==================== design 1
==> design_1/placed.png <==
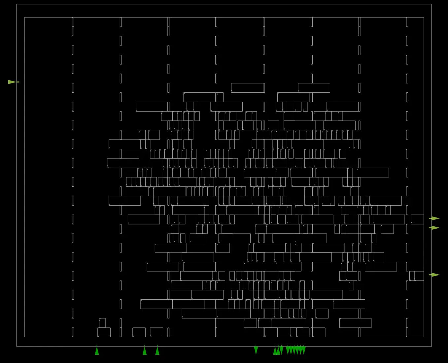

<file path="src/rtl/parking_occupancy_ctrl.sv">
// Occupancy controller for a 4-slot car park.
// Registers entry/exit sensor events against the slot picked by `switch`,
// tracks per-slot occupancy, derives free count / full, and drives a blinking
// door indicator after every accepted event.
// Optional build macro: PARK_FULL_LIGHT_EN adds a blinking full-reject LED.
// Ports:
//   clk, rst_n          clock, async active-low reset
//   entry_sensor        car at entry gate (async level)
//   exit_sensor         car at exit gate (async level)
//   switch[1:0]         target slot for the next event
//   parking_slots[3:0]  occupancy, 1 = occupied
//   capacity[2:0]       free slots 0..4
//   full                all slots occupied
//   door_open_pulse     one-cycle strobe per accepted event
//   door_open_light     door indicator LED
//   full_light          full-reject indicator LED (0 unless macro defined)

// Blink sequencer: 2*DOOR_BLINKS half-periods of BLINK_DIV cycles, starting lit.
module parking_blink_seq #(
    parameter int unsigned BLINK_DIV   = 10000000,
    parameter int unsigned DOOR_BLINKS = 3
) (
    input  logic clk,
    input  logic rst_n,
    input  logic trigger,
    output logic light
);
    localparam int unsigned CNT_W  = $clog2(BLINK_DIV);
    localparam int unsigned HALF_W = $clog2(2 * DOOR_BLINKS);
    localparam logic [CNT_W-1:0]  CNT_MAX  = CNT_W'(BLINK_DIV - 1);
    localparam logic [HALF_W-1:0] HALF_MAX = HALF_W'(2 * DOOR_BLINKS - 1);

    typedef enum logic {IDLE, BLINK} state_t;

    state_t             state_q, state_d;
    logic [CNT_W-1:0]   cnt_q, cnt_d;
    logic [HALF_W-1:0]  half_q, half_d;
    logic               light_q, light_d;
    logic               last_c;

    assign last_c = (cnt_q == CNT_MAX) && (half_q == HALF_MAX);
    assign light  = light_q;

    // State and datapath registers
    always_ff @(posedge clk or negedge rst_n) begin
        if (!rst_n) begin
            state_q <= IDLE;
            cnt_q   <= '0;
            half_q  <= '0;
            light_q <= 1'b0;
        end else begin
            state_q <= state_d;
            cnt_q   <= cnt_d;
            half_q  <= half_d;
            light_q <= light_d;
        end
    end

    // Next state: a trigger always (re)starts the sequence
    always_comb begin
        state_d = state_q;
        case (state_q)
            IDLE:    if (trigger) state_d = BLINK;
            BLINK:   if (!trigger && last_c) state_d = IDLE;
            default: state_d = IDLE;
        endcase
    end

    // Counters and light
    always_comb begin
        cnt_d   = cnt_q;
        half_d  = half_q;
        light_d = light_q;
        if (trigger) begin
            cnt_d   = '0;
            half_d  = '0;
            light_d = 1'b1;
        end else if (state_q == BLINK) begin
            if (cnt_q == CNT_MAX) begin
                cnt_d = '0;
                if (half_q == HALF_MAX) begin
                    half_d  = '0;
                    light_d = 1'b0;
                end else begin
                    half_d  = half_q + HALF_W'(1);
                    light_d = ~light_q;
                end
            end else begin
                cnt_d = cnt_q + CNT_W'(1);
            end
        end else begin
            light_d = 1'b0;
        end
    end
endmodule

module parking_occupancy_ctrl #(
    parameter int unsigned BLINK_DIV   = 10000000,
    parameter int unsigned DOOR_BLINKS = 3
) (
    input  logic       clk,
    input  logic       rst_n,
    input  logic       entry_sensor,
    input  logic       exit_sensor,
    input  logic [1:0] switch,
    output logic [3:0] parking_slots,
    output logic [2:0] capacity,
    output logic       full,
    output logic       door_open_pulse,
    output logic       door_open_light,
    output logic       full_light
);
    logic       ent_s1_q, ent_s2_q, ent_prev_q;
    logic       ext_s1_q, ext_s2_q, ext_prev_q;
    logic [3:0] slots_q, slots_d;
    logic       pulse_q, pulse_d;
    logic       entry_evt_c, exit_evt_c;

    // Synchronizers and edge-detect history
    always_ff @(posedge clk or negedge rst_n) begin
        if (!rst_n) begin
            ent_s1_q   <= 1'b0;
            ent_s2_q   <= 1'b0;
            ent_prev_q <= 1'b0;
            ext_s1_q   <= 1'b0;
            ext_s2_q   <= 1'b0;
            ext_prev_q <= 1'b0;
        end else begin
            ent_s1_q   <= entry_sensor;
            ent_s2_q   <= ent_s1_q;
            ent_prev_q <= ent_s2_q;
            ext_s1_q   <= exit_sensor;
            ext_s2_q   <= ext_s1_q;
            ext_prev_q <= ext_s2_q;
        end
    end

    assign entry_evt_c = ent_s2_q & ~ent_prev_q;
    assign exit_evt_c  = ext_s2_q & ~ext_prev_q;

    // Event resolution; simultaneous entry and exit cancel each other
    always_comb begin
        slots_d = slots_q;
        pulse_d = 1'b0;
        if (entry_evt_c && !exit_evt_c) begin
            if (!slots_q[switch] && !full) begin
                slots_d[switch] = 1'b1;
                pulse_d         = 1'b1;
            end
        end else if (exit_evt_c && !entry_evt_c) begin
            if (slots_q[switch]) begin
                slots_d[switch] = 1'b0;
                pulse_d         = 1'b1;
            end
        end
    end

    always_ff @(posedge clk or negedge rst_n) begin
        if (!rst_n) begin
            slots_q <= '0;
            pulse_q <= 1'b0;
        end else begin
            slots_q <= slots_d;
            pulse_q <= pulse_d;
        end
    end

    assign parking_slots   = slots_q;
    assign door_open_pulse = pulse_q;
    assign full            = (slots_q == 4'hF);
    assign capacity        = 3'd4 - (3'(slots_q[0]) + 3'(slots_q[1])
                                   + 3'(slots_q[2]) + 3'(slots_q[3]));

    parking_blink_seq #(
        .BLINK_DIV   (BLINK_DIV),
        .DOOR_BLINKS (DOOR_BLINKS)
    ) u_door_seq (
        .clk     (clk),
        .rst_n   (rst_n),
        .trigger (pulse_q),
        .light   (door_open_light)
    );

`ifdef PARK_FULL_LIGHT_EN
    logic full_reject_q, full_reject_d;

    // Entry edge alone while full is a reject worth signalling
    always_comb begin
        full_reject_d = entry_evt_c & ~exit_evt_c & full;
    end

    always_ff @(posedge clk or negedge rst_n) begin
        if (!rst_n) full_reject_q <= 1'b0;
        else        full_reject_q <= full_reject_d;
    end

    parking_blink_seq #(
        .BLINK_DIV   (BLINK_DIV),
        .DOOR_BLINKS (DOOR_BLINKS)
    ) u_full_seq (
        .clk     (clk),
        .rst_n   (rst_n),
        .trigger (full_reject_q),
        .light   (full_light)
    );
`else
    assign full_light = 1'b0;
`endif
endmodule

</file>
<file path="config.mk">
export PLATFORM = sky130hd
export DESIGN_NAME = parking_occupancy_ctrl
export DESIGN_NICKNAME = d
export VERILOG_FILES = /design/src/rtl/parking_occupancy_ctrl.sv
export SDC_FILE = /design/constraint.sdc
export NUM_CORES = 1
export LEC_CHECK = 0
export ABC_AREA = 1
export ABC_CLOCK_PERIOD_IN_PS = 2100
export CAP_MARGIN = 20
export CORE_AREA = 2 2 118 97
export CTS_CLUSTER_SIZE = 14
export DETAILED_ROUTE_END_ITERATION = 6
export DIE_AREA = 0 0 120 99
export GPL_TIMING_DRIVEN = 0
export HOLD_SLACK_MARGIN = 0.15
export SLEW_MARGIN = 30
export SYNTH_ARGS = -nofsm -noshare
export SYNTH_HDL_FRONTEND = slang
export SYNTH_SLANG_ARGS = --single-unit
</file>
<file path="constraint.sdc">
create_clock -name clk -period 2.1 [get_ports clk]
set_input_delay 0.21 -clock clk [delete_from_list [all_inputs] [get_ports clk]]
set_output_delay 0.21 -clock clk [all_outputs]
set_load 0.02 [all_outputs]
</file>
==================== design 2
## config.mk

```make
export PLATFORM = sky130hd
export DESIGN_NAME = seq1101_fsm_trio
export DESIGN_NICKNAME = d
export VERILOG_FILES = /design/src/rtl/seq1101_fsm_trio.sv
export SDC_FILE = /design/constraint.sdc
export NUM_CORES = 1
export LEC_CHECK = 0
export ABC_AREA = 1
export CAP_MARGIN = 20
export CORE_AREA = 10 10 47 49
export CTS_CLUSTER_DIAMETER = 100
export DETAILED_ROUTE_END_ITERATION = 16
export DIE_AREA = 0 0 57 59
export SLEW_MARGIN = 30
export SYNTH_ARGS = -nofsm -noshare
export SYNTH_HDL_FRONTEND = slang
export SYNTH_SLANG_ARGS = --single-unit
```

## constraint.sdc

```tcl
create_clock -name clk -period 2.7 [get_ports clk]
set_input_delay 0.405 -clock clk [delete_from_list [all_inputs] [get_ports clk]]
set_output_delay 0.405 -clock clk [all_outputs]
set_load 0.01 [all_outputs]
```

## src/rtl/seq1101_fsm_trio.sv

```systemverilog
// Overlapping 1-1-0-1 serial detector built three ways (Moore, behavioural Mealy,
// gate-level Mealy) with registered Mealy copies and a cross-check flag.
module seq1101_fsm_trio (
    input  logic clk,
    input  logic rst,
    input  logic in,
    output logic out_moore,
    output logic out_mealy,
    output logic sync_mealy,
    output logic out_gate,
    output logic sync_gate,
    output logic mismatch
);

    typedef enum logic [2:0] {
        M0 = 3'd0,
        M1 = 3'd1,
        M2 = 3'd2,
        M3 = 3'd3,
        M4 = 3'd4
    } moore_t;

    typedef enum logic [1:0] {
        S0 = 2'd0,
        S1 = 2'd1,
        S2 = 2'd2,
        S3 = 2'd3
    } mealy_t;

    moore_t moore_q, moore_d;
    mealy_t mealy_q, mealy_d;
    logic   mealy_out_d;
    logic   sync_mealy_q;
    logic   sync_gate_q;
    logic   q1_q, q0_q;
    logic   n1_d, n0_d;
    logic   gate_out_d;

    // ---------------- Moore FSM ----------------
    always_ff @(posedge clk) begin
        if (rst) begin
            moore_q <= M0;
        end else begin
            moore_q <= moore_d;
        end
    end

    always_comb begin
        moore_d = M0;
        case (moore_q)
            M0:      moore_d = in ? M1 : M0;
            M1:      moore_d = in ? M2 : M0;
            M2:      moore_d = in ? M2 : M3;
            M3:      moore_d = in ? M4 : M0;
            M4:      moore_d = in ? M2 : M0;
            default: moore_d = M0;
        endcase
    end

    assign out_moore = (moore_q == M4);

    // ---------------- Behavioural Mealy FSM ----------------
    always_ff @(posedge clk) begin
        if (rst) begin
            mealy_q      <= S0;
            sync_mealy_q <= 1'b0;
        end else begin
            mealy_q      <= mealy_d;
            sync_mealy_q <= mealy_out_d;
        end
    end

    always_comb begin
        mealy_d     = S0;
        mealy_out_d = 1'b0;
        case (mealy_q)
            S0: mealy_d = in ? S1 : S0;
            S1: mealy_d = in ? S2 : S0;
            S2: mealy_d = in ? S2 : S3;
            S3: begin
                mealy_d     = in ? S1 : S0;
                mealy_out_d = in;
            end
            default: mealy_d = S0;
        endcase
    end

    assign out_mealy  = mealy_out_d;
    assign sync_mealy = sync_mealy_q;

    // ---------------- Gate-level Mealy FSM (Gray: S0=00 S1=01 S2=11 S3=10) ----------------
    assign n1_d       = q0_q & (q1_q | in);
    assign n0_d       = in;
    assign gate_out_d = q1_q & ~q0_q & in;

    always_ff @(posedge clk) begin
        if (rst) begin
            q1_q        <= 1'b0;
            q0_q        <= 1'b0;
            sync_gate_q <= 1'b0;
        end else begin
            q1_q        <= n1_d;
            q0_q        <= n0_d;
            sync_gate_q <= gate_out_d;
        end
    end

    assign out_gate  = gate_out_d;
    assign sync_gate = sync_gate_q;

    // ---------------- Cross-check ----------------
    assign mismatch = (out_moore ^ sync_mealy) | (out_moore ^ sync_gate) | (out_mealy ^ out_gate);

endmodule

```

==================== design 3
File: src/rtl/kanagawa_race_counter_scanner.sv
// Readout sequencer for a bank of race counters: it snapshots all counters in one cycle,
// optionally pulses their clears, and then streams one counter per valid/ready beat.
// Optional macro: KANAGAWA_RACE_SCAN_TOTAL_EN adds a final beat that carries the snapshot sum.
// Latency: the first beat is valid the cycle after the scan is accepted; beats hold while out_ready_i is low.
module kanagawa_race_counter_scanner #(
  parameter int NUM_COUNTERS  = 4,
  parameter int COUNTER_WIDTH = 8,
  parameter int INDEX_WIDTH   = $clog2(NUM_COUNTERS+1),
  parameter int SUM_WIDTH     = COUNTER_WIDTH+$clog2(NUM_COUNTERS)+1
) (
  input  logic                                  clk_i,
  input  logic                                  rst_i,
  input  logic [NUM_COUNTERS*COUNTER_WIDTH-1:0] counters_in_i,
  input  logic                                  scan_req_i,
  input  logic                                  scan_clear_i,
  output logic                                  scan_busy_o,
  output logic                                  scan_done_o,
  output logic [NUM_COUNTERS-1:0]               counter_clear_out_o,
  output logic                                  out_valid_o,
  input  logic                                  out_ready_i,
  output logic [INDEX_WIDTH-1:0]                out_index_o,
  output logic [SUM_WIDTH-1:0]                  out_count_o
);

  typedef enum logic [1:0] {
    ST_IDLE  = 2'd0,
`ifdef KANAGAWA_RACE_SCAN_TOTAL_EN
    ST_TOTAL = 2'd2,
`endif
    ST_SEND  = 2'd1
  } state_e;

  localparam logic [INDEX_WIDTH-1:0] LAST_IDX = INDEX_WIDTH'(NUM_COUNTERS-1);

  state_e                   state_q, state_d;
  logic [COUNTER_WIDTH-1:0] snap_q [NUM_COUNTERS];
  logic [INDEX_WIDTH-1:0]   idx_q;
  logic                     clear_pending_q;
  logic                     done_q, done_d;
  logic [COUNTER_WIDTH-1:0] snap_sel;
  logic [SUM_WIDTH-1:0]     snap_sel_ext;
  logic                     accept;
`ifdef KANAGAWA_RACE_SCAN_TOTAL_EN
  logic [SUM_WIDTH-1:0]     acc_q;
`endif

  assign accept = (state_q == ST_IDLE) && scan_req_i;

  // Select the snapshot entry addressed by the current beat index.
  always_comb begin
    snap_sel = '0;
    for (int i = 0; i < NUM_COUNTERS; i++) begin
      if (idx_q == INDEX_WIDTH'(i)) snap_sel = snap_q[i];
    end
    snap_sel_ext = {{(SUM_WIDTH-COUNTER_WIDTH){1'b0}}, snap_sel};
  end

  // State register; a reset drops any in-flight scan.
  always_ff @(posedge clk_i) begin
    if (rst_i) state_q <= ST_IDLE;
    else       state_q <= state_d;
  end

  // Next-state logic plus the done pulse raised when the final beat is accepted.
  always_comb begin
    state_d = state_q;
    done_d  = 1'b0;
    case (state_q)
      ST_IDLE: begin
        if (scan_req_i) state_d = ST_SEND;
      end
      ST_SEND: begin
        if (out_ready_i && (idx_q == LAST_IDX)) begin
`ifdef KANAGAWA_RACE_SCAN_TOTAL_EN
          state_d = ST_TOTAL;
`else
          state_d = ST_IDLE;
          done_d  = 1'b1;
`endif
        end
      end
`ifdef KANAGAWA_RACE_SCAN_TOTAL_EN
      ST_TOTAL: begin
        if (out_ready_i) begin
          state_d = ST_IDLE;
          done_d  = 1'b1;
        end
      end
`endif
      default: state_d = ST_IDLE;
    endcase
  end

  // Outputs depend only on registered state, so out_ready_i never reaches out_valid_o.
  always_comb begin
    scan_busy_o         = 1'b0;
    out_valid_o         = 1'b0;
    out_index_o         = '0;
    out_count_o         = '0;
    counter_clear_out_o = '0;
    scan_done_o         = done_q;
    case (state_q)
      ST_SEND: begin
        scan_busy_o         = 1'b1;
        out_valid_o         = 1'b1;
        out_index_o         = idx_q;
        out_count_o         = snap_sel_ext;
        counter_clear_out_o = {NUM_COUNTERS{clear_pending_q}};
      end
`ifdef KANAGAWA_RACE_SCAN_TOTAL_EN
      ST_TOTAL: begin
        scan_busy_o = 1'b1;
        out_valid_o = 1'b1;
        out_index_o = INDEX_WIDTH'(NUM_COUNTERS);
        out_count_o = acc_q;
      end
`endif
      default: ;
    endcase
  end

  // Datapath: snapshot capture, beat index, running sum and the one-shot clear flag.
  always_ff @(posedge clk_i) begin
    if (rst_i) begin
      for (int i = 0; i < NUM_COUNTERS; i++) snap_q[i] <= '0;
      idx_q           <= '0;
      clear_pending_q <= 1'b0;
      done_q          <= 1'b0;
`ifdef KANAGAWA_RACE_SCAN_TOTAL_EN
      acc_q           <= '0;
`endif
    end else begin
      done_q <= done_d;
      if (accept) begin
        for (int i = 0; i < NUM_COUNTERS; i++) begin
          snap_q[i] <= counters_in_i[i*COUNTER_WIDTH +: COUNTER_WIDTH];
        end
        idx_q           <= '0;
        clear_pending_q <= scan_clear_i;
`ifdef KANAGAWA_RACE_SCAN_TOTAL_EN
        acc_q           <= '0;
`endif
      end else if (state_q == ST_SEND) begin
        // The clear is only ever driven during the first SEND cycle.
        clear_pending_q <= 1'b0;
        if (out_ready_i) begin
          idx_q <= idx_q + 1'b1;
`ifdef KANAGAWA_RACE_SCAN_TOTAL_EN
          acc_q <= acc_q + snap_sel_ext;
`endif
        end
      end
    end
  end

endmodule

File: config.mk
export PLATFORM = sky130hd
export DESIGN_NAME = kanagawa_race_counter_scanner
export DESIGN_NICKNAME = d
export VERILOG_FILES = /design/src/rtl/kanagawa_race_counter_scanner.sv
export SDC_FILE = /design/constraint.sdc
export NUM_CORES = 1
export LEC_CHECK = 0
export CAP_MARGIN = 20
export CORE_MARGIN = 4
export CORE_UTILIZATION = 43
export DETAILED_ROUTE_END_ITERATION = 8
export PLACE_DENSITY_LB_ADDON = 0.12
export RECOVER_POWER = 25
export REMOVE_ABC_BUFFERS = 1
export SETUP_SLACK_MARGIN = 0.15
export SYNTH_ARGS = -nofsm -noshare
export SYNTH_HDL_FRONTEND = slang
export SYNTH_SLANG_ARGS = --single-unit
File: constraint.sdc
create_clock -name clk_i -period 1.8 [get_ports clk_i]
set_clock_uncertainty 0.1 [all_clocks]
set_input_delay 0.18 -clock clk_i [delete_from_list [all_inputs] [get_ports clk_i]]
set_output_delay 0.18 -clock clk_i [all_outputs]
set_load 0.02 [all_outputs]
==> design_2/sizing.png <==
Scale bar: 20 um.
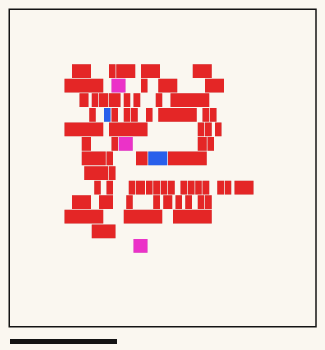
- x2: blue (cells 2; share 2.7%)
- x1 and smaller: red (cells 68; share 93%)
- x3 and x4: magenta (cells 3; share 4.1%)
final instance area: 550.5 um^2
non-clock buffer count: 8

==> impl_metrics.json, design 2 <==
{
  "outcome": "complete, no violations",
  "warnings": 28,
  "xor_share_pct": 0,
  "cp-endpoint": "mismatch",
  "nNetsFinal": 80,
  "syn-num-nets": 68,
  "core_area_mm2": 0.001401,
  "num_antenna_cells": 0,
  "grtUsageMet2_pct": 9.147,
  "largest_register_ffs": 3,
  "post_cts_buffers": 0,
  "tightest_slew_ns": 0.2794,
  "leakage_nw": 0.2720,
  "place_area_um2": 524.3,
  "pin_count": 9,
  "post_cts_resized": 0,
  "logic_gates": 40,
  "crit_arrival_ns": 1.85,
  "syn_avg_cell_area_um2": 7.023,
  "comb_area_um2": 198.9,
  "inverters": 12,
  "power.ir.vdd_worst_mv": 0.2273,
  "largestRegisters": "moore_q: 3 flops, mealy_q: 2 flops",
  "cts_hold_buf": 0,
  "synth_cell_types": 15,
  "hold_ws_ns": 0.4755,
  "r2r_cells": 4,
  "synth-async-reset-ratio_pct": 0,
  "end_kind": "primary output",
  "synth.area.top_cells": "dfxtp_1 41%, nand2_1 13%, nor2_1 10%",
  "synth_area_um2": 435.4,
  "vias_per_cell": 4.382,
  "yosys.area_share.simple_pct": 31.90,
  "finalCriticalPeriod_ns": 2.254,
  "drc": 0,
  "ys_sh_adder_pct": 8.621,
  "crit_chain": "clkdlybuf4s50_1 -> nand3_1 -> nand2_1 -> nand2_1 -> nand2_1 -> clkdlybuf4s50_1",
  "ys_cells": 62,
  "dominant_cells": "logic gates",
  "setup_violations": 0,
  "slowest_delay_ns": 0.57,
  "pg_seq_mw": 0.144,
  "setup_ws_ns": 0.4461,
  "finalSetupTns_ns": 0,
  "final_util_pct": 39.29,
  "r2r_slack_ns": 1.74,
  "clockBufferDepth": 2,
  "wl_met1_um": 356,
  "seq_share_pct": 32.73,
  "grt_max_degree": 9,
  "path_clk_slew_ns": 0.06,
  "p_comb_mw": 0.0345,
  "busiest_layer": "met2",
  "hold_path_class": "register to register",
  "cp_max_fo": 6,
  "dr.pass1.iters": 4,
  "clock_skew_ns": 0.001996,
  "clkCellAreaFrac_pct": 4.773
}
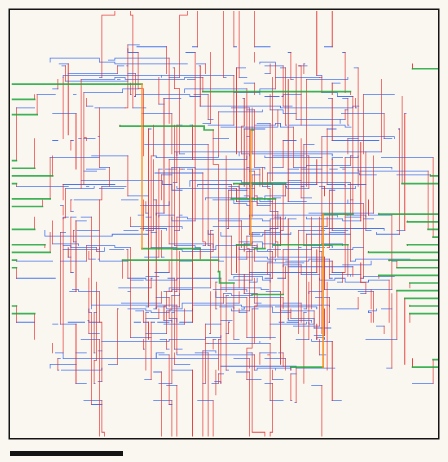
(design_3/layers.png)
Scale bar: 20 um.
- M1: blue (wire length 1950 um)
- M2: red (wire length 2510 um)
- M3: green (wire length 311 um)
- M4: orange (wire length 76.8 um)
GRT Util Overall: 17.37%
final wirelength: 4851 um
total number of vias: 1434

==> design_3/placed.png <==
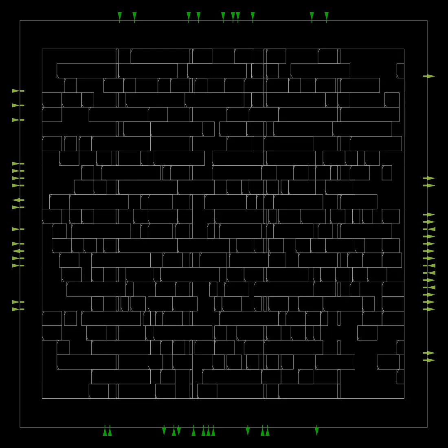
fin cells: 286
number of tapcells: 52

==> impl_metrics.json, design 3 <==
{
  "top_layer": "met4",
  "ys_top_logic_family": "simple AND/OR/NAND/NOR gates",
  "ant_nets": 0,
  "r2r_cells": 3,
  "crit_slowest_cell": "dfxtp_2",
  "violations": "setup timing",
  "outcome": "complete, but fails checks",
  "synth.area.top_cells": "edfxtp_1 48%, and2_1 10%, dfxtp_1 6.0%",
  "drive_gt1_share_pct": 37.61,
  "pin_count": 58,
  "ys_seq_share_pct": 54.27,
  "fmax_mhz": 470.4,
  "io_buffer_count": 54,
  "edf_count": 32,
  "die_width_um": 76.06,
  "critical_path_class": "register to primary output",
  "nNetsFinal": 275,
  "top_register": "snap_q",
  "cp_common_cell": "ha_4",
  "fp_util_pct": 45.12,
  "top_cells_by_count": "33 x and2_1, 32 x edfxtp_1, 12 x inv_1",
  "setup_ws_ns": -0.3258,
  "num_antenna_cells": 0,
  "flop-count": 38,
  "grtUsageMet2_pct": 29.28,
  "worst-path-buf-inv": 2,
  "cp.depth": 7,
  "setup_violations": 8
}
==> design_1/layers.png <==
Scale bar: 20 um.
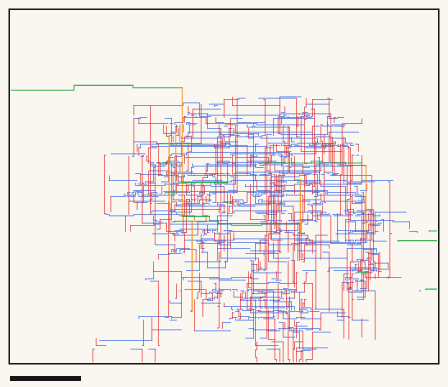
- M1: blue (wire length 2870 um)
- M4: orange (wire length 134 um)
- M2: red (wire length 2370 um)
- M3: green (wire length 188 um)
total number of vias: 2122
WL/cell: 11.02 um
GRT Util Overall: 10.17%

==> design_1/pinout.png <==
Scale bar: 20 um. Pins as bars across the die edge, other pins in grey.
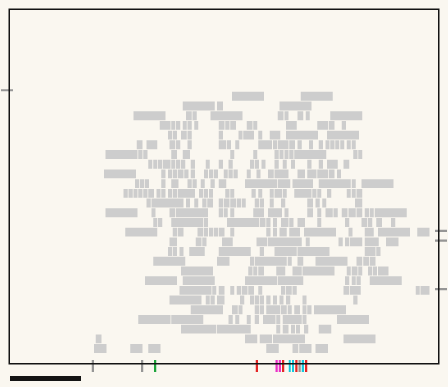
- capacity: cyan (pins 3; direction output; edge south)
- parking_slots: red (pins 4; direction output; edge south)
- entry_sensor: green (pins 1; direction input; edge south)
- switch: magenta (pins 2; direction input; edge south)
- all pins by edge: 13 south, 3 east, 1 west
Port Buffers: 15
DIE WIDTH: 120 um
overall die height: 99 um

About design_1/placed.png:
Core Region: 0.01068 mm^2
Final Core Density: 27.67%
flop share of the area: 33.97%

==> impl_metrics.json, design 1 <==
{
  "vias_per_cell": 4.202,
  "flop_area_mm2": 0.001003,
  "sh_comb_area_pct": 42.61,
  "regToRegStartpoint": "u_door_seq.cnt_q[0]",
  "place_area_mm2": 0.002768,
  "crit_chain": "fa_1 -> inv_1 -> ha_2 -> ha_4 -> buf_6",
  "fp_util_pct": 22.62,
  "pwr-share-comb_pct": 24.7,
  "buf_share_pct": 7.878,
  "slowest_delay_ns": 0.55,
  "top_cells_by_count": "124 x nand2_1, 41 x nor2_1, 40 x dfrtp_1",
  "top_register": "u_door_seq.cnt_q",
  "dpl.hpwl_um": 4130,
  "ys_sh_mux_pct": 0,
  "cts_root_buffer": "clkbuf_16",
  "syn-num-nets": 345,
  "outcome": "complete, no violations",
  "logic_gates": 255,
  "crit_arrival_ns": 1.81,
  "ys_seq_elements": 40,
  "wl_met1_um": 2868,
  "p_comb_mw": 0.576,
  "fmax_mhz": 496.0,
  "drc": 0,
  "drtIter0Drc": 159,
  "lay_top_cells": "124 x nand2_1, 41 x nor2_1, 38 x dfrtp_1",
  "dp.cells": 495,
  "ys_area_mm2": 0.002415
}

==================== design 4
==> design_4/m4.png <==
Supply wires on this layer in grey.
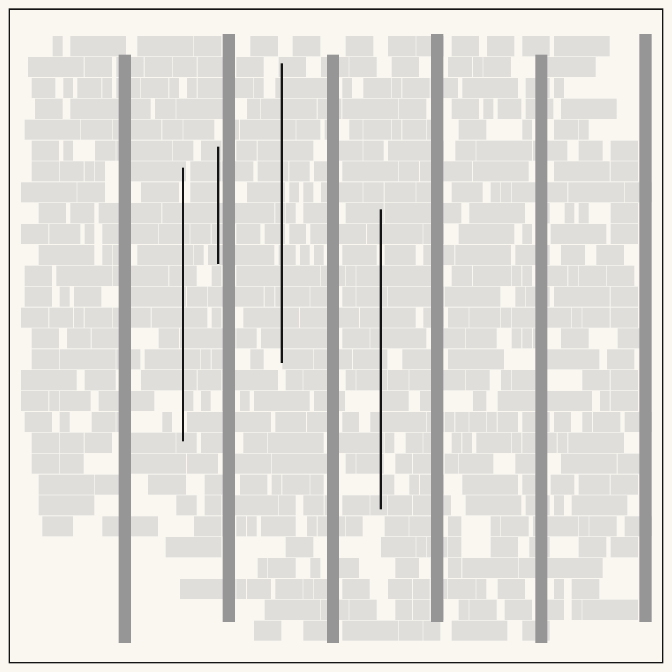

--- src/rtl/riscv_pkg.sv ---
// Shared loader types: FSM state encoding and word packing geometry.
// No logic; no latency; no flow control.
// Imported by the loader and its byte-packing sub-block.
package riscv_pkg;

    typedef enum logic [1:0] {
        IDLE,
        RECV,
        WRITE,
        DONE
    } loader_state_t;

    localparam int BYTES_PER_WORD = 4;
    localparam int BYTE_IDX_W     = $clog2(BYTES_PER_WORD);

endpackage

--- src/rtl/word_assembler.sv ---
// Packs accepted bytes little-endian into one instruction word.
// Latency: byte visible in word one cycle after byte_en; word_full rises with the last byte.
// No backpressure of its own: the parent gates byte_en with its ready.
module word_assembler
    import riscv_pkg::*;
(
    input  logic                        clk,
    input  logic                        reset,
    input  logic                        clear,
    input  logic                        byte_en,
    input  logic [7:0]                  byte_data,
    output logic [BYTE_IDX_W-1:0]       byte_idx,
    output logic [8*BYTES_PER_WORD-1:0] word,
    output logic                        word_full
);

    localparam logic [BYTE_IDX_W-1:0] LAST_IDX = BYTE_IDX_W'(BYTES_PER_WORD - 1);

    always_ff @(posedge clk) begin
        if (reset || clear) begin
            byte_idx  <= '0;
            word      <= '0;
            word_full <= 1'b0;
        end else if (byte_en) begin
            word[8*byte_idx +: 8] <= byte_data;
            byte_idx              <= byte_idx + 1'b1;
            word_full             <= (byte_idx == LAST_IDX);
        end
    end

endmodule

--- src/rtl/imem_loader.sv ---
// Boot loader: streams bytes into instruction memory one word at a time, holding the core in reset.
// Latency: 4 RECV cycles + 1 WRITE cycle per word with byte_valid held; done 5N cycles after start.
// Backpressure: byte_ready is low outside RECV, so the source holds its byte during WRITE/IDLE/DONE.
module imem_loader
    import riscv_pkg::*;
#(
    parameter  int IMEM_DEPTH = 32,
    localparam int ADDR_W     = $clog2(IMEM_DEPTH)
) (
    input  logic              clk,
    input  logic              reset,
    input  logic              start,
    input  logic [ADDR_W:0]   load_words,
    input  logic              byte_valid,
    input  logic [7:0]        byte_data,
    output logic              byte_ready,
    output logic              imem_we,
    output logic [ADDR_W-1:0] imem_addr,
    output logic [31:0]       imem_wdata,
    output logic              core_reset,
    output logic              busy,
    output logic              done,
    output logic              error,
    output logic [31:0]       checksum
);

    localparam logic [BYTE_IDX_W-1:0] LAST_IDX = BYTE_IDX_W'(BYTES_PER_WORD - 1);

    loader_state_t         state, state_nxt;
    logic [ADDR_W:0]       count;
    logic [ADDR_W-1:0]     addr;
    logic [BYTE_IDX_W-1:0] byte_idx;
    logic                  word_full;
    logic                  byte_acc;
    logic                  last_byte;
    logic                  last_word;
    logic                  len_ok;
    logic                  start_window;
    logic                  load_go;

    assign byte_ready   = (state == RECV);
    assign byte_acc     = byte_valid && byte_ready;
    assign last_byte    = byte_acc && (byte_idx == LAST_IDX);
    assign last_word    = ({1'b0, addr} == count - 1'b1);
    assign len_ok       = (load_words != '0) && (load_words <= (ADDR_W+1)'(IMEM_DEPTH));
    assign start_window = (state == IDLE) || (state == DONE);
    assign load_go      = start && start_window && len_ok;

    // Address and data come straight from registers, so they are stable for the whole strobe.
    assign imem_we   = (state == WRITE) && word_full;
    assign imem_addr = addr;

    word_assembler u_word_assembler (
        .clk       (clk),
        .reset     (reset),
        .clear     (load_go),
        .byte_en   (byte_acc),
        .byte_data (byte_data),
        .byte_idx  (byte_idx),
        .word      (imem_wdata),
        .word_full (word_full)
    );

    always_comb begin
        state_nxt  = state;
        core_reset = 1'b1;
        busy       = 1'b0;
        done       = 1'b0;
        case (state)
            IDLE: begin
                if (load_go) state_nxt = RECV;
            end
            RECV: begin
                busy = 1'b1;
                if (last_byte) state_nxt = WRITE;
            end
            WRITE: begin
                busy      = 1'b1;
                state_nxt = last_word ? DONE : RECV;
            end
            DONE: begin
                core_reset = 1'b0;
                done       = 1'b1;
                if (load_go) state_nxt = RECV;
            end
            default: state_nxt = IDLE;
        endcase
    end

    always_ff @(posedge clk) begin
        if (reset) begin
            state    <= IDLE;
            count    <= '0;
            addr     <= '0;
            checksum <= '0;
            error    <= 1'b0;
        end else begin
            state <= state_nxt;
            error <= start && start_window && !len_ok;
            if (load_go) begin
                count    <= load_words;
                addr     <= '0;
                checksum <= '0;
            end else if (imem_we) begin
                checksum <= checksum ^ imem_wdata;
                if (!last_word) addr <= addr + 1'b1;
            end
        end
    end

endmodule

--- config.mk ---
export PLATFORM = sky130hd
export DESIGN_NAME = imem_loader
export DESIGN_NICKNAME = d
export VERILOG_FILES = /design/src/rtl/riscv_pkg.sv /design/src/rtl/word_assembler.sv /design/src/rtl/imem_loader.sv
export SDC_FILE = /design/constraint.sdc
export NUM_CORES = 1
export LEC_CHECK = 0
export ABC_CLOCK_PERIOD_IN_PS = 4100
export CAP_MARGIN = 20
export CORE_UTILIZATION = 52
export DETAILED_ROUTE_END_ITERATION = 8
export GPL_TIMING_DRIVEN = 0
export PLACE_DENSITY = 0.84
export SLEW_MARGIN = 0
export SYNTH_ARGS = -nofsm -noshare
export SYNTH_HDL_FRONTEND = slang
export SYNTH_SLANG_ARGS = --single-unit
--- constraint.sdc ---
create_clock -name clk -period 4.1 [get_ports clk]
set_input_delay 0.615 -clock clk [delete_from_list [all_inputs] [get_ports clk]]
set_output_delay 0.615 -clock clk [all_outputs]
set_load 0.01 [all_outputs]
==================== design 5
**src/rtl/key_pkg.sv**
```systemverilog
// Shared types and helpers for the key_pulse_gen debouncer slice.
// Autorepeat is enabled by defining KEY_PULSE_AUTOREPEAT_EN.
package key_pkg;

    typedef enum logic [1:0] {
        S_IDLE,
        S_PRESS_WAIT,
        S_PRESSED,
        S_REL_WAIT
    } key_state_e;

    // Raw keys are active-low: a 0 on the pin means pressed.
    localparam logic KEY_ACTIVE = 1'b0;

    // Counter must hold the largest compare value of debounce and repeat timing.
    function automatic int cnt_width(input int deb, input int rep_delay, input int rep_period);
        int m;
        m = deb;
        if (rep_delay > m) m = rep_delay;
        if (rep_period > m) m = rep_period;
        return $clog2(m + 1);
    endfunction

endpackage

```
**src/rtl/key_debounce_ch.sv**
```systemverilog
// One key channel: 2-FF synchroniser, debounce FSM, registered pulse/level.
// Optional autorepeat counter when KEY_PULSE_AUTOREPEAT_EN is defined.
module key_debounce_ch
    import key_pkg::*;
#(
    parameter int DEB_CYCLES = 20,
    parameter int REP_DELAY  = 5000,
    parameter int REP_PERIOD = 1000
) (
    input  logic i_clk,
    input  logic i_rst_n,
    input  logic i_key,
    output logic o_pulse,
    output logic o_level
);

    localparam int CW = cnt_width(DEB_CYCLES, REP_DELAY, REP_PERIOD);
    localparam logic [CW-1:0] DEB_LAST = CW'(DEB_CYCLES - 1);

    logic          sync_p0;
    logic          sync_p1;
    logic          pressed_s;
    key_state_e    state;
    key_state_e    state_nxt;
    logic [CW-1:0] cnt;
    logic [CW-1:0] cnt_nxt;
    logic          pulse_q;
    logic          pulse_nxt;
    logic          level_q;
    logic          level_nxt;
    logic          rep_fire;

    // Synchroniser resets to the released level so reset never looks like a press.
    always_ff @(posedge i_clk or negedge i_rst_n) begin
        if (!i_rst_n) begin
            sync_p0 <= 1'b1;
            sync_p1 <= 1'b1;
        end else begin
            sync_p0 <= i_key;
            sync_p1 <= sync_p0;
        end
    end

    assign pressed_s = (sync_p1 == KEY_ACTIVE);

`ifdef KEY_PULSE_AUTOREPEAT_EN
    localparam logic [CW-1:0] REP_FIRST_LAST = CW'(REP_DELAY - 1);
    localparam logic [CW-1:0] REP_NEXT_LAST  = CW'(REP_PERIOD - 1);

    logic [CW-1:0] rep_cnt;
    logic [CW-1:0] rep_cnt_nxt;
    logic          rep_armed;
    logic          rep_armed_nxt;

    // Counts only while the key is steadily held; frozen during release debounce.
    always_comb begin
        rep_cnt_nxt   = rep_cnt;
        rep_armed_nxt = rep_armed;
        rep_fire      = 1'b0;
        if (state == S_PRESSED && pressed_s) begin
            if (rep_cnt == (rep_armed ? REP_NEXT_LAST : REP_FIRST_LAST)) begin
                rep_fire      = 1'b1;
                rep_cnt_nxt   = '0;
                rep_armed_nxt = 1'b1;
            end else begin
                rep_cnt_nxt = rep_cnt + 1'b1;
            end
        end else if (state == S_IDLE) begin
            rep_cnt_nxt   = '0;
            rep_armed_nxt = 1'b0;
        end
    end

    always_ff @(posedge i_clk or negedge i_rst_n) begin
        if (!i_rst_n) begin
            rep_cnt   <= '0;
            rep_armed <= 1'b0;
        end else begin
            rep_cnt   <= rep_cnt_nxt;
            rep_armed <= rep_armed_nxt;
        end
    end
`else
    assign rep_fire = 1'b0;
`endif

    always_comb begin
        state_nxt = state;
        cnt_nxt   = cnt;
        pulse_nxt = 1'b0;
        level_nxt = level_q;
        case (state)
            S_IDLE: begin
                if (pressed_s) begin
                    state_nxt = S_PRESS_WAIT;
                    cnt_nxt   = CW'(1);
                end else begin
                    cnt_nxt = '0;
                end
            end
            S_PRESS_WAIT: begin
                if (!pressed_s) begin
                    state_nxt = S_IDLE;
                    cnt_nxt   = '0;
                end else if (cnt == DEB_LAST) begin
                    state_nxt = S_PRESSED;
                    cnt_nxt   = '0;
                    pulse_nxt = 1'b1;
                    level_nxt = 1'b1;
                end else begin
                    cnt_nxt = cnt + 1'b1;
                end
            end
            S_PRESSED: begin
                if (!pressed_s) begin
                    state_nxt = S_REL_WAIT;
                    cnt_nxt   = CW'(1);
                end else begin
                    cnt_nxt   = '0;
                    pulse_nxt = rep_fire;
                end
            end
            S_REL_WAIT: begin
                // A bounce back to pressed restores the held state without a new pulse.
                if (pressed_s) begin
                    state_nxt = S_PRESSED;
                    cnt_nxt   = '0;
                end else if (cnt == DEB_LAST) begin
                    state_nxt = S_IDLE;
                    cnt_nxt   = '0;
                    level_nxt = 1'b0;
                end else begin
                    cnt_nxt = cnt + 1'b1;
                end
            end
            default: begin
                state_nxt = S_IDLE;
                cnt_nxt   = '0;
                level_nxt = 1'b0;
            end
        endcase
    end

    always_ff @(posedge i_clk or negedge i_rst_n) begin
        if (!i_rst_n) begin
            state   <= S_IDLE;
            cnt     <= '0;
            pulse_q <= 1'b0;
            level_q <= 1'b0;
        end else begin
            state   <= state_nxt;
            cnt     <= cnt_nxt;
            pulse_q <= pulse_nxt;
            level_q <= level_nxt;
        end
    end

    assign o_pulse = pulse_q;
    assign o_level = level_q;

endmodule

```
**src/rtl/key_pulse_gen.sv**
```systemverilog
// Debounced key front end: NUM_KEYS independent channels of clean press pulses.
// Define KEY_PULSE_AUTOREPEAT_EN to add hold-to-repeat pulses.
module key_pulse_gen
    import key_pkg::*;
#(
    parameter int NUM_KEYS   = 3,
    parameter int DEB_CYCLES = 20,
    parameter int REP_DELAY  = 5000,
    parameter int REP_PERIOD = 1000
) (
    input  logic                i_clk,
    input  logic                i_rst_n,
    input  logic [NUM_KEYS-1:0] i_key,
    output logic [NUM_KEYS-1:0] o_pulse,
    output logic [NUM_KEYS-1:0] o_level
);

    for (genvar g = 0; g < NUM_KEYS; g++) begin : g_ch
        key_debounce_ch #(
            .DEB_CYCLES (DEB_CYCLES),
            .REP_DELAY  (REP_DELAY),
            .REP_PERIOD (REP_PERIOD)
        ) u_ch (
            .i_clk   (i_clk),
            .i_rst_n (i_rst_n),
            .i_key   (i_key[g]),
            .o_pulse (o_pulse[g]),
            .o_level (o_level[g])
        );
    end

endmodule

```
**config.mk**
```make
export PLATFORM = sky130hd
export DESIGN_NAME = key_pulse_gen
export DESIGN_NICKNAME = d
export VERILOG_FILES = /design/src/rtl/key_pkg.sv /design/src/rtl/key_debounce_ch.sv /design/src/rtl/key_pulse_gen.sv
export SDC_FILE = /design/constraint.sdc
export NUM_CORES = 1
export LEC_CHECK = 0
export CORE_MARGIN = 2
export CORE_UTILIZATION = 45
export CTS_BUF_LIST = sky130_fd_sc_hd__clkbuf_16
export CTS_CLUSTER_SIZE = 8
export DETAILED_ROUTE_END_ITERATION = 6
export GPL_TIMING_DRIVEN = 0
export SLEW_MARGIN = 10
export SYNTH_ARGS = -nofsm -noshare
export SYNTH_HDL_FRONTEND = slang
export SYNTH_HIERARCHICAL = 1
export SYNTH_SLANG_ARGS = --single-unit
```
**constraint.sdc**
```tcl
create_clock -name i_clk -period 2.6 [get_ports i_clk]
set_input_delay 0.39 -clock i_clk [delete_from_list [all_inputs] [get_ports i_clk]]
set_output_delay 0.39 -clock i_clk [all_outputs]
set_load 0.05 [all_outputs]
```
==> design_5/layers.png <==
Scale bar: 20 um.
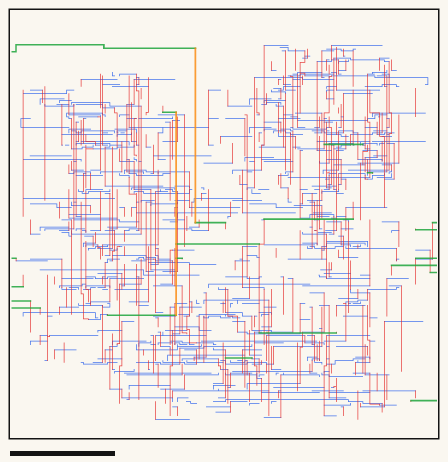
- M4: orange (wire length 72.1 um)
- M1: blue (wire length 2290 um)
- M3: green (wire length 155 um)
- M2: red (wire length 2190 um)
total number of vias: 1800
WL/cell: 13.61 um

==> design_5/sizing.png <==
Scale bar: 20 um.
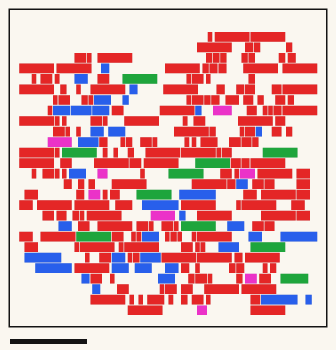
- x2: blue (cells 36; share 13%)
- x6 and larger: green (cells 10; share 3.7%)
- x3 and x4: magenta (cells 8; share 3.0%)
- x1 and smaller: red (cells 217; share 80%)
PnR worst setup slack: 0.5846 ns
final instance area: 0.003186 mm^2
non-clock buffer count: 14
Area growth syn-to-layout: 17.06%

==> impl_metrics.json, design 5 <==
{
  "top_layer": "met4",
  "dp_slack_ns": 0.5712,
  "syn-num-nets": 252,
  "grt_use_total_pct": 16.74,
  "wl_met3_um": 154,
  "rsz0062_at_grt": "no",
  "yosys.area_share.simple_pct": 26.99,
  "clkCellAreaFrac_pct": 8.013,
  "lay_top_cells": "51 x dfrtp_1, 30 x nor2_1, 22 x xnor2_1",
  "place_area_mm2": 0.002930,
  "regToRegStartpoint": "g_ch[2].u_ch/cnt[0]",
  "met2RoutedLength_um": 2192,
  "synth_cell_types": 38,
  "hold_path_class": "input port to asynchronous set/reset pin",
  "ys_cells": 244,
  "well_tap_count": 75,
  "flop_area_mm2": 0.001434,
  "syn_avg_cell_area_um2": 11.15,
  "path_clk_slew_ns": 0.05,
  "cp-start-kind": "register",
  "antenna_found_initial": 0,
  "core_area_mm2": 0.005886,
  "num_antenna_cells": 0,
  "outcome": "complete, no violations",
  "r2r_slack_ns": 0.58,
  "pg_seq_mw": 0.919,
  "leakage_nw": 1.235,
  "power.ir.vdd_worst_mv": 0.5208,
  "synth-async-reset-ratio_pct": 100.0,
  "ys_sh_mux_pct": 0.3678,
  "inverters": 14,
  "drc": 0,
  "synthFlopType": "dfrtp_1",
  "ys_area_mm2": 0.002721,
  "gp_congestion": 0.7666,
  "grt_pass1_wl_um": 8293,
  "dr.pass1.iters": 4,
  "sh_comb_area_pct": 38.14,
  "dp.cells": 330,
  "end_kind": "register",
  "yosys.area.top_type_share_pct": 46.90,
  "num-fill-cells": 534,
  "synth_area_mm2": 0.002721,
  "final_cells": 346
}
==> design_4/layers.png <==
Scale bar: 20 um.
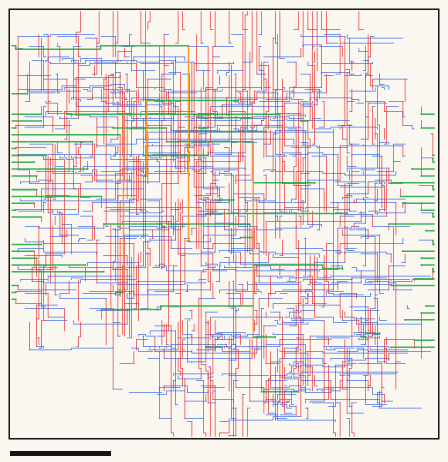
- M2: red (wire length 3950 um)
- M4: orange (wire length 128 um)
- M1: blue (wire length 3680 um)
- M3: green (wire length 581 um)
total number of vias: 2896
final wirelength: 8339 um
GRT Util Overall: 24.38%

Notes on design_4/m4.png above:
- wire length on this layer: 128 um
- longest straight run: 38.8 um
- nets with wire on the layer: 4

==> impl_metrics.json, design 4 <==
{
  "fp_util_pct": 55.10,
  "cts_hold_buf": 0,
  "grt.met1_usage_pct": 30.68,
  "outcome": "complete, but fails checks",
  "setup_violations": 0,
  "dp.cells": 532,
  "dpl.hpwl_um": 6011,
  "inverters": 9,
  "power_density_mw_per_mm2": 405.4,
  "gp_congestion": 0.7908,
  "drv_cap": 0,
  "hold_path_depth": 2,
  "yosys.area.top_type_share_pct": 45.31,
  "grt_max_degree": 15,
  "finalSetupTns_ns": 0,
  "pin_count": 93,
  "flop_area_mm2": 0.001622,
  "violations": "DRC",
  "p_switching_mw": 0.5615,
  "drc": 5,
  "met2RoutedLength_um": 3951,
  "top_area_cell": "dfxtp_1",
  "busiest_layer": "met2",
  "wl_met1_um": 3678,
  "cts_root_buffer": "clkbuf_8"
}

==> screenshots <==
Metal 3.
Scale bar: 20 um.
picture 1
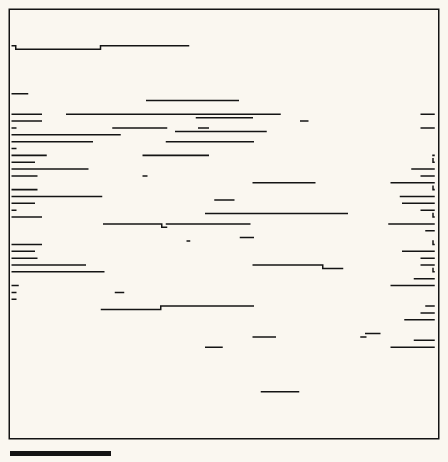
picture 2
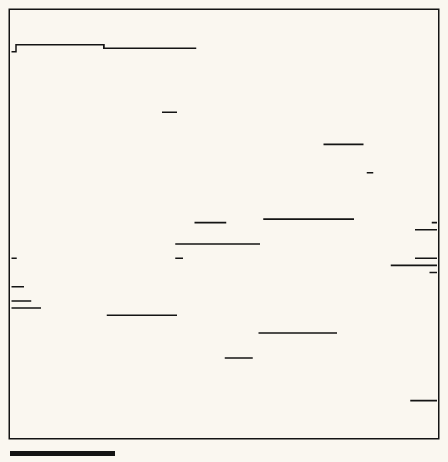
design 5: picture 2
design 4: picture 1

Key to picture 1:
- main direction: horizontal
- share of all routed wire: 7.0%


==================== design 6
===== src/rtl/pipeline_ctrl_pkg.sv =====
// ---------------------------------------------------------------------------
// pipeline_ctrl_pkg
// Shared definitions for the pipeline stall/flush controller.
//   state_t : controller FSM states, 2-bit encoding
//   REG_X0  : index of the hard-wired zero register
// ---------------------------------------------------------------------------
package pipeline_ctrl_pkg;

   typedef enum logic [1:0] {
      ST_INIT     = 2'd0,
      ST_RUN      = 2'd1,
      ST_MEM_WAIT = 2'd2,
      ST_HALT     = 2'd3
   } state_t;

   localparam logic [4:0] REG_X0 = 5'd0;

endpackage


===== src/rtl/load_use_detect.sv =====
// ---------------------------------------------------------------------------
// load_use_detect
// Pure combinational load-use hazard comparator.
//   i_id_ex_rd, i_id_ex_mem_read : destination and load flag of the EX instr
//   i_if_id_rs1/rs2, i_use_rs1/rs2 : sources of the ID instr and their use
//   i_if_id_mem_write            : ID instr is a store
//   o_load_use                   : ID instr must wait one cycle for the load
// ---------------------------------------------------------------------------
module load_use_detect
   import pipeline_ctrl_pkg::*;
(
   input  logic [4:0] i_id_ex_rd,
   input  logic       i_id_ex_mem_read,
   input  logic [4:0] i_if_id_rs1,
   input  logic [4:0] i_if_id_rs2,
   input  logic       i_use_rs1,
   input  logic       i_use_rs2,
   input  logic       i_if_id_mem_write,
   output logic       o_load_use
);

   logic w_hit_rs1;
   logic w_hit_rs2;

   assign w_hit_rs1 = (i_id_ex_rd == i_if_id_rs1) && i_use_rs1;
   // A store's data operand (rs2) is forwarded at MEM, so it never stalls.
   assign w_hit_rs2 = (i_id_ex_rd == i_if_id_rs2) && i_use_rs2 && !i_if_id_mem_write;

   assign o_load_use = i_id_ex_mem_read && (i_id_ex_rd != REG_X0) && (w_hit_rs1 || w_hit_rs2);

endmodule


===== src/rtl/pipeline_ctrl.sv =====
// ---------------------------------------------------------------------------
// pipeline_ctrl
// Stall/flush controller for a 5-stage RISC-V pipeline: load-use stall,
// data-memory freeze, taken-branch flush, memory-timeout watchdog and
// saturating performance counters.
//   Inputs : hazard info from IF/ID and ID/EX, EX_branch_taken, dmem_req/ready
//   Outputs: pc/pipe-register write enables, MEM_WB_bubble, control_mux_sel,
//            IF_ID/ID_EX flushes, sticky mem_timeout, stall_cycles,
//            flush_events, o_dbg_state (current FSM state)
// Control outputs are combinational from state + inputs (zero-cycle response).
// ---------------------------------------------------------------------------
module pipeline_ctrl
   import pipeline_ctrl_pkg::*;
#(
   parameter int MEM_TIMEOUT = 16,
   parameter int CNT_W       = 32
) (
   input  logic             clk,
   input  logic             rst_n,
   input  logic [4:0]       IF_ID_rs1,
   input  logic [4:0]       IF_ID_rs2,
   input  logic             IF_ID_use_rs1,
   input  logic             IF_ID_use_rs2,
   input  logic             IF_ID_mem_write,
   input  logic [4:0]       ID_EX_rd,
   input  logic             ID_EX_mem_read,
   input  logic             EX_branch_taken,
   input  logic             dmem_req,
   input  logic             dmem_ready,
   output logic             pc_write,
   output logic             IF_ID_write,
   output logic             ID_EX_write,
   output logic             EX_MEM_write,
   output logic             MEM_WB_bubble,
   output logic             control_mux_sel,
   output logic             IF_ID_flush,
   output logic             ID_EX_flush,
   output logic             mem_timeout,
   output logic [CNT_W-1:0] stall_cycles,
   output logic [CNT_W-1:0] flush_events,
   output logic [1:0]       o_dbg_state
);

   localparam int WAIT_W = $clog2(MEM_TIMEOUT + 1);

   state_t            r_state;
   state_t            w_state_next;
   logic [WAIT_W-1:0] r_wait_cnt;
   logic [WAIT_W-1:0] w_wait_next;
   logic [WAIT_W-1:0] w_wait_inc;
   logic              r_mem_timeout;
   logic              w_set_timeout;
   logic [CNT_W-1:0]  r_stall_cycles;
   logic [CNT_W-1:0]  r_flush_events;
   logic              w_load_use;
   logic              w_frozen;
   logic              w_count_stall;
   logic              w_count_flush;

   load_use_detect u_load_use_detect (
      .i_id_ex_rd        (ID_EX_rd),
      .i_id_ex_mem_read  (ID_EX_mem_read),
      .i_if_id_rs1       (IF_ID_rs1),
      .i_if_id_rs2       (IF_ID_rs2),
      .i_use_rs1         (IF_ID_use_rs1),
      .i_use_rs2         (IF_ID_use_rs2),
      .i_if_id_mem_write (IF_ID_mem_write),
      .o_load_use        (w_load_use)
   );

   assign w_wait_inc = r_wait_cnt + WAIT_W'(1);

   // RUN enters the freeze on a pending access; MEM_WAIT holds it until ready.
   assign w_frozen = ((r_state == ST_RUN) && dmem_req && !dmem_ready) ||
                     ((r_state == ST_MEM_WAIT) && !dmem_ready);

   always_comb begin
      pc_write        = 1'b0;
      IF_ID_write     = 1'b0;
      ID_EX_write     = 1'b0;
      EX_MEM_write    = 1'b0;
      MEM_WB_bubble   = 1'b0;
      control_mux_sel = 1'b0;
      IF_ID_flush     = 1'b0;
      ID_EX_flush     = 1'b0;
      w_state_next    = r_state;
      w_wait_next     = r_wait_cnt;
      w_set_timeout   = 1'b0;
      w_count_stall   = 1'b0;
      w_count_flush   = 1'b0;
      case (r_state)
         ST_INIT: begin
            control_mux_sel = 1'b1;
            w_state_next    = ST_RUN;
            w_wait_next     = '0;
         end
         ST_RUN, ST_MEM_WAIT: begin
            if (w_frozen) begin
               MEM_WB_bubble = 1'b1;
               w_count_stall = 1'b1;
               // The RUN cycle that detects the wait is the first not-ready cycle.
               w_wait_next   = (r_state == ST_RUN) ? WAIT_W'(1) : w_wait_inc;
               if (w_wait_next >= WAIT_W'(MEM_TIMEOUT)) begin
                  w_state_next  = ST_HALT;
                  w_set_timeout = 1'b1;
               end else begin
                  w_state_next = ST_MEM_WAIT;
               end
            end else begin
               w_state_next = ST_RUN;
               w_wait_next  = '0;
               pc_write     = 1'b1;
               IF_ID_write  = 1'b1;
               ID_EX_write  = 1'b1;
               EX_MEM_write = 1'b1;
               if (EX_branch_taken) begin
                  // The ID instruction is flushed, so its load-use hazard is moot.
                  IF_ID_flush   = 1'b1;
                  ID_EX_flush   = 1'b1;
                  w_count_flush = 1'b1;
               end else if (w_load_use) begin
                  pc_write        = 1'b0;
                  IF_ID_write     = 1'b0;
                  control_mux_sel = 1'b1;
                  w_count_stall   = 1'b1;
               end
            end
         end
         ST_HALT: begin
            MEM_WB_bubble = 1'b1;
         end
         default: begin
            w_state_next = ST_INIT;
         end
      endcase
   end

   always_ff @(posedge clk or negedge rst_n) begin
      if (!rst_n) begin
         r_state        <= ST_INIT;
         r_wait_cnt     <= '0;
         r_mem_timeout  <= 1'b0;
         r_stall_cycles <= '0;
         r_flush_events <= '0;
      end else begin
         r_state       <= w_state_next;
         r_wait_cnt    <= w_wait_next;
         r_mem_timeout <= r_mem_timeout | w_set_timeout;
         if (w_count_stall && (r_stall_cycles != '1)) begin
            r_stall_cycles <= r_stall_cycles + CNT_W'(1);
         end
         if (w_count_flush && (r_flush_events != '1)) begin
            r_flush_events <= r_flush_events + CNT_W'(1);
         end
      end
   end

   assign mem_timeout  = r_mem_timeout;
   assign stall_cycles = r_stall_cycles;
   assign flush_events = r_flush_events;
   assign o_dbg_state  = r_state;

endmodule

===== config.mk =====
export PLATFORM = sky130hd
export DESIGN_NAME = pipeline_ctrl
export DESIGN_NICKNAME = d
export VERILOG_FILES = /design/src/rtl/pipeline_ctrl_pkg.sv /design/src/rtl/load_use_detect.sv /design/src/rtl/pipeline_ctrl.sv
export SDC_FILE = /design/constraint.sdc
export NUM_CORES = 1
export LEC_CHECK = 0
export ABC_AREA = 1
export CORE_MARGIN = 2
export CORE_UTILIZATION = 53
export DETAILED_ROUTE_END_ITERATION = 8
export PLACE_DENSITY = 0.82
export SYNTH_ARGS = -nofsm -noshare
export SYNTH_HDL_FRONTEND = slang
export SYNTH_HIERARCHICAL = 1
export SYNTH_SLANG_ARGS = --single-unit

===== constraint.sdc =====
create_clock -name clk -period 2.4 [get_ports clk]
set_input_delay 0.48 -clock clk [delete_from_list [all_inputs] [get_ports clk]]
set_output_delay 0.48 -clock clk [all_outputs]
set_load 0.1 [all_outputs]

==================== design 7
**src/rtl/timer_counter_if.sv**
```systemverilog
// Bus-side view of the timer: bridge-decoded word offset, write strobe, byte
// enables and write data in; combinational read data and the interrupt out.
interface timer_counter_if;
  logic [1:0]  addr;
  logic        we;
  logic [3:0]  byteen;
  logic [31:0] wdata;
  logic [31:0] rdata;
  logic        irq;

  // Handshake: no valid/ready. A write is taken at the clock edge whenever
  // we=1, and rdata always reflects the register selected by addr.
  modport master (output addr, output we, output byteen, output wdata,
                  input rdata, input irq);
  modport slave  (input addr, input we, input byteen, input wdata,
                  output rdata, output irq);
endinterface

```
**src/rtl/timer_counter.sv**
```systemverilog
// Programmable down-counter with one-shot and auto-reload modes. Expiry sets
// an interrupt-pending flag that is gated by the CTRL.IM mask onto irq.
module timer_counter #(
  parameter logic [31:0] PRESET_RST = 32'h0
) (
  input  logic             clk,
  input  logic             reset,
  timer_counter_if.slave   bus,
  output logic [1:0]       dbg_state
);

  typedef enum logic [1:0] {
    ST_IDLE = 2'd0,
    ST_LOAD = 2'd1,
    ST_CNT  = 2'd2,
    ST_INT  = 2'd3
  } state_e;

  state_e      state_q, state_d;
  logic [3:0]  ctrl_q,  ctrl_d;
  logic [31:0] preset_q, preset_d;
  logic [31:0] count_q,  count_d;
  logic        pend_q,   pend_d;

  logic        ctrl_en;
  logic        mode_reload;
  logic        wr_any;

  assign ctrl_en     = ctrl_q[0];
  assign mode_reload = (ctrl_q[2:1] == 2'b01);
  assign wr_any      = bus.we && (bus.byteen != 4'b0000);

  function automatic logic [31:0] byte_merge(input logic [31:0] old_v,
                                             input logic [31:0] new_v,
                                             input logic [3:0]  be);
    logic [31:0] r;
    r = old_v;
    for (int i = 0; i < 4; i++) begin
      if (be[i]) r[8*i +: 8] = new_v[8*i +: 8];
    end
    return r;
  endfunction

  always_comb begin
    state_d  = state_q;
    ctrl_d   = ctrl_q;
    preset_d = preset_q;
    count_d  = count_q;
    pend_d   = pend_q;

    case (state_q)
      ST_IDLE: begin
        if (ctrl_en) state_d = ST_LOAD;
      end
      ST_LOAD: begin
        count_d = preset_q;
        state_d = ST_CNT;
      end
      ST_CNT: begin
        if (!ctrl_en) begin
          state_d = ST_IDLE;
        end else if (count_q != 32'd0) begin
          count_d = count_q - 32'd1;
        end else begin
          pend_d  = 1'b1;
          state_d = ST_INT;
        end
      end
      ST_INT: begin
        if (mode_reload) begin
          pend_d  = 1'b0;
          state_d = ST_LOAD;
        end else begin
          ctrl_d[0] = 1'b0;
          state_d   = ST_IDLE;
        end
      end
      default: state_d = ST_IDLE;
    endcase

    // Software writes are applied last so a CTRL write overrides the
    // hardware En clear from the INT state in the same cycle.
    if (wr_any) begin
      case (bus.addr)
        2'd0: begin
          if (bus.byteen[0]) ctrl_d = bus.wdata[3:0];
          pend_d = 1'b0;
        end
        2'd1:    preset_d = byte_merge(preset_q, bus.wdata, bus.byteen);
        default: ;
      endcase
    end
  end

  always_ff @(posedge clk) begin
    if (reset) begin
      state_q  <= ST_IDLE;
      ctrl_q   <= 4'h0;
      preset_q <= PRESET_RST;
      count_q  <= 32'h0;
      pend_q   <= 1'b0;
    end else begin
      state_q  <= state_d;
      ctrl_q   <= ctrl_d;
      preset_q <= preset_d;
      count_q  <= count_d;
      pend_q   <= pend_d;
    end
  end

  always_comb begin
    bus.rdata = 32'h0;
    case (bus.addr)
      2'd0:    bus.rdata = {28'h0, ctrl_q};
      2'd1:    bus.rdata = preset_q;
      2'd2:    bus.rdata = count_q;
      default: bus.rdata = 32'h0;
    endcase
  end

  assign bus.irq   = pend_q & ctrl_q[3];
  assign dbg_state = state_q;

endmodule

```
**src/flat_wrapper.sv**
```systemverilog
// flat-port wrapper written by rule: the top's interface ports become plain ports
module timer_counter_flat 
#(
  parameter logic [31:0] PRESET_RST = 32'h0
)
  (clk, reset, dbg_state, bus_addr, bus_we, bus_byteen, bus_wdata, bus_rdata, bus_irq);
  timer_counter_if bus_i ();
  input  logic clk;
  input  logic reset;
  output logic [1:0] dbg_state;
  input wire logic [$bits(bus_i.addr)-1:0] bus_addr;
  input wire logic [$bits(bus_i.we)-1:0] bus_we;
  input wire logic [$bits(bus_i.byteen)-1:0] bus_byteen;
  input wire logic [$bits(bus_i.wdata)-1:0] bus_wdata;
  output wire logic [$bits(bus_i.rdata)-1:0] bus_rdata;
  output wire logic [$bits(bus_i.irq)-1:0] bus_irq;
  assign bus_i.addr = bus_addr;
  assign bus_i.we = bus_we;
  assign bus_i.byteen = bus_byteen;
  assign bus_i.wdata = bus_wdata;
  assign bus_rdata = bus_i.rdata;
  assign bus_irq = bus_i.irq;
  timer_counter #(.PRESET_RST(PRESET_RST)) u_core (.clk(clk), .reset(reset), .bus(bus_i), .dbg_state(dbg_state));
endmodule
```
**config.mk**
```make
export PLATFORM = sky130hd
export DESIGN_NAME = timer_counter_flat
export DESIGN_NICKNAME = d
export VERILOG_FILES = /design/src/rtl/timer_counter_if.sv /design/src/rtl/timer_counter.sv /design/src/flat_wrapper.sv
export SDC_FILE = /design/constraint.sdc
export NUM_CORES = 1
export LEC_CHECK = 0
export CORE_MARGIN = 10
export CORE_UTILIZATION = 53
export DETAILED_ROUTE_END_ITERATION = 10
export HOLD_SLACK_MARGIN = 0.03
export PLACE_DENSITY = 0.82
export SETUP_SLACK_MARGIN = 0.2
export SLEW_MARGIN = 10
export SYNTH_ARGS = -nofsm -noshare
export SYNTH_HDL_FRONTEND = slang
export SYNTH_SLANG_ARGS = --single-unit
```
**constraint.sdc**
```tcl
create_clock -name clk -period 3 [get_ports clk]
set_input_delay 0.6 -clock clk [delete_from_list [all_inputs] [get_ports clk]]
set_output_delay 0.6 -clock clk [all_outputs]
set_load 0.01 [all_outputs]
```
==================== design 8
### src/rtl/sprite_pkg.sv
// Shared types and constants for the sprite animator slice.
package sprite_pkg;

    // Encoding doubles as the sprite-sheet row.
    typedef enum logic [1:0] {
        IDLE   = 2'd0,
        WALK_R = 2'd1,
        WALK_L = 2'd2,
        JUMP   = 2'd3
    } state_t;

    typedef enum logic [1:0] {
        KEY_NONE,
        KEY_LEFT,
        KEY_RIGHT,
        KEY_JUMP
    } key_t;

    localparam logic [7:0] KEY_A = 8'h04;
    localparam logic [7:0] KEY_D = 8'h07;
    localparam logic [7:0] KEY_W = 8'h1A;

    localparam int SHEET_COLS = 4;
    localparam int CELL_W     = 32;
    localparam int CELL_H     = 52;

    function automatic key_t decode_key(input logic [7:0] kc);
        case (kc)
            KEY_A:   return KEY_LEFT;
            KEY_D:   return KEY_RIGHT;
            KEY_W:   return KEY_JUMP;
            default: return KEY_NONE;
        endcase
    endfunction

endpackage

### src/rtl/sprite_animator_if.sv
// Keyboard/vsync inputs and colour-mapper outputs of the sprite animator.
interface sprite_animator_if;
    logic       frame_clk;
    logic [7:0] keycode;
    logic [9:0] shape_x;
    logic [9:0] shape_y;
    logic [3:0] sel;
    logic       facing;

    modport master (
        output frame_clk, keycode,
        input  shape_x, shape_y, sel, facing
    );

    modport slave (
        input  frame_clk, keycode,
        output shape_x, shape_y, sel, facing
    );
endinterface

### src/rtl/frame_tick.sv
// Rising-edge detector on the vsync level; one Clk-wide tick per frame.
module frame_tick (
    input  logic Clk,
    input  logic Reset_n,
    input  logic frame_clk,
    output logic tick
);
    logic frame_clk_d;

    // Delay register resets high so a frame_clk already high at release is not a tick.
    always_ff @(posedge Clk) begin
        if (!Reset_n) frame_clk_d <= 1'b1;
        else          frame_clk_d <= frame_clk;
    end

    assign tick = frame_clk & ~frame_clk_d;
endmodule

### src/rtl/sprite_animator.sv
// Per-frame sprite movement, jump physics and sheet-cell selection.
//  state  | meaning
//  IDLE   | standing, row 0
//  WALK_R | walking right, row 1
//  WALK_L | walking left, row 2
//  JUMP   | airborne, row 3, column follows vertical speed
module sprite_animator
    import sprite_pkg::*;
#(
    parameter int SCREEN_W = 640,
    parameter int SPRITE_W = 32,
    parameter int GROUND_Y = 400,
    parameter int INIT_X   = 304,
    parameter int STEP_X   = 2,
    parameter int JUMP_V   = 10,
    parameter int GRAVITY  = 1,
    parameter int ANIM_DIV = 8
) (
    input  logic         Clk,
    input  logic         Reset_n,
    sprite_animator_if.slave bus
);
    localparam int CNT_W = (ANIM_DIV > 1) ? $clog2(ANIM_DIV) : 1;
    localparam logic [CNT_W-1:0]  CNT_MAX   = CNT_W'(ANIM_DIV - 1);
    localparam logic [9:0]        X_MAX     = 10'(SCREEN_W - SPRITE_W);
    localparam logic [9:0]        X_LIM     = 10'(SCREEN_W - SPRITE_W - STEP_X);
    localparam logic [9:0]        STEP      = 10'(STEP_X);
    localparam logic [9:0]        X_RESET   = 10'(INIT_X);
    localparam logic signed [10:0] Y_GND    = 11'(GROUND_Y);
    localparam logic signed [11:0] Y_GND12  = 12'(GROUND_Y);
    localparam logic signed [7:0] VY_LAUNCH = 8'(-JUMP_V);
    localparam logic signed [7:0] GRAV      = 8'(GRAVITY);
    localparam logic signed [7:0] HALF      = 8'(JUMP_V / 2);
    localparam logic signed [7:0] NEG_HALF  = 8'(-(JUMP_V / 2));

    logic tick;
    key_t key;

    state_t              state, state_n;
    logic [9:0]          x_q, x_n;
    logic signed [10:0]  y_q, y_n;
    logic signed [7:0]   vy_q, vy_n, vy_cur;
    logic signed [11:0]  y_sum;
    logic [CNT_W-1:0]    cnt_q, cnt_n;
    logic [1:0]          col_q, col_n, col_show;
    logic                facing_q, facing_n;
    logic [3:0]          sel_q, sel_n;

    frame_tick u_tick (
        .Clk       (Clk),
        .Reset_n   (Reset_n),
        .frame_clk (bus.frame_clk),
        .tick      (tick)
    );

    // State register.
    always_ff @(posedge Clk) begin
        if (!Reset_n) state <= IDLE;
        else          state <= state_n;
    end

    // Position, physics and animation registers; next values already hold off-tick.
    always_ff @(posedge Clk) begin
        if (!Reset_n) begin
            x_q      <= X_RESET;
            y_q      <= Y_GND;
            vy_q     <= '0;
            cnt_q    <= '0;
            col_q    <= '0;
            facing_q <= 1'b1;
            sel_q    <= '0;
        end else begin
            x_q      <= x_n;
            y_q      <= y_n;
            vy_q     <= vy_n;
            cnt_q    <= cnt_n;
            col_q    <= col_n;
            facing_q <= facing_n;
            sel_q    <= sel_n;
        end
    end

    // Next-state, motion and sheet-cell selection, evaluated only on a frame tick.
    always_comb begin
        key      = decode_key(bus.keycode);
        state_n  = state;
        x_n      = x_q;
        y_n      = y_q;
        vy_n     = vy_q;
        cnt_n    = cnt_q;
        col_n    = col_q;
        facing_n = facing_q;
        sel_n    = sel_q;
        vy_cur   = vy_q;
        y_sum    = '0;
        col_show = col_q;

        if (tick) begin
            if (state != JUMP) begin
                case (key)
                    KEY_JUMP:  state_n = JUMP;
                    KEY_RIGHT: state_n = WALK_R;
                    KEY_LEFT:  state_n = WALK_L;
                    default:   state_n = IDLE;
                endcase
            end

            if (key == KEY_RIGHT) begin
                facing_n = 1'b1;
                x_n      = (x_q >= X_LIM) ? X_MAX : x_q + STEP;
            end else if (key == KEY_LEFT) begin
                facing_n = 1'b0;
                x_n      = (x_q < STEP) ? '0 : x_q - STEP;
            end

            if (state_n == JUMP) begin
                vy_cur = (state == JUMP) ? vy_q : VY_LAUNCH;
                y_sum  = {y_q[10], y_q} + {{4{vy_cur[7]}}, vy_cur};
                vy_n   = vy_cur + GRAV;
                if (y_sum >= Y_GND12 && vy_cur > 8'sd0) begin
                    y_n     = Y_GND;
                    vy_n    = '0;
                    state_n = IDLE;
                end else begin
                    y_n = y_sum[11] ? '0 : y_sum[10:0];
                end
            end

            if (state_n == JUMP) begin
                if (vy_n < NEG_HALF)   col_show = 2'd0;
                else if (vy_n < 8'sd0) col_show = 2'd1;
                else if (vy_n < HALF)  col_show = 2'd2;
                else                   col_show = 2'd3;
                col_n = col_show;
                cnt_n = '0;
            end else if (state_n != state) begin
                col_show = 2'd0;
                col_n    = 2'd0;
                cnt_n    = '0;
            end else begin
                // The displayed column is the one held at the start of this tick,
                // so each column is shown for a full ANIM_DIV ticks.
                col_show = col_q;
                if (cnt_q == CNT_MAX) begin
                    cnt_n = '0;
                    col_n = col_q + 2'd1;
                end else begin
                    cnt_n = cnt_q + 1'b1;
                end
            end

            sel_n = {state_n, col_show};
        end
    end

    assign bus.shape_x = x_q;
    assign bus.shape_y = y_q[9:0];
    assign bus.sel     = sel_q;
    assign bus.facing  = facing_q;
endmodule

### src/flat_wrapper.sv
// flat-port wrapper written by rule: the top's interface ports become plain ports
module sprite_animator_flat import sprite_pkg::*;
#(
    parameter int SCREEN_W = 640,
    parameter int SPRITE_W = 32,
    parameter int GROUND_Y = 400,
    parameter int INIT_X   = 304,
    parameter int STEP_X   = 2,
    parameter int JUMP_V   = 10,
    parameter int GRAVITY  = 1,
    parameter int ANIM_DIV = 8
)
  (Clk, Reset_n, bus_frame_clk, bus_keycode, bus_shape_x, bus_shape_y, bus_sel, bus_facing);
  sprite_animator_if bus_i ();
  input  logic Clk;
  input  logic Reset_n;
  input wire logic [$bits(bus_i.frame_clk)-1:0] bus_frame_clk;
  input wire logic [$bits(bus_i.keycode)-1:0] bus_keycode;
  output wire logic [$bits(bus_i.shape_x)-1:0] bus_shape_x;
  output wire logic [$bits(bus_i.shape_y)-1:0] bus_shape_y;
  output wire logic [$bits(bus_i.sel)-1:0] bus_sel;
  output wire logic [$bits(bus_i.facing)-1:0] bus_facing;
  assign bus_i.frame_clk = bus_frame_clk;
  assign bus_i.keycode = bus_keycode;
  assign bus_shape_x = bus_i.shape_x;
  assign bus_shape_y = bus_i.shape_y;
  assign bus_sel = bus_i.sel;
  assign bus_facing = bus_i.facing;
  sprite_animator #(.SCREEN_W(SCREEN_W), .SPRITE_W(SPRITE_W), .GROUND_Y(GROUND_Y), .INIT_X(INIT_X), .STEP_X(STEP_X), .JUMP_V(JUMP_V), .GRAVITY(GRAVITY), .ANIM_DIV(ANIM_DIV)) u_core (.Clk(Clk), .Reset_n(Reset_n), .bus(bus_i));
endmodule
### config.mk
export PLATFORM = sky130hd
export DESIGN_NAME = sprite_animator_flat
export DESIGN_NICKNAME = d
export VERILOG_FILES = /design/src/rtl/sprite_pkg.sv /design/src/rtl/sprite_animator_if.sv /design/src/rtl/frame_tick.sv /design/src/rtl/sprite_animator.sv /design/src/flat_wrapper.sv
export SDC_FILE = /design/constraint.sdc
export NUM_CORES = 1
export LEC_CHECK = 0
export CORE_AREA = 2 2 104 106
export CTS_CLUSTER_DIAMETER = 60
export DETAILED_ROUTE_END_ITERATION = 7
export DIE_AREA = 0 0 106 108
export PLACE_DENSITY_LB_ADDON = 0.25
export SYNTH_ARGS = -nofsm -noshare
export SYNTH_HDL_FRONTEND = slang
export SYNTH_SLANG_ARGS = --single-unit
### constraint.sdc
create_clock -name Clk -period 5.6 [get_ports Clk]
set_input_delay 0.84 -clock Clk [delete_from_list [all_inputs] [get_ports Clk]]
set_output_delay 0.84 -clock Clk [all_outputs]
set_load 0.02 [all_outputs]
==================== design 9
## src/rtl/vga_object_engine_if.sv

```systemverilog
// Config write bus for vga_object_engine: places, recolours, enables and sets
// the speed of one object per strobe.
interface vga_object_engine_if #(
  parameter int unsigned N_OBJ = 7,
  parameter int unsigned VEL_W = 4
);
  localparam int unsigned IDX_W = (N_OBJ > 1) ? $clog2(N_OBJ) : 1;

  logic             cfg_we;
  logic [IDX_W-1:0] cfg_idx;
  logic [9:0]       cfg_x;
  logic [9:0]       cfg_y;
  logic [VEL_W-1:0] cfg_vx;
  logic [VEL_W-1:0] cfg_vy;
  logic [23:0]      cfg_rgb;
  logic             cfg_on;

  modport master (output cfg_we, cfg_idx, cfg_x, cfg_y, cfg_vx, cfg_vy, cfg_rgb, cfg_on);
  modport slave  (input  cfg_we, cfg_idx, cfg_x, cfg_y, cfg_vx, cfg_vy, cfg_rgb, cfg_on);
endinterface

```

## src/rtl/vga_object_engine.sv

```systemverilog
// Multi-object square renderer: per-pixel priority hit test with registered RGB,
// plus a once-per-frame serial update pass that moves and bounces every object.
module vga_object_engine #(
  parameter int unsigned N_OBJ    = 7,
  parameter int unsigned OBJ_SIZE = 40,
  parameter int unsigned H_RES    = 640,
  parameter int unsigned V_RES    = 480,
  parameter int unsigned VEL_W    = 4,
  parameter logic [23:0] BG_RGB   = 24'h000000
) (
  input  logic                    clock,
  input  logic                    resetn,
  input  logic                    enable,
  input  logic [9:0]              pixel_X_pos,
  input  logic [9:0]              pixel_Y_pos,
  input  logic                    pause,
  vga_object_engine_if.slave      cfg,
  output logic [7:0]              VGA_red,
  output logic [7:0]              VGA_green,
  output logic [7:0]              VGA_blue,
  output logic                    busy,
  output logic                    frame_done
);

  localparam int unsigned IDX_W = (N_OBJ > 1) ? $clog2(N_OBJ) : 1;
  localparam logic [9:0]  MAX_X = 10'(H_RES - OBJ_SIZE);
  localparam logic [9:0]  MAX_Y = 10'(V_RES - OBJ_SIZE);
  localparam logic [VEL_W-1:0] VEL_MIN = {1'b1, {(VEL_W-1){1'b0}}};

  typedef struct packed {
    logic [9:0]       x;
    logic [9:0]       y;
    logic [VEL_W-1:0] vx;
    logic [VEL_W-1:0] vy;
    logic [23:0]      rgb;
    logic             on;
  } obj_t;

  typedef enum logic [1:0] {S_IDLE, S_UPDATE, S_DONE} state_t;

  state_t           state_q;
  logic [IDX_W-1:0] idx_q;
  logic             busy_q;
  logic             frame_done_q;
  logic [23:0]      rgb_q;
  logic [23:0]      pix_rgb_c;
  logic             frame_trig_c;
  obj_t             obj_q [N_OBJ];
  obj_t             obj_d [N_OBJ];

  function automatic logic [9:0] clamp_pos(input logic [9:0] p, input logic [9:0] maxv);
    return (p > maxv) ? maxv : p;
  endfunction

  // The most negative velocity has no positive mirror, so bounce could not undo it.
  function automatic logic [VEL_W-1:0] sat_vel(input logic [VEL_W-1:0] v);
    return (v == VEL_MIN) ? VEL_MIN + VEL_W'(1) : v;
  endfunction

  // Returns {new_pos, new_vel} for one axis, bouncing off 0 and maxv.
  function automatic logic [9+VEL_W:0] step_axis(input logic [9:0] p,
                                                 input logic [VEL_W-1:0] v,
                                                 input logic [9:0] maxv);
    logic signed [11:0] n;
    n = $signed({2'b00, p}) + $signed({{(12-VEL_W){v[VEL_W-1]}}, v});
    if (n > $signed({2'b00, maxv})) return {maxv, VEL_W'(0) - v};
    else if (n[11])                 return {10'd0, VEL_W'(0) - v};
    else                            return {n[9:0], v};
  endfunction

  assign frame_trig_c = enable && !pause &&
                        (pixel_X_pos == 10'(H_RES - 1)) &&
                        (pixel_Y_pos == 10'(V_RES - 1));

  // Next object state: frame move first, then a same-cycle config write overrides it.
  always_comb begin
    obj_d = obj_q;
    for (int i = 0; i < N_OBJ; i++) begin
      if (state_q == S_UPDATE && idx_q == IDX_W'(i) && obj_q[i].on) begin
        {obj_d[i].x, obj_d[i].vx} = step_axis(obj_q[i].x, obj_q[i].vx, MAX_X);
        {obj_d[i].y, obj_d[i].vy} = step_axis(obj_q[i].y, obj_q[i].vy, MAX_Y);
      end
      if (cfg.cfg_we && cfg.cfg_idx == IDX_W'(i)) begin
        obj_d[i].x   = clamp_pos(cfg.cfg_x, MAX_X);
        obj_d[i].y   = clamp_pos(cfg.cfg_y, MAX_Y);
        obj_d[i].vx  = sat_vel(cfg.cfg_vx);
        obj_d[i].vy  = sat_vel(cfg.cfg_vy);
        obj_d[i].rgb = cfg.cfg_rgb;
        obj_d[i].on  = cfg.cfg_on;
      end
    end
  end

  always_ff @(posedge clock or negedge resetn) begin
    if (!resetn) begin
      for (int i = 0; i < N_OBJ; i++) obj_q[i] <= '0;
    end else begin
      obj_q <= obj_d;
    end
  end

  // Descending scan so the lowest-index hit is the last one written.
  always_comb begin
    pix_rgb_c = BG_RGB;
    for (int i = N_OBJ - 1; i >= 0; i--) begin
      if (obj_q[i].on &&
          ({1'b0, pixel_X_pos} >= {1'b0, obj_q[i].x}) &&
          ({1'b0, pixel_X_pos} <  {1'b0, obj_q[i].x} + 11'(OBJ_SIZE)) &&
          ({1'b0, pixel_Y_pos} >= {1'b0, obj_q[i].y}) &&
          ({1'b0, pixel_Y_pos} <  {1'b0, obj_q[i].y} + 11'(OBJ_SIZE)))
        pix_rgb_c = obj_q[i].rgb;
    end
    if (pixel_X_pos >= 10'(H_RES) || pixel_Y_pos >= 10'(V_RES)) pix_rgb_c = BG_RGB;
  end

  always_ff @(posedge clock or negedge resetn) begin
    if (!resetn)     rgb_q <= BG_RGB;
    else if (enable) rgb_q <= pix_rgb_c;
  end

  // Update sequencer: one object per clock, then a single frame_done cycle.
  always_ff @(posedge clock or negedge resetn) begin
    if (!resetn) begin
      state_q      <= S_IDLE;
      idx_q        <= '0;
      busy_q       <= 1'b0;
      frame_done_q <= 1'b0;
    end else begin
      case (state_q)
        S_IDLE: begin
          frame_done_q <= 1'b0;
          if (frame_trig_c) begin
            state_q <= S_UPDATE;
            idx_q   <= '0;
            busy_q  <= 1'b1;
          end
        end
        S_UPDATE: begin
          if (idx_q == IDX_W'(N_OBJ - 1)) begin
            state_q      <= S_DONE;
            idx_q        <= '0;
            frame_done_q <= 1'b1;
          end else begin
            idx_q <= idx_q + IDX_W'(1);
          end
        end
        S_DONE: begin
          state_q      <= S_IDLE;
          busy_q       <= 1'b0;
          frame_done_q <= 1'b0;
        end
        default: begin
          state_q      <= S_IDLE;
          idx_q        <= '0;
          busy_q       <= 1'b0;
          frame_done_q <= 1'b0;
        end
      endcase
    end
  end

  assign VGA_red    = rgb_q[23:16];
  assign VGA_green  = rgb_q[15:8];
  assign VGA_blue   = rgb_q[7:0];
  assign busy       = busy_q;
  assign frame_done = frame_done_q;

endmodule

```

## src/flat_wrapper.sv

```systemverilog
// flat-port wrapper written by rule: the top's interface ports become plain ports
module vga_object_engine_flat 
#(
  parameter int unsigned N_OBJ    = 7,
  parameter int unsigned OBJ_SIZE = 40,
  parameter int unsigned H_RES    = 640,
  parameter int unsigned V_RES    = 480,
  parameter int unsigned VEL_W    = 4,
  parameter logic [23:0] BG_RGB   = 24'h000000
)
  (clock, resetn, enable, pixel_X_pos, pixel_Y_pos, pause, VGA_red, VGA_green, VGA_blue, busy, frame_done, cfg_cfg_we, cfg_cfg_idx, cfg_cfg_x, cfg_cfg_y, cfg_cfg_vx, cfg_cfg_vy, cfg_cfg_rgb, cfg_cfg_on);
  vga_object_engine_if #(.N_OBJ(N_OBJ), .VEL_W(VEL_W)) cfg_i ();
  input  logic clock;
  input  logic resetn;
  input  logic enable;
  input  logic [9:0] pixel_X_pos;
  input  logic [9:0] pixel_Y_pos;
  input  logic pause;
  output logic [7:0] VGA_red;
  output logic [7:0] VGA_green;
  output logic [7:0] VGA_blue;
  output logic busy;
  output logic frame_done;
  input wire logic [$bits(cfg_i.cfg_we)-1:0] cfg_cfg_we;
  input wire logic [$bits(cfg_i.cfg_idx)-1:0] cfg_cfg_idx;
  input wire logic [$bits(cfg_i.cfg_x)-1:0] cfg_cfg_x;
  input wire logic [$bits(cfg_i.cfg_y)-1:0] cfg_cfg_y;
  input wire logic [$bits(cfg_i.cfg_vx)-1:0] cfg_cfg_vx;
  input wire logic [$bits(cfg_i.cfg_vy)-1:0] cfg_cfg_vy;
  input wire logic [$bits(cfg_i.cfg_rgb)-1:0] cfg_cfg_rgb;
  input wire logic [$bits(cfg_i.cfg_on)-1:0] cfg_cfg_on;
  assign cfg_i.cfg_we = cfg_cfg_we;
  assign cfg_i.cfg_idx = cfg_cfg_idx;
  assign cfg_i.cfg_x = cfg_cfg_x;
  assign cfg_i.cfg_y = cfg_cfg_y;
  assign cfg_i.cfg_vx = cfg_cfg_vx;
  assign cfg_i.cfg_vy = cfg_cfg_vy;
  assign cfg_i.cfg_rgb = cfg_cfg_rgb;
  assign cfg_i.cfg_on = cfg_cfg_on;
  vga_object_engine #(.N_OBJ(N_OBJ), .OBJ_SIZE(OBJ_SIZE), .H_RES(H_RES), .V_RES(V_RES), .VEL_W(VEL_W), .BG_RGB(BG_RGB)) u_core (.clock(clock), .resetn(resetn), .enable(enable), .pixel_X_pos(pixel_X_pos), .pixel_Y_pos(pixel_Y_pos), .pause(pause), .cfg(cfg_i), .VGA_red(VGA_red), .VGA_green(VGA_green), .VGA_blue(VGA_blue), .busy(busy), .frame_done(frame_done));
endmodule
```

## config.mk

```make
export PLATFORM = sky130hd
export DESIGN_NAME = vga_object_engine_flat
export DESIGN_NICKNAME = d
export VERILOG_FILES = /design/src/rtl/vga_object_engine_if.sv /design/src/rtl/vga_object_engine.sv /design/src/flat_wrapper.sv
export SDC_FILE = /design/constraint.sdc
export NUM_CORES = 2
export LEC_CHECK = 0
export ABC_CLOCK_PERIOD_IN_PS = 3610
export CAP_MARGIN = 20
export CORE_MARGIN = 5
export CORE_UTILIZATION = 40
export CTS_CLUSTER_DIAMETER = 40
export DETAILED_ROUTE_END_ITERATION = 10
export HOLD_SLACK_MARGIN = 0.03
export PLACE_DENSITY = 0.56
export SETUP_SLACK_MARGIN = 0.15
export SLEW_MARGIN = 5
export SYNTH_ARGS = -nofsm -noshare
export SYNTH_HDL_FRONTEND = slang
export SYNTH_SLANG_ARGS = --single-unit
```

## constraint.sdc

```tcl
create_clock -name clock -period 3.61 [get_ports clock]
set_input_delay 0.722 -clock clock [delete_from_list [all_inputs] [get_ports clock]]
set_output_delay 0.722 -clock clock [all_outputs]
set_load 0.03 [all_outputs]
```

==> design_7/placed.png <==
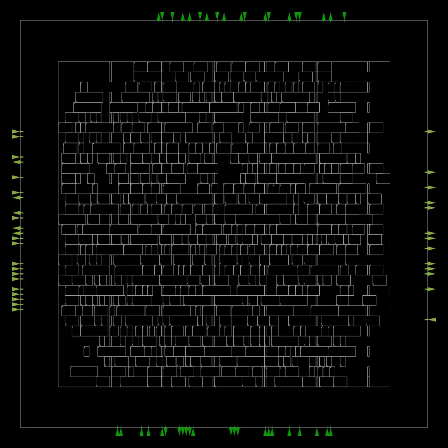
flop share of the area: 26.55%
Rows: 32
Final Core Density: 69.28%
Fill cells: 652
fin cells: 708

==> design_7/sizing.png <==
Scale bar: 20 um.
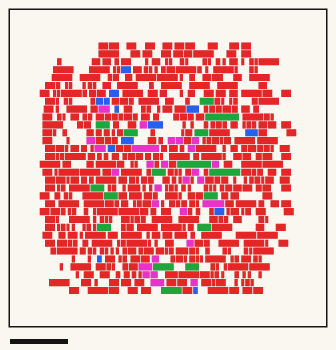
- x3 and x4: magenta (cells 27; share 4.5%)
- x1 and smaller: red (cells 550; share 91%)
- x6 and larger: green (cells 16; share 2.6%)
- x2: blue (cells 13; share 2.1%)
PnR worst setup slack: 0.2874 ns
non-clock buffer count: 98

==> impl_metrics.json, design 7 <==
{
  "syn-num-nets": 586,
  "yosys.area_share.simple_pct": 26.45,
  "crit_start": "bus_addr[1]",
  "post_cts_buffers": 1,
  "top_area_cell": "dfxtp_1",
  "top_layer": "met4",
  "synthFlopType": "dfxtp_1",
  "pwr-share-comb_pct": 41.4,
  "ys_seq_share_pct": 33.87,
  "seq_power_share_pct": 33.0,
  "r2r_slack_ns": 0.38,
  "cp.depth": 5,
  "synth_cells": 539,
  "power.ir.vdd_worst_mv": 0.3854,
  "xor_share_pct": 0,
  "postLayoutCellArea_mm2": 0.005354,
  "edf_count": 0,
  "crit_arrival_ns": 2.11,
  "cp_top_family": "buffers and inverters",
  "nNetsFinal": 648,
  "comb_area_mm2": 0.002572,
  "pin_count": 76,
  "drtIter0Drc": 517,
  "finalMaxSlewViolations": 0,
  "outcome": "complete, no violations",
  "pg_clk_mw": 0.812,
  "regToRegStartpoint": "u_core.dbg_state[1]",
  "tightest_slew_ns": 0.7188,
  "drc": 0,
  "grtUsageMet3_pct": 4.130,
  "hold_viol": 0,
  "lay_top_count": "nand2_1",
  "hp-start": "u_core.preset_q[8]",
  "flop-count": 71,
  "grt_overflow": 0,
  "grt_pass1_vias": 4444,
  "finalCriticalPeriod_ns": 2.713,
  "dp.cells": 689,
  "rsz0062_at_grt": "yes"
}
==> design_8/placed.png <==
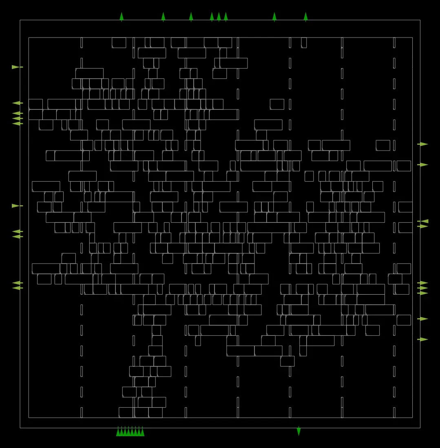
Rows: 37
Final Core Density: 34.46%
Fill cells: 1070

==> impl_metrics.json, design 8 <==
{
  "fmax_mhz": 210.8,
  "via_count": 2909,
  "grt_max_degree": 41,
  "comb_area_mm2": 0.002049,
  "n_all_buffers": 36,
  "path_clk_slew_ns": 0.09,
  "yosys_warnings": 0,
  "top_cells_by_count": "40 x nand2_1, 39 x dfxtp_1, 30 x nor2_1",
  "drc": 0,
  "buf_share_pct": 10.08,
  "crit_chain": "and2_0 -> nand2_1 -> inv_1 -> ha_1 -> inv_1 -> fa_1 -> nor2b_1 -> o21ai_0 -> nand2_1 -> mux2i_1 -> a221oi_2 -> o311ai_4 -> nand3_1 -> a221o_1 -> ha_1 -> a311oi_1 -> nand2_1 -> a21oi_1",
  "die_width_um": 106,
  "ys_area_mm2": 0.003044,
  "outcome": "complete, no violations",
  "hp-start": "u_core.y_q[10]",
  "seq_share_pct": 22.14,
  "wl_met3_um": 262,
  "die_y_um": 108,
  "setup_ws_ns": 0.8551,
  "cts_inserted_buffers": 5,
  "ys_sh_adder_pct": 8.878,
  "largest_register_ffs": 11,
  "p_int_mw": 0.4403,
  "yosys.area_share.simple_pct": 26.76,
  "synth_cell_types": 63,
  "r2r_slack_ns": 0.86,
  "cp.required_ns": 5.82
}
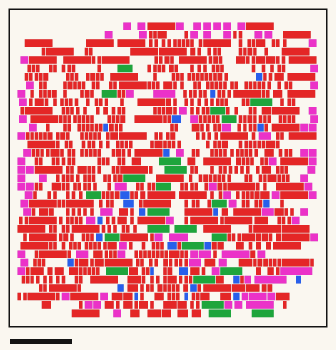
(design_6/sizing.png)
Scale bar: 20 um.
- x2: blue (cells 25; share 2.7%)
- x1 and smaller: red (cells 779; share 84%)
- x6 and larger: green (cells 23; share 2.5%)
- x3 and x4: magenta (cells 96; share 10%)
PnR worst setup slack: 0.03651 ns
non-clock buffer count: 112

==> impl_metrics.json, design 6 <==
{
  "outcome": "complete, no violations",
  "pwr-share-comb_pct": 4.5,
  "die_y_um": 101.8,
  "grt_use_total_pct": 27.39,
  "post_cts_resized": 14,
  "die-area_mm2": 0.01036,
  "crit_arrival_ns": 1.88,
  "totalPowerFinal_mw": 2.156,
  "period_used_pct": 98.48,
  "buf_share_pct": 16.30,
  "cts_inserted_buffers": 9,
  "drtIter0Drc": 241,
  "ys_seq_share_pct": 35.54,
  "cp_top_family": "buffers and inverters",
  "lay_top_count": "nand2_1",
  "dr.pass1.iters": 5,
  "xor_share_pct": 5.183,
  "grt_overflow": 0,
  "syn-num-nets": 843
}
==> design_9/m3.png <==
Scale bar: 100 um.
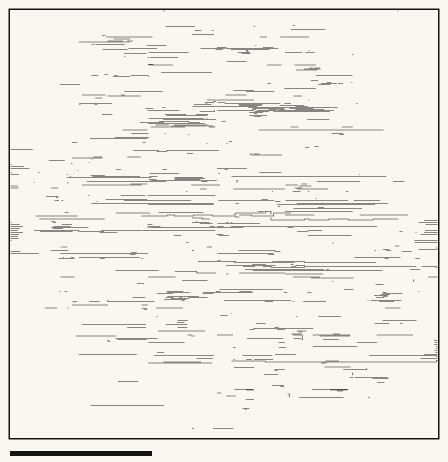
- main direction: horizontal
- wire length on this layer: 7400 um
- longest straight run: 120 um
final wirelength: 117700 um
total number of vias: 31900
met3 GRT Util: 4.052%

==> design_9/m4.png <==
Supply wires on this layer in grey.
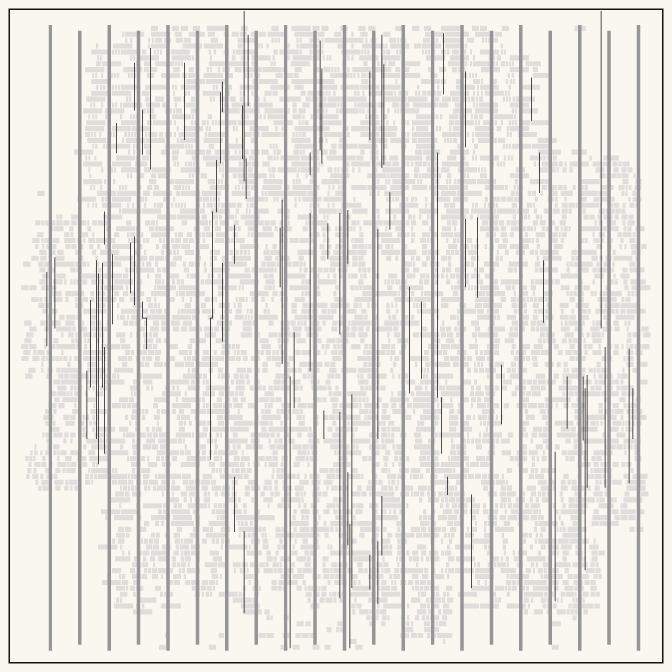
- share of all routed wire: 2.8%
- main direction: vertical
- wire length on this layer: 3330 um
- nets with wire on the layer: 53
- longest straight run: 146 um

==> impl_metrics.json, design 9 <==
{
  "grt_pass1_wl_um": 181000,
  "r2r_cells": 14,
  "drive_gt1_share_pct": 12.92,
  "dp.cells": 5440,
  "n_all_buffers": 394,
  "final_util_pct": 49.77,
  "top_register": "u_core.obj_q",
  "rsz0062_at_grt": "yes",
  "grt_pass1_vias": 31070,
  "top_layer": "met5",
  "finalSetupTns_ns": 0,
  "crit_slowest_cell": "or4_1",
  "ys_cells": 4091,
  "power_density_mw_per_mm2": 635.9,
  "r2r-end": "u_core.rgb_q[22]",
  "syn_avg_cell_area_um2": 8.273,
  "cts_hold_buf": 0,
  "wl_met3_um": 7401,
  "ys_area_mm2": 0.03385,
  "synth_cell_types": 97,
  "busiest_layer": "met2",
  "power_switching_share_pct": 39.77,
  "critical_path_class": "register to register",
  "largest_register_ffs": 371,
  "clock_skew_ns": 0.05419,
  "warnings": 56,
  "cp-start-kind": "register",
  "inverters": 259,
  "grt_use_total_pct": 25.29,
  "dp_slack_ns": -0.6486,
  "drc": 0,
  "setup_ws_ns": 0.01050,
  "fp_util_pct": 40.38,
  "yosys.area_share.simple_pct": 20.29,
  "antenna_found_initial": 7,
  "ys_seq_share_pct": 29.72,
  "htree_levels": 3,
  "end_kind": "register",
  "yosys.area.top_type_share_pct": 29.72,
  "aoi_share_pct": 23.05,
  "largestRegisters": "u_core.obj_q: 371 flops, u_core.rgb_q: 24 flops, u_core.idx_q: 3 flops",
  "pin_count": 107,
  "outcome": "complete, no violations",
  "pg_clk_mw": 8.33,
  "drv_cap": 0,
  "clkCellAreaFrac_pct": 7.373,
  "clk-insertion-delay-late_ns": 0.65,
  "pwr-share-clk_pct": 31.4,
  "die_width_um": 300.9,
  "top_area_cell": "dfrtp_1",
  "edf_count": 0,
  "crit_start": "u_core.obj_q[364]",
  "seq_share_pct": 24.12,
  "synth_area_mm2": 0.03385,
  "cp.depth": 14,
  "grt_overflow": 0,
  "final_cells": 5617,
  "cts.sinks": 402,
  "post_cts_buffers": 7,
  "num_antenna_cells": 2,
  "period_used_pct": 99.71,
  "setup_violations": 0
}

==> gallery <==
Routed metal, one colour a layer.
(a)
Scale bar: 20 um.
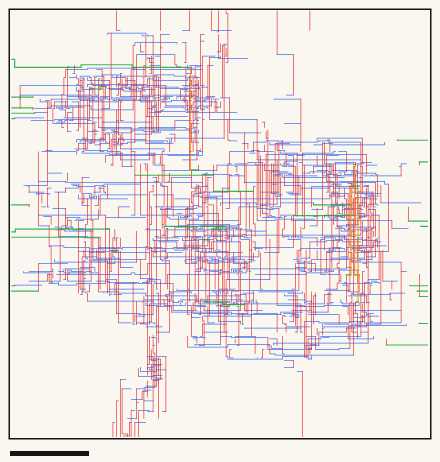
(b)
Scale bar: 20 um.
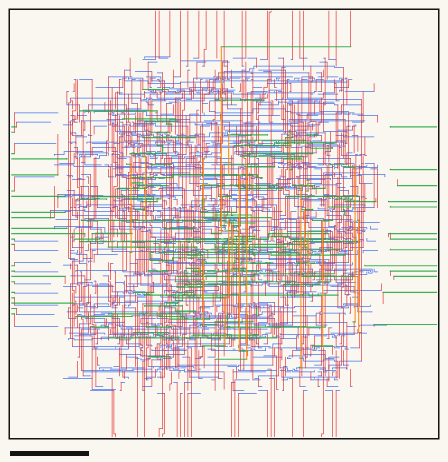
(c)
Scale bar: 100 um.
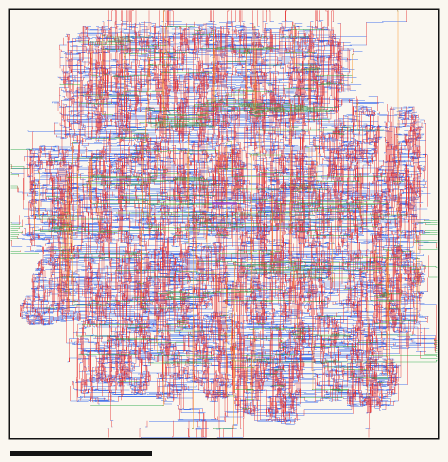
(d)
Scale bar: 20 um.
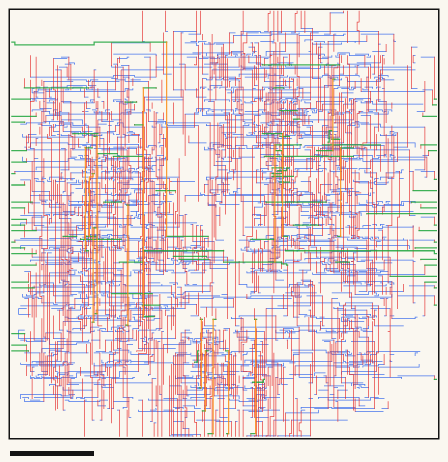
(d) -> design 6
(b) -> design 7
(a) -> design 8
(c) -> design 9
Of these, largest die: (c)

Key to (d):
- M3: green (wire length 526 um)
- M1: blue (wire length 5650 um)
- M4: orange (wire length 429 um)
- M2: red (wire length 6770 um)



## Gallery

I/O pins on the die edge.
Scale bar: 20 um. Pins as bars across the die edge, other pins in grey.
Plate I
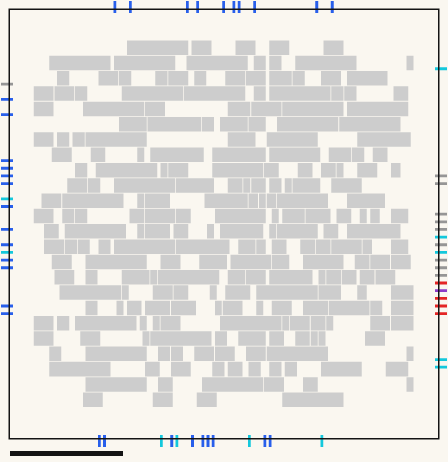
Plate II
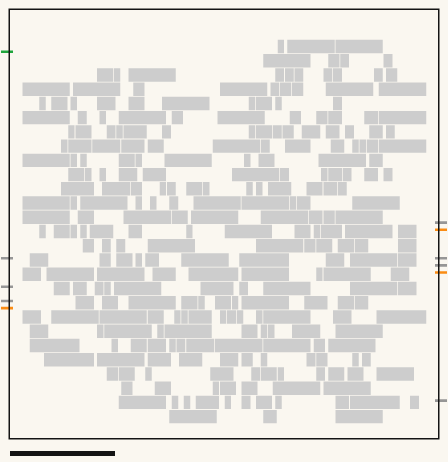
Plate III
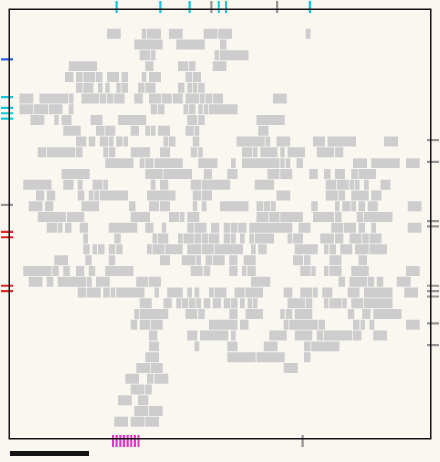
The one with the fewest pins is Plate II.
Plate III: design 8
Plate I: design 3
Plate II: design 5


==> notes/layouts.md <==
Pictures saved along the way, in no particular order.

Metal 3.
Scale bar: 20 um.
panel A
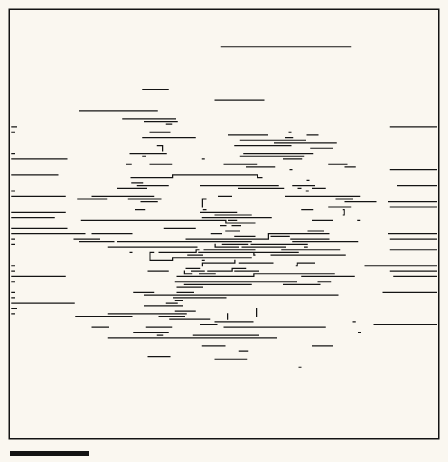
panel B
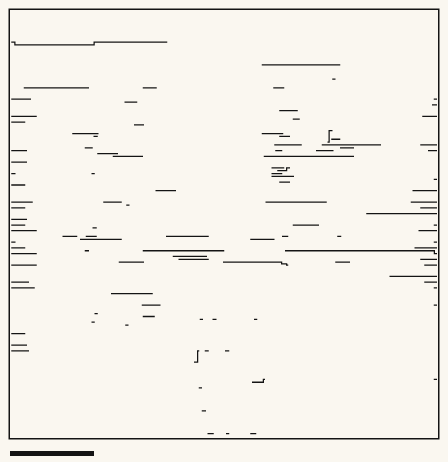
panel C
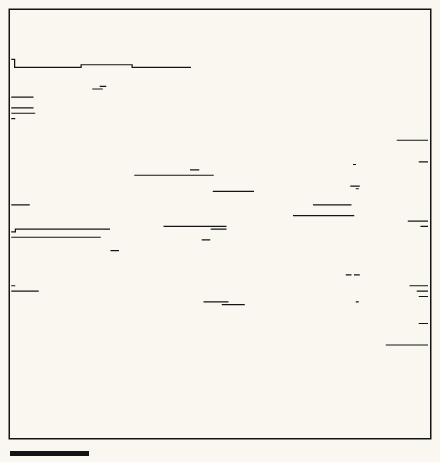
panel D
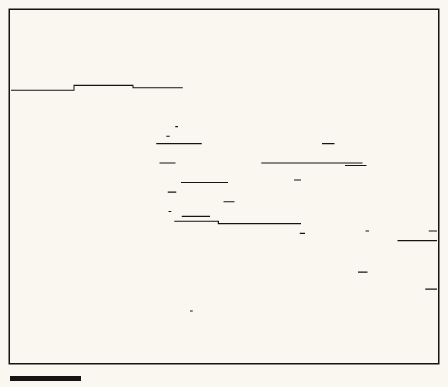
panel E
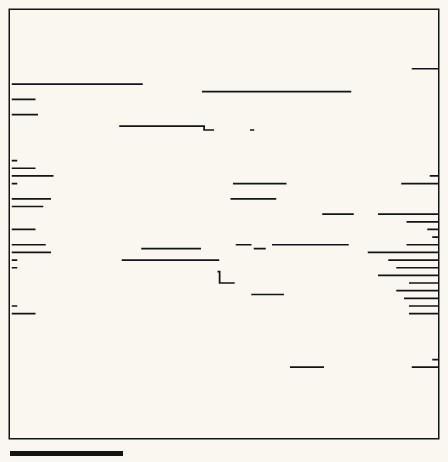
panel F
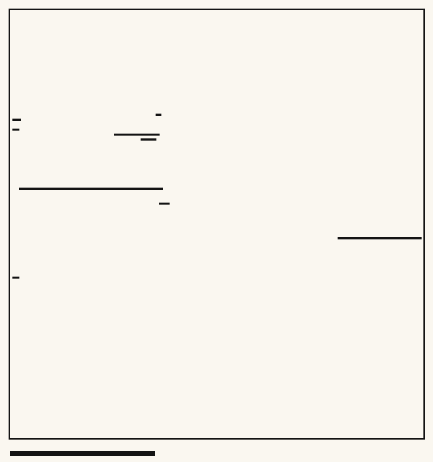
For design 7, see panel A.
For design 2, see panel F.
For design 1, see panel D.
For design 6, see panel B.
For design 8, see panel C.
For design 3, see panel E.
Of these, smallest die: panel F

Power is estimated from default activity; no workload was simulated.
